# ---- design 1 ----
==> design_1/gate_families.png <==
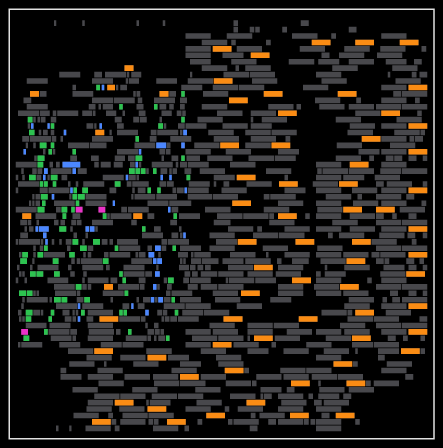

===== src/rtl/fetch_unit.sv =====
// Instruction fetch unit: issues word-aligned fetch requests, tracks in-flight
// responses with a credit counter, and buffers returned words with their PCs
// in a small prefetch FIFO for decode. Redirects flush the FIFO and discard
// the responses that are still in flight.
//
// Optional feature macro: FETCH_ALIGN_CHECK_EN. When it is defined, a redirect
// to a misaligned target enters a FAULT state that raises a sticky fetch_fault
// and issues no requests. When it is undefined, the low two bits of the
// redirect target are ignored.
//
// Handshakes: a request transfers when mem_req_valid && mem_req_ready. An
// instruction transfers when ins_valid && ins_ready. A valid may be withdrawn
// only by a redirect. mem_rsp_valid has no back-pressure, because the credit
// counter guarantees FIFO space for every outstanding response.
module fetch_unit #(
    parameter logic [31:0] RESET_PC = 32'h0000_0000,
    parameter int          DEPTH    = 4
) (
    input  logic        clk,
    input  logic        reset,
    output logic        mem_req_valid,
    output logic [31:0] mem_req_addr,
    input  logic        mem_req_ready,
    input  logic        mem_rsp_valid,
    input  logic [31:0] mem_rsp_data,
    output logic        ins_valid,
    output logic [31:0] ins_data,
    output logic [31:0] ins_pc,
    input  logic        ins_ready,
    input  logic        redirect,
    input  logic [31:0] redirect_pc,
    output logic        fetch_fault,
    output logic [1:0]  dbg_state_o
);

    localparam int PW = (DEPTH > 1) ? $clog2(DEPTH) : 1;
    localparam int CW = $clog2(DEPTH + 1);

`ifdef FETCH_ALIGN_CHECK_EN
    typedef enum logic [1:0] {S_FETCH = 2'd0, S_DRAIN = 2'd1, S_FAULT = 2'd2} state_t;
`else
    typedef enum logic [1:0] {S_FETCH = 2'd0, S_DRAIN = 2'd1} state_t;
`endif

    state_t          state_q;
    logic [31:0]     fetch_pc_q, fetch_pc_d;
    logic [31:0]     rsp_pc_q, rsp_pc_d;       // PC of the next response that will be kept
    logic [CW-1:0]   outstanding_q, outstanding_d;
    logic [CW-1:0]   discard_q, discard_d;
    logic [CW-1:0]   count_q, count_d;
    logic [PW-1:0]   wr_ptr_q, wr_ptr_d;
    logic [PW-1:0]   rd_ptr_q, rd_ptr_d;
    logic [31:0]     fifo_pc_q   [DEPTH];
    logic [31:0]     fifo_data_q [DEPTH];

    logic            accept, push, pop, in_fault, can_issue;
    logic [CW:0]     credit_used;
    logic [31:0]     target_pc;

    assign target_pc = {redirect_pc[31:2], 2'b00};

`ifdef FETCH_ALIGN_CHECK_EN
    logic fault_q;
    logic misaligned;
    assign misaligned  = (redirect_pc[1:0] != 2'b00);
    assign in_fault    = (state_q == S_FAULT);
    assign fetch_fault = fault_q;
`else
    logic unused_pc_lsbs;
    assign unused_pc_lsbs = ^redirect_pc[1:0];
    assign in_fault       = 1'b0;
    assign fetch_fault    = 1'b0;
`endif

    // Credits: every in-flight response (kept or discarded) plus every buffered word.
    assign credit_used   = {1'b0, outstanding_q} + {1'b0, count_q};
    assign can_issue     = credit_used < (CW + 1)'(DEPTH);
    assign mem_req_valid = !reset && can_issue && !redirect && !in_fault;
    assign mem_req_addr  = fetch_pc_q;

    assign ins_valid   = (count_q != '0);
    assign ins_data    = ins_valid ? fifo_data_q[rd_ptr_q] : 32'h0;
    assign ins_pc      = ins_valid ? fifo_pc_q[rd_ptr_q] : 32'h0;
    assign dbg_state_o = state_q;

    assign accept = mem_req_valid && mem_req_ready;
    assign push   = mem_rsp_valid && !redirect && (discard_q == '0);
    assign pop    = ins_valid && ins_ready;

    // Next-state for the PC, credit, discard and FIFO pointer registers.
    always_comb begin
        outstanding_d = outstanding_q;
        if (accept && !mem_rsp_valid) begin
            outstanding_d = outstanding_q + CW'(1);
        end else if (!accept && mem_rsp_valid) begin
            outstanding_d = outstanding_q - CW'(1);
        end

        discard_d = discard_q;
        if (redirect) begin
            discard_d = outstanding_q - CW'(mem_rsp_valid);
        end else if (mem_rsp_valid && (discard_q != '0)) begin
            discard_d = discard_q - CW'(1);
        end

        fetch_pc_d = fetch_pc_q;
        rsp_pc_d   = rsp_pc_q;
        if (redirect) begin
            fetch_pc_d = target_pc;
            rsp_pc_d   = target_pc;
        end else begin
            if (accept) fetch_pc_d = fetch_pc_q + 32'd4;
            if (push)   rsp_pc_d   = rsp_pc_q + 32'd4;
        end

        wr_ptr_d = wr_ptr_q;
        rd_ptr_d = rd_ptr_q;
        count_d  = count_q;
        if (redirect) begin
            wr_ptr_d = '0;
            rd_ptr_d = '0;
            count_d  = '0;
        end else begin
            if (push) wr_ptr_d = wr_ptr_q + PW'(1);
            if (pop)  rd_ptr_d = rd_ptr_q + PW'(1);
            if (push && !pop) begin
                count_d = count_q + CW'(1);
            end else if (!push && pop) begin
                count_d = count_q - CW'(1);
            end
        end
    end

    // Datapath and bookkeeping registers.
    always_ff @(posedge clk or posedge reset) begin
        if (reset) begin
            fetch_pc_q    <= RESET_PC;
            rsp_pc_q      <= RESET_PC;
            outstanding_q <= '0;
            discard_q     <= '0;
            count_q       <= '0;
            wr_ptr_q      <= '0;
            rd_ptr_q      <= '0;
        end else begin
            fetch_pc_q    <= fetch_pc_d;
            rsp_pc_q      <= rsp_pc_d;
            outstanding_q <= outstanding_d;
            discard_q     <= discard_d;
            count_q       <= count_d;
            wr_ptr_q      <= wr_ptr_d;
            rd_ptr_q      <= rd_ptr_d;
        end
    end

    // FIFO storage: write each kept response with the PC of its request.
    always_ff @(posedge clk) begin
        if (push) begin
            fifo_pc_q[wr_ptr_q]   <= rsp_pc_q;
            fifo_data_q[wr_ptr_q] <= mem_rsp_data;
        end
    end

    // Control FSM: DRAIN while stale responses remain, FAULT after a misaligned redirect.
    always_ff @(posedge clk or posedge reset) begin
        if (reset) begin
            state_q <= S_FETCH;
`ifdef FETCH_ALIGN_CHECK_EN
            fault_q <= 1'b0;
`endif
        end else begin
`ifdef FETCH_ALIGN_CHECK_EN
            if (redirect && misaligned) begin
                state_q <= S_FAULT;
                fault_q <= 1'b1;
            end else if (redirect || (state_q != S_FAULT)) begin
                state_q <= (discard_d != '0) ? S_DRAIN : S_FETCH;
                fault_q <= 1'b0;
            end
`else
            state_q <= (discard_d != '0) ? S_DRAIN : S_FETCH;
`endif
        end
    end

endmodule


===== config.mk =====
export PLATFORM = sky130hd
export DESIGN_NAME = fetch_unit
export DESIGN_NICKNAME = d
export VERILOG_FILES = /design/src/rtl/fetch_unit.sv
export SDC_FILE = /design/constraint.sdc
export NUM_CORES = 1
export LEC_CHECK = 0
export CAP_MARGIN = 10
export CORE_AREA = 2 2 177 179
export DETAILED_ROUTE_END_ITERATION = 8
export DIE_AREA = 0 0 179 181
export DONT_BUFFER_PORTS = 1
export PLACE_DENSITY_LB_ADDON = 0.2
export SLEW_MARGIN = 0
export SYNTH_ARGS = -nofsm -noshare
export SYNTH_HDL_FRONTEND = slang
export SYNTH_SLANG_ARGS = --single-unit
export TNS_END_PERCENT = 100

===== constraint.sdc =====
create_clock -name clk -period 3.8 [get_ports clk]
set_input_delay 0.38 -clock clk [delete_from_list [all_inputs] [get_ports clk]]
set_output_delay 0.38 -clock clk [all_outputs]
set_load 0.01 [all_outputs]

# ---- design 2 ----
<file path="config.mk">
export PLATFORM = sky130hd
export DESIGN_NAME = trace_line_arbiter
export DESIGN_NICKNAME = d
export VERILOG_FILES = /design/src/rtl/trace_line_arbiter_pkg.sv /design/src/rtl/trace_line_arbiter_rr_pick.sv /design/src/rtl/trace_line_arbiter.sv
export SDC_FILE = /design/constraint.sdc
export NUM_CORES = 1
export LEC_CHECK = 0
export ABC_AREA = 0
export CAP_MARGIN = 20
export CORE_MARGIN = 3
export CORE_UTILIZATION = 44
export DETAILED_ROUTE_END_ITERATION = 16
export GPL_TIMING_DRIVEN = 1
export PLACE_DENSITY = 0.84
export SLEW_MARGIN = 0
export SYNTH_ARGS = -nofsm -noshare
export SYNTH_HDL_FRONTEND = slang
export SYNTH_SLANG_ARGS = --single-unit
</file>
<file path="constraint.sdc">
create_clock -name clk -period 10.3 [get_ports clk]
set_input_delay 2.575 -clock clk [delete_from_list [all_inputs] [get_ports clk]]
set_output_delay 2.575 -clock clk [all_outputs]
set_load 0.03 [all_outputs]
</file>
<file path="src/rtl/trace_line_arbiter_pkg.sv">
// Shared types and constants for the trace line arbiter: FSM states,
// line delimiter characters and the round-robin pointer helper.
package trace_line_arbiter_pkg;

    typedef enum logic [2:0] {
        ST_IDLE      = 3'd0,
        ST_LINE      = 3'd1,
        ST_RESULT    = 3'd2,
        ST_ABORT     = 3'd3,
        ST_ABORT_RES = 3'd4
    } arb_state_e;

    localparam logic [7:0] CHAR_START       = 8'h5E; // '^'
    localparam logic [7:0] CHAR_END         = 8'h23; // '#'
    localparam logic [7:0] DEF_IDLE_CHAR    = 8'h00;
    localparam logic [7:0] DEF_ABORT_CHAR   = 8'h0A;

    // Pointer position just after the given source, wrapping at n.
    function automatic int rr_next(input int cur, input int n);
        return (cur + 1) % n;
    endfunction

endpackage

</file>
<file path="src/rtl/trace_line_arbiter_rr_pick.sv">
// Combinational round-robin picker: first set request bit scanning upward
// from ptr_i, wrapping modulo N.
module trace_line_arbiter_rr_pick #(
    parameter int N = 4,
    parameter int W = 2
) (
    input  logic [N-1:0] req_i,
    input  logic [W-1:0] ptr_i,
    output logic [W-1:0] winner_o,
    output logic         found_o
);

    always_comb begin
        found_o  = 1'b0;
        winner_o = '0;
        for (int k = 0; k < N; k++) begin
            if (!found_o && req_i[(int'(ptr_i) + k) % N]) begin
                found_o  = 1'b1;
                winner_o = W'((int'(ptr_i) + k) % N);
            end
        end
    end

endmodule

</file>
<file path="src/rtl/trace_line_arbiter.sv">
// Shares one cpu_checker among N_SRC trace sources, one whole '^'..'#' line
// at a time, and returns the checker verdict tagged with the source id.
module trace_line_arbiter
    import trace_line_arbiter_pkg::*;
#(
    parameter int         N_SRC      = 4,
    parameter int         SRC_W      = 2,
    parameter int         MAX_LEN    = 64,
    parameter logic [7:0] IDLE_CHAR  = DEF_IDLE_CHAR,
    parameter logic [7:0] ABORT_CHAR = DEF_ABORT_CHAR
) (
    input  logic                  clk,
    input  logic                  reset,
    input  logic [N_SRC-1:0]      src_valid,
    input  logic [8*N_SRC-1:0]    src_char,
    input  logic [16*N_SRC-1:0]   src_freq,
    output logic [N_SRC-1:0]      src_ready,
    output logic [7:0]            chk_char,
    output logic [15:0]           chk_freq,
    input  logic [1:0]            chk_format_type,
    input  logic [3:0]            chk_error_code,
    output logic                  res_valid,
    output logic [SRC_W-1:0]      res_src,
    output logic [1:0]            res_format,
    output logic [3:0]            res_error,
    output logic                  res_abort
);

    localparam int LEN_W = $clog2(MAX_LEN) + 1;

    arb_state_e       state_q, state_d;
    logic [SRC_W-1:0] rr_ptr_q, rr_ptr_d;
    logic [SRC_W-1:0] owner_q, owner_d;
    logic [LEN_W-1:0] len_q, len_d;
    logic [15:0]      freq_q, freq_d;

    logic             res_valid_q, res_valid_d;
    logic [SRC_W-1:0] res_src_q, res_src_d;
    logic [1:0]       res_format_q, res_format_d;
    logic [3:0]       res_error_q, res_error_d;
    logic             res_abort_q, res_abort_d;

    logic [N_SRC-1:0] req;
    logic [SRC_W-1:0] pick_winner;
    logic             pick_found;
    logic [7:0]       own_char;
    logic [15:0]      win_freq;
    logic [LEN_W-1:0] len_inc;

    always_comb begin
        req = '0;
        for (int i = 0; i < N_SRC; i++) begin
            req[i] = src_valid[i] && (src_char[8*i +: 8] == CHAR_START);
        end
    end

    trace_line_arbiter_rr_pick #(
        .N (N_SRC),
        .W (SRC_W)
    ) u_rr_pick (
        .req_i    (req),
        .ptr_i    (rr_ptr_q),
        .winner_o (pick_winner),
        .found_o  (pick_found)
    );

    assign own_char = src_char[8*int'(owner_q) +: 8];
    assign win_freq = src_freq[16*int'(pick_winner) +: 16];
    assign len_inc  = (len_q == LEN_W'(MAX_LEN)) ? len_q : len_q + 1'b1;

    // The checker eats a character every cycle, so every state names chk_char
    // explicitly; a missing owner character is turned into ABORT_CHAR.
    always_comb begin
        state_d      = state_q;
        rr_ptr_d     = rr_ptr_q;
        owner_d      = owner_q;
        len_d        = len_q;
        freq_d       = freq_q;
        res_valid_d  = 1'b0;
        res_src_d    = res_src_q;
        res_format_d = res_format_q;
        res_error_d  = res_error_q;
        res_abort_d  = res_abort_q;
        src_ready    = '0;
        chk_char     = IDLE_CHAR;
        chk_freq     = freq_q;

        unique case (state_q)
            ST_IDLE: begin
                for (int i = 0; i < N_SRC; i++) begin
                    if (src_valid[i] && (src_char[8*i +: 8] != CHAR_START)) begin
                        src_ready[i] = 1'b1;
                    end
                end
                if (pick_found) begin
                    src_ready[pick_winner] = 1'b1;
                    chk_char = CHAR_START;
                    chk_freq = win_freq;
                    owner_d  = pick_winner;
                    freq_d   = win_freq;
                    rr_ptr_d = SRC_W'(rr_next(int'(pick_winner), N_SRC));
                    len_d    = LEN_W'(1);
                    state_d  = ST_LINE;
                end
            end

            ST_LINE: begin
                if (src_valid[owner_q]) begin
                    src_ready[owner_q] = 1'b1;
                    chk_char = own_char;
                    len_d    = len_inc;
                    if (own_char == CHAR_END) begin
                        state_d = ST_RESULT;
                    end else if (len_inc >= LEN_W'(MAX_LEN)) begin
                        state_d = ST_ABORT;
                    end
                end else begin
                    chk_char = ABORT_CHAR;
                    state_d  = ST_ABORT_RES;
                end
            end

            ST_RESULT: begin
                res_valid_d  = 1'b1;
                res_src_d    = owner_q;
                res_format_d = chk_format_type;
                res_error_d  = chk_error_code;
                res_abort_d  = 1'b0;
                state_d      = ST_IDLE;
            end

            ST_ABORT: begin
                chk_char = ABORT_CHAR;
                state_d  = ST_ABORT_RES;
            end

            ST_ABORT_RES: begin
                // Drain the rest of the broken line, including its '#'.
                if (src_valid[owner_q]) begin
                    src_ready[owner_q] = 1'b1;
                end
                if (!src_valid[owner_q] || (own_char == CHAR_END)) begin
                    res_valid_d  = 1'b1;
                    res_src_d    = owner_q;
                    res_format_d = 2'b00;
                    res_error_d  = 4'b0000;
                    res_abort_d  = 1'b1;
                    state_d      = ST_IDLE;
                end
            end

            default: begin
                state_d = ST_IDLE;
            end
        endcase
    end

    always_ff @(posedge clk or negedge reset) begin
        if (!reset) begin
            state_q      <= ST_IDLE;
            rr_ptr_q     <= '0;
            owner_q      <= '0;
            len_q        <= '0;
            freq_q       <= '0;
            res_valid_q  <= 1'b0;
            res_src_q    <= '0;
            res_format_q <= '0;
            res_error_q  <= '0;
            res_abort_q  <= 1'b0;
        end else begin
            state_q      <= state_d;
            rr_ptr_q     <= rr_ptr_d;
            owner_q      <= owner_d;
            len_q        <= len_d;
            freq_q       <= freq_d;
            res_valid_q  <= res_valid_d;
            res_src_q    <= res_src_d;
            res_format_q <= res_format_d;
            res_error_q  <= res_error_d;
            res_abort_q  <= res_abort_d;
        end
    end

    assign res_valid  = res_valid_q;
    assign res_src    = res_src_q;
    assign res_format = res_format_q;
    assign res_error  = res_error_q;
    assign res_abort  = res_abort_q;

endmodule

</file>
==> design_2/registers.png <==
Other sequential cells in the stronger gray, the rest of the logic in the fainter gray.
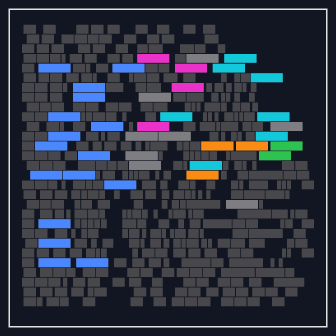
| netlist name | color | placed flops |
|---|---|---|
| res_error | magenta | 4 |
| freq_q | blue | 16 |
| res_src | green | 2 |
| len_q | cyan | 7 |
| state_q | orange | 3 |
seq pwr: 209 uW
Util after Layout: 0.697
sequential share of cell area: 0.222
storage element area: 1000 um2

==> design_2/gate_families.png <==
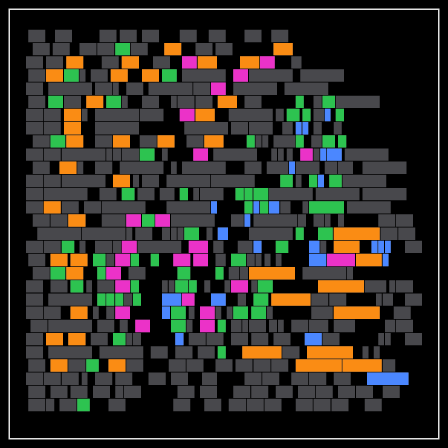
| family | color | cells |
|---|---|---|
| NOR gates | blue | 25 |
| AND-OR and OR-AND gates | magenta | 23 |
| inverting AOI/OAI gates | green | 60 |
| multiplexers | orange | 41 |

==> metrics.csv, design 2 <==
metric,value,unit
status,"complete, no violations",
core-area,6460,um2
n_clock_buffer,6,
drt_iter0_drc,247,
yosys.area.top_type,dfrtp_1,
synthSimpleGateAreaFrac,0.200,
vias_per_cell,6.06,
fp_util,0.462,
final.setup.tns,0,ns
start_kind,input port,
io-pin-count,146,
die_w,88.3,um
critPathCapture,chk_freq[11],
edf_count,0,
met3_usage,0.0968,
synthTopCellsByCount,"nand2_1, dfrtp_1, mux2i_1",
final_cells,516,
stdcell_area,4500,um2
ys_sh_aoi,0.213,
worst_slack,1.57,ns
synth_top_cell_by_count,nand2_1,
fin_crit,8.73,ns
leakagePower,0.00174,uW
cpMaxStageDelayCell,nor2_4,
buffers,146,
pg_clk,99.3,uW
synth_flop_count,40,
hold_path_depth,2,
cp-startpoint,src_char[14],
switching_share,0.398,
grt_pass1_vias,3237,
setup_violations,0,
taps,77,
num-multi-input-gates,239,
p_sw,258,uW
synthFlopType,dfrtp_1,
power_frac_seq,0.323,
ys_async_sr_fraction,1.00,
lay_top_count,clkdlybuf4s50_1,
xor_share,0.00881,
clkCellAreaFrac,0.0172,
yosysSeqAreaShare,0.336,
antenna_found_initial,0,
relSlewSlack,0.360,
synth_warnings,0,
crit_fanout,28,
drv_slew,0,
syn-mean-instance-area,9.81,um2
==> design_1/final_clocks.png <==
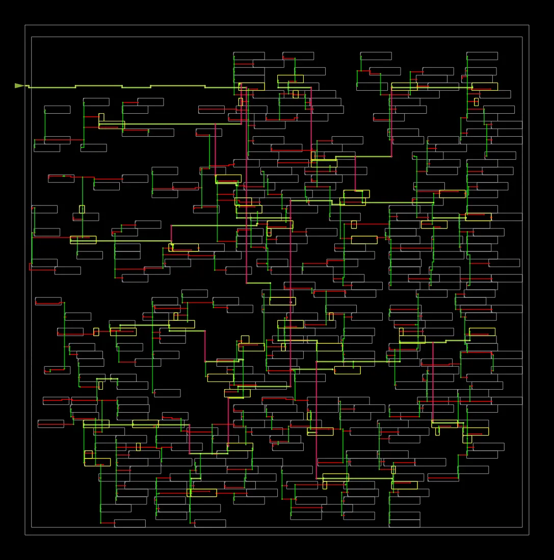
FF+latch count: 322
clk_buf instances: 50
worst skew pair latency: 0.51 ns
clk sink count: 322
P_clk: 3150 uW

==> design_1/zoom.png <==
Region (20, 111) to (70, 161) um. Cells in gray, sequential cells in the stronger gray; small squares are vias.
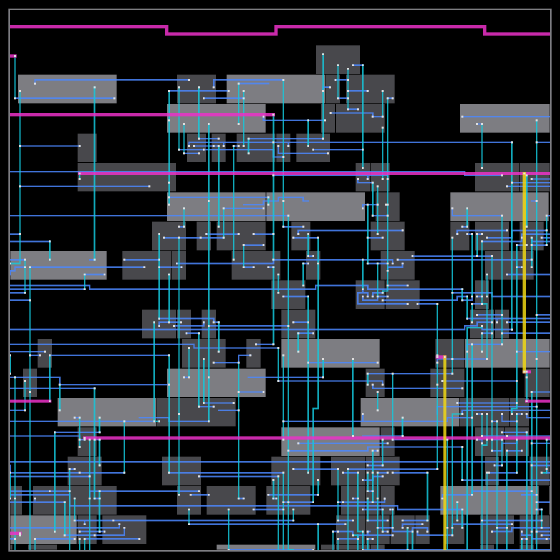
| layer | color |
|---|---|
| met3 | magenta |
| met2 | cyan |
| met4 | yellow |
| met1 | blue |
sequential cells in the window: 16
netlist names of flops here include: rsp_pc_q (5), discard_q (3), mem_req_addr (3)
most frequent: dfrtp_1 (16), inv_1 (8), ha_1 (8)
cells with their middle in the window: 97

Notes on design_1/gate_families.png above:
| family | color | cells |
|---|---|---|
| multiplexers | orange | 70 |
| NOR gates | blue | 42 |
| AND-OR and OR-AND gates | magenta | 3 |
| inverting AOI/OAI gates | green | 84 |
Comb/total area: 0.259
filler-free cell count of the finished design: 1326
most frequent logic cell in the layout: edfxtp_1

==> metrics.csv, design 1 <==
metric,value,unit
top_cells_by_area,"edfxtp_1, dfrtp_1, mux4_2, and2_1, nand2_1",
grt_usage,0.179,
hold_path_depth,1,
r2r_start,outstanding_q[2],
use_met1,0.250,
reg_top3,"fifo_data_q x128, fifo_pc_q x120",
reg2reg_depth,10,
synth_flop_count,322,
drt_iter0_drc,429,
cp-startpoint,outstanding_q[2],
comb_area,4030,um2
powerComb,1960,uW
cp.depth,10,
cpLargestDelayFamily,simple AND/OR/NAND/NOR gates,
r2r_slack,0.51,ns
synth_cells,857,
min_path_type,in -> reg,
top_cell_area_share,0.547,
worst_slack,0.514,ns
p_per_area,609,nW/um2
final.setup.tns,0,ns
p_clk_frac,0.333,
leakagePower,0.00518,uW
criticalPathCategory,reg -> reg,
fmax,304,MHz
largest_reg_flops,128,
synth_warnings,0,
wire_per_inst,21.7,um
fin_total_pwr,9460,uW
ant_nets,0,
cts_resized,0,
drc,0,
cts.htree.levels,2,
p_sw,2720,uW
worstMarginPinSlew,1.05,ns
min_to,rsp_pc_q[17],
layout.area.seq,9300,um2
num_antenna_cells,0,
regMostFlops,fifo_data_q,
overflow,0,
crit_path_end_kind,flip-flop,
grt_pass1_wl,44.5,mm
switching_share,0.288,
highest_layer,met4,
slowest_delay,0.63,ns
hold_viol,0,
mappedNetlistArea,13600,um2
root_buffer,clkbuf_16,
xor_share,0.0277,
num-multi-input-gates,471,
io-pin-count,171,
status,"complete, no violations",
irDropWorstVdd,264,uV

# ---- design 3 ----
==> design_3/cell_classes.png <==
Scale bar: 20 um. Fill, decap, tap and diode cells in gray.
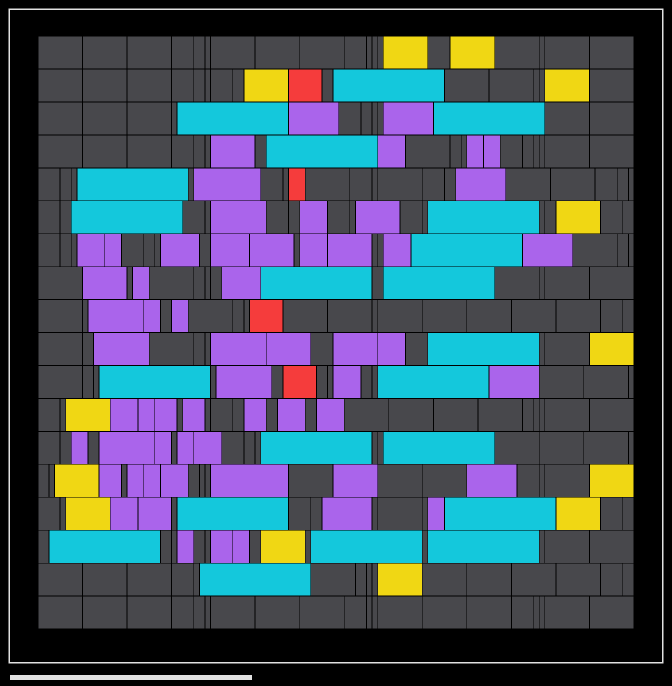

$ cat config.mk
export PLATFORM = sky130hd
export DESIGN_NAME = serial_loader_7bit
export DESIGN_NICKNAME = d
export VERILOG_FILES = /design/src/rtl/serial_loader_7bit_pkg.sv /design/src/rtl/serial_loader_7bit_sipo.sv /design/src/rtl/serial_loader_7bit.sv
export SDC_FILE = /design/constraint.sdc
export NUM_CORES = 1
export LEC_CHECK = 0
export CAP_MARGIN = 0
export CORE_MARGIN = 2
export CORE_UTILIZATION = 40
export CTS_CLUSTER_SIZE = 12
export DETAILED_ROUTE_END_ITERATION = 10
export HOLD_SLACK_MARGIN = 0.03
export PLACE_DENSITY = 0.69
export SLEW_MARGIN = 25
export SYNTH_ARGS = -nofsm -noshare
export SYNTH_HDL_FRONTEND = slang
export SYNTH_HIERARCHICAL = 1
export SYNTH_SLANG_ARGS = --single-unit
$ cat constraint.sdc
create_clock -name clock -period 3.49 [get_ports clock]
set_clock_uncertainty 0.1 [all_clocks]
set_input_delay 0.698 -clock clock [delete_from_list [all_inputs] [get_ports clock]]
set_output_delay 0.698 -clock clock [all_outputs]
set_load 0.03 [all_outputs]
$ cat src/rtl/serial_loader_7bit_pkg.sv
// serial_loader_7bit_pkg: shared constants and state encoding for the serial loader.
// SERIAL_LOADER_PARITY_EN adds the PARITY state.
package serial_loader_7bit_pkg;
  localparam int DATA_W_DEF = 7;
  localparam logic START_BIT = 1'b0;
  localparam logic STOP_BIT = 1'b1;
  typedef enum logic [1:0] {
    IDLE = 2'd0,
    DATA = 2'd1,
`ifdef SERIAL_LOADER_PARITY_EN
    STOP = 2'd2,
    PARITY = 2'd3
`else
    STOP = 2'd2
`endif
  } state_t;
endpackage

$ cat src/rtl/serial_loader_7bit_sipo.sv
// sipo_shift_reg: serial-in parallel-out register with counter-indexed bit write and clear.
module sipo_shift_reg #(
  parameter int W = 7,
  parameter int CW = 3
) (
  input  logic          clock,
  input  logic          reset,
  input  logic          clr,
  input  logic          wr,
  input  logic [CW-1:0] idx,
  input  logic          din,
  output logic [W-1:0]  q
);
  logic [W-1:0] q_q, q_d;
  always_comb begin
    q_d = q_q;
    if (clr) q_d = '0;
    else if (wr) q_d[idx] = din;
  end
  always_ff @(posedge clock or posedge reset)
    if (reset) q_q <= '0;
    else q_q <= q_d;
  assign q = q_q;
endmodule

$ cat src/rtl/serial_loader_7bit.sv
// serial_loader_7bit: frames a strobed serial line into a DATA_W payload with a one-cycle load pulse.
// Define SERIAL_LOADER_PARITY_EN to insert and check a parity bit before the stop bit.
module serial_loader_7bit
  import serial_loader_7bit_pkg::*;
#(
  parameter int DATA_W = DATA_W_DEF,
  parameter bit PARITY_ODD = 1'b0
) (
  input  logic              clock,
  input  logic              reset,
  input  logic              sin,
  input  logic              sin_valid,
  output logic [DATA_W-1:0] dout,
  output logic              load,
  output logic              busy,
  output logic              frame_err
);
  localparam int CW = DATA_W > 1 ? $clog2(DATA_W) : 1;
  state_t state_q, state_d;
  logic [CW-1:0] cnt_q, cnt_d;
  logic err_q, err_d, load_q, load_d, ferr_q, ferr_d, sr_clr, sr_wr;
  logic [DATA_W-1:0] dout_q, dout_d, sr;
  sipo_shift_reg #(.W(DATA_W), .CW(CW)) u_sipo (
    .clock(clock), .reset(reset), .clr(sr_clr), .wr(sr_wr),
    .idx(cnt_q), .din(sin), .q(sr)
  );
  always_comb begin
    state_d = state_q;
    cnt_d = cnt_q;
    err_d = err_q;
    dout_d = dout_q;
    ferr_d = ferr_q;
    load_d = 1'b0;
    sr_clr = 1'b0;
    sr_wr = 1'b0;
    if (sin_valid)
      case (state_q)
        IDLE:
          if (sin == START_BIT) begin
            state_d = DATA;
            cnt_d = '0;
            err_d = 1'b0;
            sr_clr = 1'b1;
          end
        DATA: begin
          sr_wr = 1'b1;
          cnt_d = cnt_q + 1'b1;
`ifdef SERIAL_LOADER_PARITY_EN
          if (cnt_q == CW'(DATA_W - 1)) state_d = PARITY;
`else
          if (cnt_q == CW'(DATA_W - 1)) state_d = STOP;
`endif
        end
`ifdef SERIAL_LOADER_PARITY_EN
        PARITY: begin
          if (sin != (^sr ^ PARITY_ODD)) err_d = 1'b1;
          state_d = STOP;
        end
`endif
        default: begin
          state_d = IDLE;
          if (sin == STOP_BIT && !err_q) begin
            dout_d = sr;
            load_d = 1'b1;
            ferr_d = 1'b0;
          end else ferr_d = 1'b1;
        end
      endcase
  end
  always_ff @(posedge clock or posedge reset)
    if (reset) begin
      state_q <= IDLE;
      cnt_q <= '0;
      err_q <= 1'b0;
      dout_q <= '0;
      load_q <= 1'b0;
      ferr_q <= 1'b0;
    end else begin
      state_q <= state_d;
      cnt_q <= cnt_d;
      err_q <= err_d;
      dout_q <= dout_d;
      load_q <= load_d;
      ferr_q <= ferr_d;
    end
  assign dout = dout_q;
  assign load = load_q;
  assign frame_err = ferr_q;
  assign busy = state_q != IDLE;
endmodule

# ---- design 4 ----
==> config.mk <==
export PLATFORM = sky130hd
export DESIGN_NAME = seq_alu
export DESIGN_NICKNAME = d
export VERILOG_FILES = /design/src/rtl/seq_alu_pkg.sv /design/src/rtl/alu_core.sv /design/src/rtl/seq_alu.sv
export SDC_FILE = /design/constraint.sdc
export NUM_CORES = 1
export LEC_CHECK = 0
export CAP_MARGIN = 0
export CORE_MARGIN = 3
export CORE_UTILIZATION = 30
export DETAILED_ROUTE_END_ITERATION = 8
export HOLD_SLACK_MARGIN = 0.15
export PLACE_DENSITY = 0.51
export SETUP_SLACK_MARGIN = 0.02
export SYNTH_ARGS = -nofsm -noshare
export SYNTH_HDL_FRONTEND = slang
export SYNTH_HIERARCHICAL = 1
export SYNTH_SLANG_ARGS = --single-unit
==> constraint.sdc <==
create_clock -name clk -period 8.74 [get_ports clk]
set_input_delay 0.874 -clock clk [delete_from_list [all_inputs] [get_ports clk]]
set_output_delay 0.874 -clock clk [all_outputs]
set_load 0.1 [all_outputs]
==> src/rtl/seq_alu_pkg.sv <==
// Shared opcode encodings and FSM state type for the sequential ALU.
package seq_alu_pkg;

  localparam logic [2:0] OP_ADD = 3'd0;
  localparam logic [2:0] OP_SUB = 3'd1;
  localparam logic [2:0] OP_AND = 3'd2;
  localparam logic [2:0] OP_OR  = 3'd3;
  localparam logic [2:0] OP_XOR = 3'd4;
  localparam logic [2:0] OP_SLL = 3'd5;
  localparam logic [2:0] OP_SRL = 3'd6;
  localparam logic [2:0] OP_MUL = 3'd7;

  typedef enum logic {
    ST_IDLE = 1'b0,
    ST_RUN  = 1'b1
  } state_t;

endpackage

==> src/rtl/alu_core.sv <==
// Single-cycle add/sub/logic unit; purely combinational, no flow control.
// Opcodes outside ADD..XOR yield zero result and zero carry.
module alu_core
  import seq_alu_pkg::*;
#(
  parameter int WIDTH = 8
) (
  input  logic [WIDTH-1:0] a_i,
  input  logic [WIDTH-1:0] b_i,
  input  logic [2:0]       op_i,
  output logic [WIDTH-1:0] y_o,
  output logic             c_o
);

  logic [WIDTH:0] sum;

  always_comb begin
    y_o = '0;
    c_o = 1'b0;
    sum = '0;
    case (op_i)
      OP_ADD: begin
        sum = {1'b0, a_i} + {1'b0, b_i};
        y_o = sum[WIDTH-1:0];
        c_o = sum[WIDTH];
      end
      // carry out of a + ~b + 1 doubles as the no-borrow flag
      OP_SUB: begin
        sum = {1'b0, a_i} + {1'b0, ~b_i} + (WIDTH+1)'(1);
        y_o = sum[WIDTH-1:0];
        c_o = sum[WIDTH];
      end
      OP_AND: y_o = a_i & b_i;
      OP_OR:  y_o = a_i | b_i;
      OP_XOR: y_o = a_i ^ b_i;
      default: begin
        y_o = '0;
        c_o = 1'b0;
      end
    endcase
  end

endmodule

==> src/rtl/seq_alu.sv <==
// Sequential ALU: 1-cycle logic/arith, bit-serial shifts (max(1,s) cycles), shift-add MUL (WIDTH cycles).
// start is only accepted in IDLE (including the done cycle); requests while busy are dropped.
module seq_alu
  import seq_alu_pkg::*;
#(
  parameter int WIDTH  = 8,
  parameter int MUL_EN = 1
) (
  input  logic             clk,
  input  logic             rst,
  input  logic             start,
  input  logic [2:0]       func,
  input  logic [WIDTH-1:0] in1,
  input  logic [WIDTH-1:0] in2,
  output logic [WIDTH-1:0] result,
  output logic             carry,
  output logic             zero,
  output logic             busy,
  output logic             done
);

  localparam int SW = $clog2(WIDTH);

  state_t           state_q;
  logic [2:0]       func_q;
  logic [WIDTH-1:0] a_q, b_q, acc_hi_q, acc_lo_q, result_q;
  logic [SW-1:0]    cnt_q;
  logic             carry_q, zero_q, busy_q, done_q;

  logic [WIDTH-1:0] core_y;
  logic             core_c;
  logic [WIDTH-1:0] sh_d;
  logic             sh_out;
  logic [WIDTH:0]   mul_add, mul_sum;
  logic [WIDTH-1:0] mul_hi_d, mul_lo_d;
  logic             fin_d;
  logic [WIDTH-1:0] res_d;
  logic             car_d;

  alu_core #(.WIDTH(WIDTH)) u_core (
    .a_i  (a_q),
    .b_i  (b_q),
    .op_i (func_q),
    .y_o  (core_y),
    .c_o  (core_c)
  );

  always_comb begin
    sh_d     = (func_q == OP_SLL) ? {acc_lo_q[WIDTH-2:0], 1'b0} : {1'b0, acc_lo_q[WIDTH-1:1]};
    sh_out   = (func_q == OP_SLL) ? acc_lo_q[WIDTH-1] : acc_lo_q[0];
    // {hi,lo} holds partial product over remaining multiplier bits, LSB consumed each cycle
    mul_add  = acc_lo_q[0] ? {1'b0, a_q} : '0;
    mul_sum  = {1'b0, acc_hi_q} + mul_add;
    mul_hi_d = mul_sum[WIDTH:1];
    mul_lo_d = {mul_sum[0], acc_lo_q[WIDTH-1:1]};

    fin_d = 1'b1;
    res_d = core_y;
    car_d = core_c;
    case (func_q)
      OP_SLL, OP_SRL: begin
        fin_d = (cnt_q <= SW'(1));
        res_d = (cnt_q == '0) ? acc_lo_q : sh_d;
        car_d = (cnt_q != '0) && sh_out;
      end
      OP_MUL: begin
        if (MUL_EN == 0) begin
          fin_d = 1'b1;
          res_d = '0;
          car_d = 1'b0;
        end else begin
          fin_d = (cnt_q == '0);
          res_d = mul_lo_d;
          car_d = |mul_hi_d;
        end
      end
      default: ;
    endcase
  end

  always_ff @(posedge clk) begin
    if (rst) begin
      state_q  <= ST_IDLE;
      func_q   <= OP_ADD;
      a_q      <= '0;
      b_q      <= '0;
      acc_hi_q <= '0;
      acc_lo_q <= '0;
      cnt_q    <= '0;
      result_q <= '0;
      carry_q  <= 1'b0;
      zero_q   <= 1'b1;
      busy_q   <= 1'b0;
      done_q   <= 1'b0;
    end else begin
      done_q <= 1'b0;
      case (state_q)
        ST_IDLE: begin
          if (start) begin
            func_q   <= func;
            a_q      <= in1;
            b_q      <= in2;
            acc_hi_q <= '0;
            acc_lo_q <= (func == OP_MUL) ? in2 : in1;
            cnt_q    <= (func == OP_MUL) ? SW'(WIDTH-1) : in2[SW-1:0];
            busy_q   <= 1'b1;
            state_q  <= ST_RUN;
          end
        end
        ST_RUN: begin
          if (fin_d) begin
            result_q <= res_d;
            carry_q  <= car_d;
            zero_q   <= (res_d == '0);
            done_q   <= 1'b1;
            busy_q   <= 1'b0;
            state_q  <= ST_IDLE;
          end else begin
            cnt_q <= cnt_q - SW'(1);
            if (func_q == OP_MUL) begin
              acc_hi_q <= mul_hi_d;
              acc_lo_q <= mul_lo_d;
            end else begin
              acc_lo_q <= sh_d;
            end
          end
        end
        default: state_q <= ST_IDLE;
      endcase
    end
  end

  assign result = result_q;
  assign carry  = carry_q;
  assign zero   = zero_q;
  assign busy   = busy_q;
  assign done   = done_q;

endmodule

# ---- design 5 ----
**src/rtl/alu_op_sequencer_if.sv**
```systemverilog
// ----------------------------------------------------------------------------
// alu_op_sequencer_if
//   Signal bundle between the ALU op sequencer and its surroundings.
//   Three groups:
//     cmd_*  : command handshake from the issue logic
//              (valid/ready, opcode, count, operands).
//     alu_*  : operand/opcode/execute stream to the ALU, plus its result and
//              flags coming back.
//     rsp_*  : result handshake to the consumer (valid/ready, data, {S,C,Z}).
//   Optional: abort (present only when ALU_SEQ_ABORT_EN is defined).
//   Modports:
//     master : the sequencer's view. It drives cmd_ready, alu_A/B/op/execute
//              and rsp_valid/data/flags.
//     slave  : the environment's view (issue logic, ALU, consumer).
// ----------------------------------------------------------------------------
interface alu_op_sequencer_if #(
    parameter int BITS     = 16,
    parameter int CNT_BITS = 4
) ();
    logic                cmd_valid;
    logic                cmd_ready;
    logic [4:0]          cmd_op;
    logic [CNT_BITS-1:0] cmd_count;
    logic [BITS-1:0]     cmd_a;
    logic [BITS-1:0]     cmd_b;

    logic [BITS-1:0]     alu_A;
    logic [BITS-1:0]     alu_B;
    logic [4:0]          alu_op;
    logic                alu_execute;
    logic [BITS-1:0]     alu_out;
    logic                alu_C;
    logic                alu_Z;
    logic                alu_S;

    logic                rsp_valid;
    logic                rsp_ready;
    logic [BITS-1:0]     rsp_data;
    logic [2:0]          rsp_flags;

`ifdef ALU_SEQ_ABORT_EN
    logic                abort;

    modport master (
        input  cmd_valid, cmd_op, cmd_count, cmd_a, cmd_b,
        input  alu_out, alu_C, alu_Z, alu_S, rsp_ready, abort,
        output cmd_ready, alu_A, alu_B, alu_op, alu_execute,
        output rsp_valid, rsp_data, rsp_flags
    );

    modport slave (
        output cmd_valid, cmd_op, cmd_count, cmd_a, cmd_b,
        output alu_out, alu_C, alu_Z, alu_S, rsp_ready, abort,
        input  cmd_ready, alu_A, alu_B, alu_op, alu_execute,
        input  rsp_valid, rsp_data, rsp_flags
    );
`else
    modport master (
        input  cmd_valid, cmd_op, cmd_count, cmd_a, cmd_b,
        input  alu_out, alu_C, alu_Z, alu_S, rsp_ready,
        output cmd_ready, alu_A, alu_B, alu_op, alu_execute,
        output rsp_valid, rsp_data, rsp_flags
    );

    modport slave (
        output cmd_valid, cmd_op, cmd_count, cmd_a, cmd_b,
        output alu_out, alu_C, alu_Z, alu_S, rsp_ready,
        input  cmd_ready, alu_A, alu_B, alu_op, alu_execute,
        input  rsp_valid, rsp_data, rsp_flags
    );
`endif
endinterface

```
**src/rtl/alu_op_sequencer.sv**
```systemverilog
// ----------------------------------------------------------------------------
// alu_op_sequencer
//   Command-side driver for the 16-bit flag-holding ALU.
//   - Accepts one command per cmd valid/ready handshake.
//   - Single-bit shift/rotate ops (16..20) repeat N times. Each result is fed
//     back as the next operand, which gives multi-bit shifts without a barrel
//     shifter.
//   - Returns the final ALU result and {S,C,Z} over the rsp handshake.
//
//   Ports:
//     CLK  : clock
//     RSTb : asynchronous active-low reset
//     bus  : alu_op_sequencer_if.master, carrying the cmd_*, alu_* and rsp_*
//            groups
//
//   Optional feature: define ALU_SEQ_ABORT_EN to add bus.abort. When abort
//   is high in RUN or WAIT, the command is dropped and the block returns to
//   IDLE without issuing a response.
//
//   Timing: a command accepted in cycle T drives execute pulses in cycles
//   T+1..T+N, and rsp_valid first rises in cycle T+N+2.
// ----------------------------------------------------------------------------
module alu_op_sequencer #(
    parameter int BITS     = 16,
    parameter int CNT_BITS = 4
) (
    input  logic               CLK,
    input  logic               RSTb,
    alu_op_sequencer_if.master bus
);
    // One extra bit so that a count of 0 can hold 2**CNT_BITS steps.
    localparam int STEP_BITS = CNT_BITS + 1;

    typedef enum logic [1:0] {IDLE, RUN, WAIT, DONE} state_t;

    state_t               state;
    logic [4:0]           opReg;
    logic [BITS-1:0]      aReg;
    logic [BITS-1:0]      bReg;
    logic [STEP_BITS-1:0] stepsReg;
    logic                 firstReg;
    logic                 execReg;
    logic                 cmdReadyReg;
    logic                 rspValidReg;
    logic [BITS-1:0]      rspDataReg;
    logic [2:0]           rspFlagsReg;

    logic                 isRepeat;
    logic                 feedback;
    logic                 abortReq;
    logic [STEP_BITS-1:0] loadSteps;

`ifdef ALU_SEQ_ABORT_EN
    assign abortReq = bus.abort;
`else
    assign abortReq = 1'b0;
`endif

    assign isRepeat  = (bus.cmd_op >= 5'd16) && (bus.cmd_op <= 5'd20);
    assign loadSteps = !isRepeat                   ? STEP_BITS'(1) :
                       (bus.cmd_count == '0)       ? STEP_BITS'(1 << CNT_BITS) :
                                                     {1'b0, bus.cmd_count};

    // After the first step, both operands come straight from the ALU result.
    // Both A and B are fed back because rolc/rorc take their carry-in from A.
    assign feedback = (state == RUN) && !firstReg;

    assign bus.alu_A       = feedback ? bus.alu_out : aReg;
    assign bus.alu_B       = feedback ? bus.alu_out : bReg;
    assign bus.alu_op      = opReg;
    assign bus.alu_execute = execReg;
    assign bus.cmd_ready   = cmdReadyReg;
    assign bus.rsp_valid   = rspValidReg;
    assign bus.rsp_data    = rspDataReg;
    assign bus.rsp_flags   = rspFlagsReg;

    always_ff @(posedge CLK or negedge RSTb) begin
        if (!RSTb) begin
            state       <= IDLE;
            opReg       <= '0;
            aReg        <= '0;
            bReg        <= '0;
            stepsReg    <= '0;
            firstReg    <= 1'b0;
            execReg     <= 1'b0;
            cmdReadyReg <= 1'b1;
            rspValidReg <= 1'b0;
            rspDataReg  <= '0;
            rspFlagsReg <= '0;
        end else begin
            case (state)
                IDLE: begin
                    if (bus.cmd_valid && cmdReadyReg) begin
                        opReg       <= bus.cmd_op;
                        aReg        <= bus.cmd_a;
                        bReg        <= bus.cmd_b;
                        stepsReg    <= loadSteps;
                        firstReg    <= 1'b1;
                        execReg     <= 1'b1;
                        cmdReadyReg <= 1'b0;
                        state       <= RUN;
                    end
                end

                RUN: begin
                    // Keep the operands presented in this step. The ALU bus
                    // then holds its last values once the run ends or is
                    // aborted.
                    aReg     <= bus.alu_A;
                    bReg     <= bus.alu_B;
                    firstReg <= 1'b0;
                    if (abortReq) begin
                        execReg     <= 1'b0;
                        cmdReadyReg <= 1'b1;
                        state       <= IDLE;
                    end else begin
                        stepsReg <= stepsReg - STEP_BITS'(1);
                        if (stepsReg == STEP_BITS'(1)) begin
                            execReg <= 1'b0;
                            state   <= WAIT;
                        end
                    end
                end

                WAIT: begin
                    if (abortReq) begin
                        cmdReadyReg <= 1'b1;
                        state       <= IDLE;
                    end else begin
                        // The ALU registers its result, so the final step's
                        // output is valid here, one cycle after the last
                        // execute.
                        rspDataReg  <= bus.alu_out;
                        rspFlagsReg <= {bus.alu_S, bus.alu_C, bus.alu_Z};
                        rspValidReg <= 1'b1;
                        state       <= DONE;
                    end
                end

                DONE: begin
                    if (bus.rsp_ready) begin
                        rspValidReg <= 1'b0;
                        cmdReadyReg <= 1'b1;
                        state       <= IDLE;
                    end
                end

                default: state <= IDLE;
            endcase
        end
    end
endmodule

```
**src/flat_wrapper.sv**
```systemverilog
// flat-port wrapper written by rule: the top's interface ports become plain ports
module alu_op_sequencer_flat 
#(
    parameter int BITS     = 16,
    parameter int CNT_BITS = 4
)
  (CLK, RSTb, bus_cmd_valid, bus_cmd_op, bus_cmd_count, bus_cmd_a, bus_cmd_b, bus_alu_out, bus_alu_C, bus_alu_Z, bus_alu_S, bus_rsp_ready, bus_cmd_ready, bus_alu_A, bus_alu_B, bus_alu_op, bus_alu_execute, bus_rsp_valid, bus_rsp_data, bus_rsp_flags);
  alu_op_sequencer_if #(.BITS(BITS), .CNT_BITS(CNT_BITS)) bus_i ();
  input  logic CLK;
  input  logic RSTb;
  input wire logic [$bits(bus_i.cmd_valid)-1:0] bus_cmd_valid;
  input wire logic [$bits(bus_i.cmd_op)-1:0] bus_cmd_op;
  input wire logic [$bits(bus_i.cmd_count)-1:0] bus_cmd_count;
  input wire logic [$bits(bus_i.cmd_a)-1:0] bus_cmd_a;
  input wire logic [$bits(bus_i.cmd_b)-1:0] bus_cmd_b;
  input wire logic [$bits(bus_i.alu_out)-1:0] bus_alu_out;
  input wire logic [$bits(bus_i.alu_C)-1:0] bus_alu_C;
  input wire logic [$bits(bus_i.alu_Z)-1:0] bus_alu_Z;
  input wire logic [$bits(bus_i.alu_S)-1:0] bus_alu_S;
  input wire logic [$bits(bus_i.rsp_ready)-1:0] bus_rsp_ready;
  output wire logic [$bits(bus_i.cmd_ready)-1:0] bus_cmd_ready;
  output wire logic [$bits(bus_i.alu_A)-1:0] bus_alu_A;
  output wire logic [$bits(bus_i.alu_B)-1:0] bus_alu_B;
  output wire logic [$bits(bus_i.alu_op)-1:0] bus_alu_op;
  output wire logic [$bits(bus_i.alu_execute)-1:0] bus_alu_execute;
  output wire logic [$bits(bus_i.rsp_valid)-1:0] bus_rsp_valid;
  output wire logic [$bits(bus_i.rsp_data)-1:0] bus_rsp_data;
  output wire logic [$bits(bus_i.rsp_flags)-1:0] bus_rsp_flags;
  assign bus_i.cmd_valid = bus_cmd_valid;
  assign bus_i.cmd_op = bus_cmd_op;
  assign bus_i.cmd_count = bus_cmd_count;
  assign bus_i.cmd_a = bus_cmd_a;
  assign bus_i.cmd_b = bus_cmd_b;
  assign bus_i.alu_out = bus_alu_out;
  assign bus_i.alu_C = bus_alu_C;
  assign bus_i.alu_Z = bus_alu_Z;
  assign bus_i.alu_S = bus_alu_S;
  assign bus_i.rsp_ready = bus_rsp_ready;
  assign bus_cmd_ready = bus_i.cmd_ready;
  assign bus_alu_A = bus_i.alu_A;
  assign bus_alu_B = bus_i.alu_B;
  assign bus_alu_op = bus_i.alu_op;
  assign bus_alu_execute = bus_i.alu_execute;
  assign bus_rsp_valid = bus_i.rsp_valid;
  assign bus_rsp_data = bus_i.rsp_data;
  assign bus_rsp_flags = bus_i.rsp_flags;
  alu_op_sequencer #(.BITS(BITS), .CNT_BITS(CNT_BITS)) u_core (.CLK(CLK), .RSTb(RSTb), .bus(bus_i));
endmodule
```
**config.mk**
```make
export PLATFORM = sky130hd
export DESIGN_NAME = alu_op_sequencer_flat
export DESIGN_NICKNAME = d
export VERILOG_FILES = /design/src/rtl/alu_op_sequencer_if.sv /design/src/rtl/alu_op_sequencer.sv /design/src/flat_wrapper.sv
export SDC_FILE = /design/constraint.sdc
export NUM_CORES = 1
export LEC_CHECK = 0
export CORE_MARGIN = 5
export CORE_UTILIZATION = 40
export DETAILED_ROUTE_END_ITERATION = 10
export PLACE_DENSITY = 0.81
export SYNTH_ARGS = -nofsm -noshare
export SYNTH_HDL_FRONTEND = slang
export SYNTH_SLANG_ARGS = --single-unit
```
**constraint.sdc**
```tcl
create_clock -name CLK -period 1.9 [get_ports CLK]
set_input_delay 0.38 -clock CLK [delete_from_list [all_inputs] [get_ports CLK]]
set_output_delay 0.38 -clock CLK [all_outputs]
set_load 0.03 [all_outputs]
```
# ---- design 6 ----
--- src/rtl/pipe_pkg.sv ---
// Shared pipeline definitions: default field widths, control-bundle bit
// positions and the ID/EX payload layout used by neighbouring stages.
package pipe_pkg;

  localparam int DATA_W     = 32;
  localparam int REG_ADDR_W = 5;
  localparam int CTRL_W     = 8;

  localparam int LW_BIT       = 0;
  localparam int MEMWRITE_BIT = 1;
  localparam int REGWRITE_BIT = 2;
  localparam int MEMTOREG_BIT = 3;
  localparam int ALUSRC_BIT   = 4;
  localparam int BRANCH_BIT   = 5;
  localparam int ALUOP_LSB    = 6;

  typedef struct packed {
    logic [CTRL_W-1:0]     ctrl;
    logic [DATA_W-1:0]     rs_data;
    logic [DATA_W-1:0]     rt_data;
    logic [DATA_W-1:0]     imm;
    logic [REG_ADDR_W-1:0] rs_addr;
    logic [REG_ADDR_W-1:0] rt_addr;
    logic [REG_ADDR_W-1:0] rd_addr;
  } id_ex_bundle_t;

endpackage

--- src/rtl/load_use_detect.sv ---
// Load-use hazard compare: a load in EX whose destination feeds the
// instruction waiting in ID. Register $0 is never a real dependency.
module load_use_detect
  import pipe_pkg::*;
#(
  parameter int REG_ADDR_W = pipe_pkg::REG_ADDR_W
) (
  input  logic                  ex_lw,
  input  logic [REG_ADDR_W-1:0] ex_rt_addr,
  input  logic [REG_ADDR_W-1:0] id_rs_addr,
  input  logic [REG_ADDR_W-1:0] id_rt_addr,
  input  logic                  id_valid,
  input  logic                  stall,
  output logic                  hazard
);

  logic addr_match;

  assign addr_match = (ex_rt_addr == id_rs_addr) || (ex_rt_addr == id_rt_addr);
  assign hazard     = ex_lw && (ex_rt_addr != '0) && addr_match && id_valid && !stall;

endmodule

--- src/rtl/id_ex_pipe_reg.sv ---
// ID/EX pipeline register with valid bit, stall/flush control, automatic
// load-use bubble insertion and a saturating count of inserted bubbles.
module id_ex_pipe_reg
  import pipe_pkg::*;
#(
  parameter int DATA_W     = pipe_pkg::DATA_W,
  parameter int REG_ADDR_W = pipe_pkg::REG_ADDR_W,
  parameter int CTRL_W     = pipe_pkg::CTRL_W,
  parameter int LW_BIT     = pipe_pkg::LW_BIT,
  parameter int CNT_W      = 16
) (
  input  logic                  clock,
  input  logic                  reset_n,
  input  logic                  id_valid,
  input  logic [CTRL_W-1:0]     id_ctrl,
  input  logic [DATA_W-1:0]     id_rs_data,
  input  logic [DATA_W-1:0]     id_rt_data,
  input  logic [DATA_W-1:0]     id_imm,
  input  logic [REG_ADDR_W-1:0] id_rs_addr,
  input  logic [REG_ADDR_W-1:0] id_rt_addr,
  input  logic [REG_ADDR_W-1:0] id_rd_addr,
  input  logic                  stall,
  input  logic                  flush,
  input  logic                  count_clr,
  output logic                  ex_valid,
  output logic [CTRL_W-1:0]     ex_ctrl,
  output logic [DATA_W-1:0]     ex_rs_data,
  output logic [DATA_W-1:0]     ex_rt_data,
  output logic [DATA_W-1:0]     ex_imm,
  output logic [REG_ADDR_W-1:0] ex_rs_addr,
  output logic [REG_ADDR_W-1:0] ex_rt_addr,
  output logic [REG_ADDR_W-1:0] ex_rd_addr,
  output logic                  ex_lw,
  output logic                  load_use_hazard,
  output logic [CNT_W-1:0]      bubble_count
);

  typedef struct packed {
    logic [CTRL_W-1:0]     ctrl;
    logic [DATA_W-1:0]     rs_data;
    logic [DATA_W-1:0]     rt_data;
    logic [DATA_W-1:0]     imm;
    logic [REG_ADDR_W-1:0] rs_addr;
    logic [REG_ADDR_W-1:0] rt_addr;
    logic [REG_ADDR_W-1:0] rd_addr;
  } payload_t;

  payload_t id_payload;
  payload_t ex_payload;
  logic     ex_valid_q;
  logic     count_bubble;

  // An invalid ID slot still moves its fields, but never its control bits.
  assign id_payload = '{
    ctrl:    id_valid ? id_ctrl : '0,
    rs_data: id_rs_data,
    rt_data: id_rt_data,
    imm:     id_imm,
    rs_addr: id_rs_addr,
    rt_addr: id_rt_addr,
    rd_addr: id_rd_addr
  };

  load_use_detect #(
    .REG_ADDR_W (REG_ADDR_W)
  ) u_load_use_detect (
    .ex_lw      (ex_lw),
    .ex_rt_addr (ex_payload.rt_addr),
    .id_rs_addr (id_rs_addr),
    .id_rt_addr (id_rt_addr),
    .id_valid   (id_valid),
    .stall      (stall),
    .hazard     (load_use_hazard)
  );

  always_ff @(posedge clock or negedge reset_n) begin
    if (!reset_n) begin
      ex_valid_q <= 1'b0;
      ex_payload <= '0;
    end else if (flush) begin
      ex_valid_q <= 1'b0;
      ex_payload <= '0;
    end else if (stall) begin
      ex_valid_q <= ex_valid_q;
      ex_payload <= ex_payload;
    end else if (load_use_hazard) begin
      ex_valid_q <= 1'b0;
      ex_payload <= '0;
    end else begin
      ex_valid_q <= id_valid;
      ex_payload <= id_payload;
    end
  end

  // Flushing an already-empty stage displaces nothing, so it is not a bubble.
  assign count_bubble = (flush && (ex_valid_q || id_valid)) || (!flush && load_use_hazard);

  always_ff @(posedge clock or negedge reset_n) begin
    if (!reset_n) begin
      bubble_count <= '0;
    end else if (count_clr) begin
      bubble_count <= '0;
    end else if (count_bubble && (bubble_count != '1)) begin
      bubble_count <= bubble_count + CNT_W'(1);
    end
  end

  assign ex_valid   = ex_valid_q;
  assign ex_ctrl    = ex_payload.ctrl;
  assign ex_rs_data = ex_payload.rs_data;
  assign ex_rt_data = ex_payload.rt_data;
  assign ex_imm     = ex_payload.imm;
  assign ex_rs_addr = ex_payload.rs_addr;
  assign ex_rt_addr = ex_payload.rt_addr;
  assign ex_rd_addr = ex_payload.rd_addr;
  assign ex_lw      = ex_valid_q && ex_payload.ctrl[LW_BIT];

endmodule
--- config.mk ---
export PLATFORM = sky130hd
export DESIGN_NAME = id_ex_pipe_reg
export DESIGN_NICKNAME = d
export VERILOG_FILES = /design/src/rtl/pipe_pkg.sv /design/src/rtl/load_use_detect.sv /design/src/rtl/id_ex_pipe_reg.sv
export SDC_FILE = /design/constraint.sdc
export NUM_CORES = 1
export LEC_CHECK = 0
export CELL_PAD_IN_SITES_DETAIL_PLACEMENT = 2
export CELL_PAD_IN_SITES_GLOBAL_PLACEMENT = 2
export CORE_MARGIN = 2
export CORE_UTILIZATION = 25
export DETAILED_ROUTE_END_ITERATION = 7
export PLACE_DENSITY_LB_ADDON = 0.1
export SLEW_MARGIN = 10
export SYNTH_ARGS = -nofsm -noshare
export SYNTH_HDL_FRONTEND = slang
export SYNTH_HIERARCHICAL = 1
export SYNTH_SLANG_ARGS = --single-unit
--- constraint.sdc ---
create_clock -name clock -period 2.9 [get_ports clock]
set_clock_uncertainty 0.1 [all_clocks]
set_input_delay 0.29 -clock clock [delete_from_list [all_inputs] [get_ports clock]]
set_output_delay 0.29 -clock clock [all_outputs]
set_load 0.01 [all_outputs]
==> design_4/final_clocks.png <==
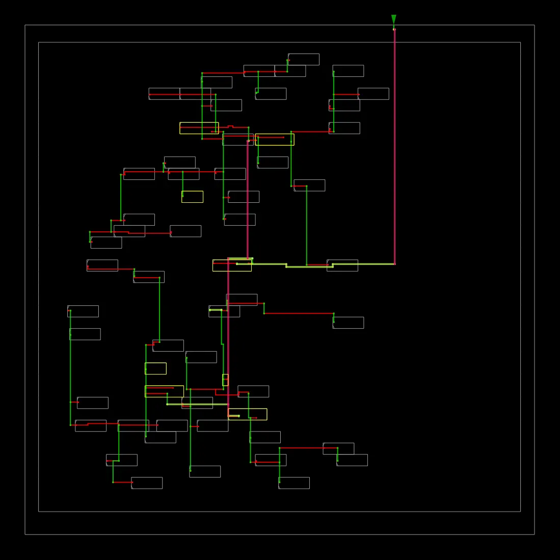
P_clk: 212 uW
clk_buf instances: 8
Setup Skew: 0.00721 ns

==> metrics.csv, design 4 <==
metric,value,unit
hold_path_depth,2,
n_all_inverters,37,
wl_met1,5.86,mm
place_hpwl,9.07,mm
met3_usage,0.0163,
fin_crit,3.25,ns
cpLargestDelayFamily,simple AND/OR/NAND/NOR gates,
grt_pass1_vias,3630,
grt_max_degree,53,
crit_path_end_kind,flip-flop,
lay_top_count,nand2_1,
final_cell_mix,"nand2_1, dfxtp_1, a21oi_1",
xor_share,0.0154,
relSlewSlack,0.222,
clkCellAreaFrac,0.0342,
critPathCapture,zero,
p_sw,227,uW
wl_met2,5.71,mm
sh_comb_area,0.587,
cp-startpoint,a_q[0],
use_met1,0.238,
ys_async_sr_fraction,0,
synthTopCellsByCount,"nand2_1, dfxtp_1, a21oi_1",
overflow,0,
status,"complete, no violations",
top_cells_by_area,"dfxtp_1, ha_1, a21oi_1, nand2_1, nor2_1",
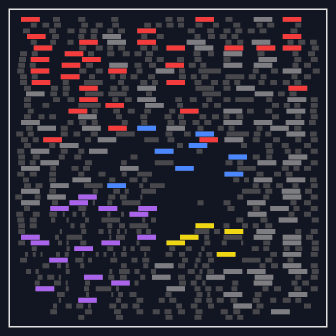
(design_6/registers.png)
Other sequential cells in the stronger gray, the rest of the logic in the fainter gray.
| netlist name | color | placed flops |
|---|---|---|
| ex_rt_addr | yellow | 5 |
| bubble_count | purple | 16 |
| ex_rt_data | red | 32 |
| ex_ctrl | blue | 8 |
seq pwr: 2050 uW
sequential share of cell area: 0.381
Util after Layout: 0.426

==> design_6/gate_families.png <==
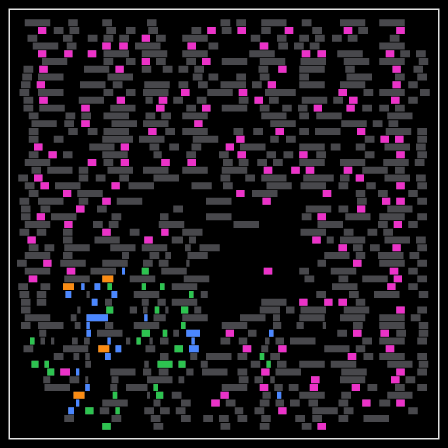
| family | color | cells |
|---|---|---|
| inverting AOI/OAI gates | green | 27 |
| multiplexers | orange | 4 |
| AND-OR and OR-AND gates | magenta | 121 |
| NOR gates | blue | 22 |

==> metrics.csv, design 6 <==
metric,value,unit
overflow,0,
crit_fanout,5,
min_path_type,in -> async,
required,2.51,ns
num_vias,4577,
leakagePower,0.00385,uW
dp_cells,911,
flops,136,
grt_max_degree,82,
synth_flop_count,136,
setup_violations,0,
antenna_found_initial,1,
comb_area,1790,um2
r2r_slack,0.37,ns
met3_usage,0.0598,
fillers,2140,
reg2reg_to,ex_ctrl[7],
n_clock_buffer,18,
synth_cell_types,43,
start_kind,flip-flop,
final.setup.tns,0,ns
synthTopLogicFamily,AND-OR/OR-AND gates,
worstMarginPinSlew,0.773,ns
synth_warnings,6,
layout-drive-gt1-share,0.0868,
switching_share,0.239,
fmax,373,MHz
critPathCapture,load_use_hazard,
io-pin-count,263,
yosysSeqAreaShare,0.639,
crit_path_end_kind,output pin,
min_period_over_period,0.925,
cts_resized,0,
lay_top_count,clkdlybuf4s50_1,
ys_cells,392,
wl_met1,7.93,mm
cp.depth,6,
root_buffer,clkbuf_16,
power_leader,clock,
synth_top_cell_by_count,dfrtp_1,
power_frac_seq,0.416,
dr.pass1.iters,4,
drv_slew,0,
cts_tree,yes,
slowest_delay,0.55,ns
status,"complete, no violations",
pre_cts_slack,0.128,ns
syn-mean-instance-area,13.6,um2
vias_per_cell,4.85,
die_area,22500,um2
openroad.warnings,26,
core-area,21000,um2
num_antenna_cells,1,
reg2reg_depth,7,
drc,0,
wire_per_inst,20.6,um
ant_nets,0,
sh_comb_area,0.200,
largest_class,sequential cells,
cts.sinks,136,
critPathArrivalTime,2.29,ns
ys_sh_adder,0.00235,
worst_slack,0.216,ns
power_frac_comb,0.136,
pg_clk,2210,uW
p_int,3750,uW
ys_async_sr_fraction,1.00,
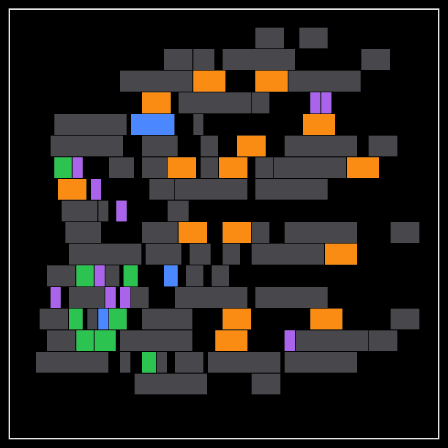
(design_3/gate_families.png)
| family | color | cells |
|---|---|---|
| NOR gates | blue | 3 |
| inverters | purple | 10 |
| inverting AOI/OAI gates | green | 8 |
| multiplexers | orange | 15 |

## Picture notes: design_3/cell_classes.png
| class | color | cells | share of their area |
|---|---|---|---|
| clock drivers and dummy loads | red | 4 | 2.3% |
| all other logic | purple | 60 | 40% |
| other buffers and delay cells | yellow | 13 | 11% |
| flops | cyan | 21 | 46% |

==> metrics.csv, design 3 <==
metric,value,unit
numCtsBuffers,3,
n_all_inverters,10,
io-pin-count,14,
dp_cells,124,
ys_cells,82,
buffers,13,
mappedNetlistArea,993,um2
status,"complete, no violations",
power_frac_seq,0.467,
cts_resized,0,
r2r_slack,1.70,ns
sh_comb_area,0.360,
place_hpwl,1.16,mm
synthSimpleGateAreaFrac,0.195,
top_cell_area_share,0.529,
ys_sh_adder,0.0252,
largest_class,sequential cells,
power_leader,registers,
criticalPathCategory,reg -> out,
==> design_5/final_clocks.png <==
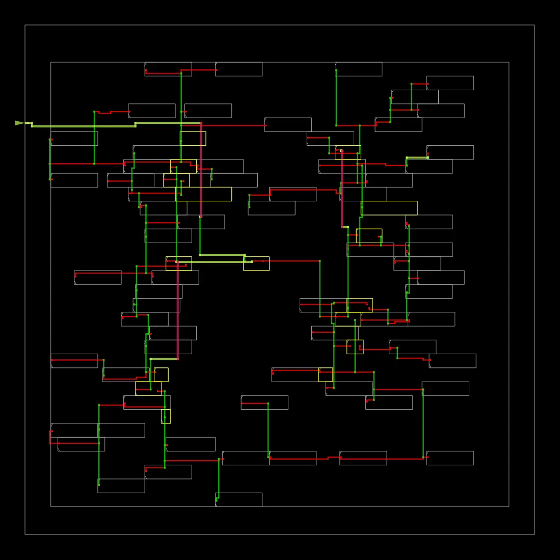
Setup Skew: 0.0113 ns
P_clk: 1340 uW
total CTS buffers: 9
clk_buf instances: 10
worst skew pair latency: 0.34 ns

==> design_5/gate_families.png <==
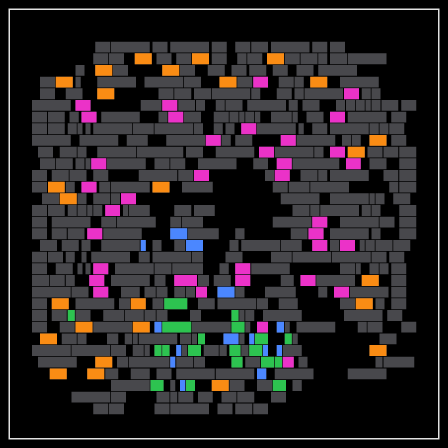
| family | color | cells |
|---|---|---|
| NOR gates | blue | 14 |
| multiplexers | orange | 26 |
| inverting AOI/OAI gates | green | 19 |
| AND-OR and OR-AND gates | magenta | 36 |
Comb/total area: 0.322
most frequent logic cell in the layout: clkdlybuf4s50_1
filler-free cell count of the finished design: 556

==> metrics.csv, design 5 <==
metric,value,unit
status,"finished, violations left",
violations,negative setup slack,
p_per_area,2120,nW/um2
synth_cell_types,38,
clk_path_buf_depth,2,
powerSeq,2620,uW
clkCellAreaFrac,0.0420,
num-multi-input-gates,211,
highest_layer,met4,
worst_slack,-0.150,ns
mappedNetlistArea,3220,um2
synthTopLogicFamily,simple AND/OR/NAND/NOR gates,
r2r_start,u_core.state[0],
io-pin-count,123,
p_int,6410,uW
openroad.warnings,34,
pre_cts_slack,-0.171,ns
reg2reg_to,u_core.aReg[6],
grt_usage,0.198,
dp_cells,524,
slowest_delay,0.40,ns
syn-mean-instance-area,10.7,um2
crit_fanout,7,
place_hpwl,6.42,mm
rows,32,
grt_max_degree,68,
drc,0,
grt_busiest_layer,met2,
irDropWorstVdd,1290,uV
crit_top_cell,buf_6,
min_path_type,in -> async,
reg2reg_depth,8,
cts_resized,71,
vias_per_cell,5.38,
fin_total_pwr,11400,uW
grt_pass1_vias,3135,
synthTopCellsByCount,"nand2_1, dfrtp_1, a221o_1",
edf_count,0,
synthSimpleGateAreaFrac,0.169,
num_vias,2992,
final_cell_mix,"clkdlybuf4s50_1, dfrtp_1, nand2_2",
relSlewSlack,0.706,
hold_viol,0,
layout-drive-gt1-share,0.405,
ant_nets,0,
yosysSeqAreaShare,0.521,
wl_met2,5.35,mm
cts.htree.levels,3,
cpLargestDelayFamily,buffers and inverters,
path_clk_slew,0.08,ns
drv_cap,0,
flops,67,
buffers,152,
drt_iter0_drc,138,
crit_buf_inv,4,
required,1.52,ns
setup_violations,64,
root_buffer,clkbuf_8,
dr.pass1.iters,4,
post_dp_cell_area,4610,um2
die_w,99.8,um
fin_nets,520,


==> notes/layouts.md <==
Pictures saved along the way, in no particular order.

Zoomed window.
picture 1
Region (5, 66) to (55, 116) um. Cells in gray, sequential cells in the stronger gray; small squares are vias.
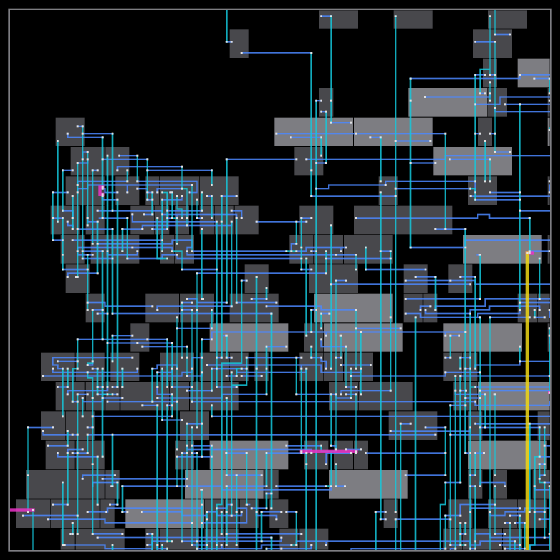
picture 2
Region (12, 87) to (62, 137) um. Cells in gray, sequential cells in the stronger gray; small squares are vias.
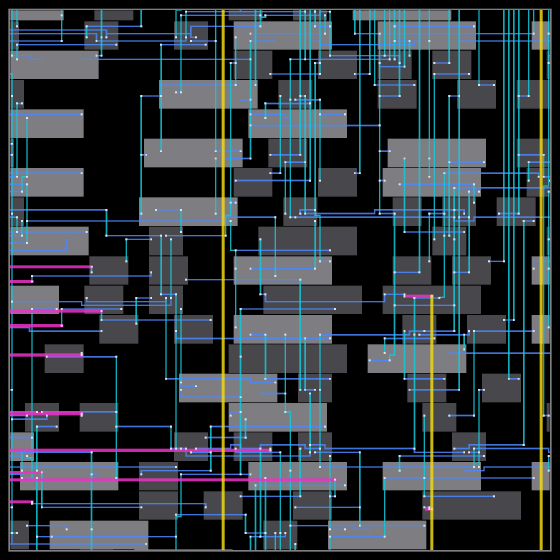
picture 3
Region (0, 38) to (50, 88) um. Cells in gray, sequential cells in the stronger gray; small squares are vias.
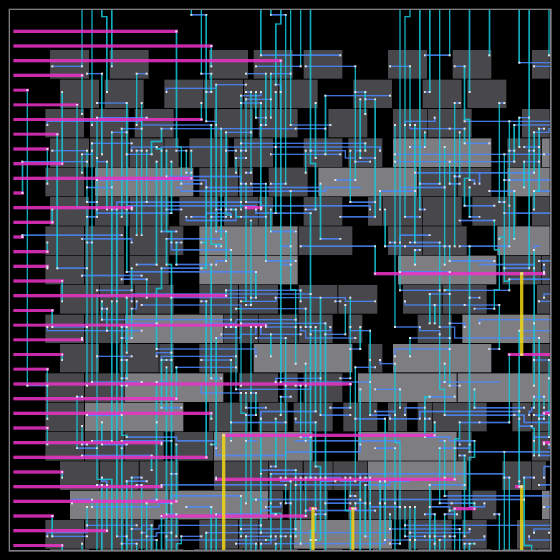
picture 4
Region (0, 50) to (50, 100) um. Cells in gray, sequential cells in the stronger gray; small squares are vias.
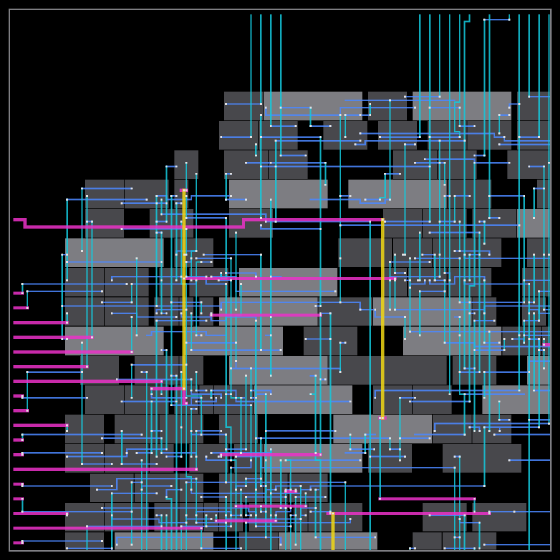
Picture 1 comes from design 4.
Picture 2 comes from design 6.
Picture 4 comes from design 5.
Picture 3 comes from design 2.


==> layout pictures side by side <==
Register map, names as in the netlist.
Other sequential cells in the stronger gray, the rest of the logic in the fainter gray.
panel A
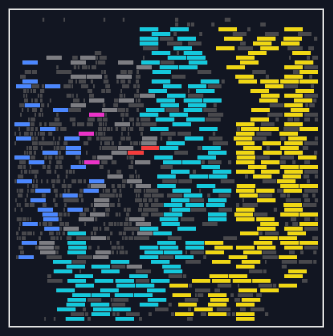
panel B
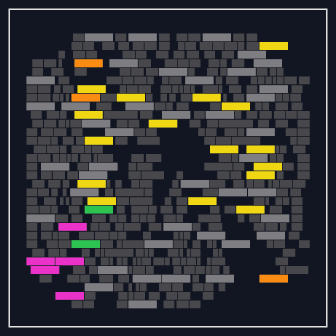
panel C
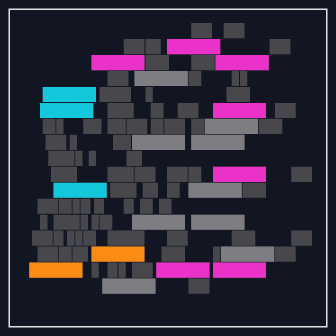
- design 5 = panel B
- design 3 = panel C
- design 1 = panel A
The one with the most cells is panel A.

Key to panel B:
| netlist name | color | placed flops |
|---|---|---|
| u_core.bReg | yellow | 16 |
| u_core.state | green | 2 |
| u_core.bus.rsp_flags | orange | 3 |
| u_core.bus.alu_op | magenta | 5 |

Power is estimated from default activity; no workload was simulated.
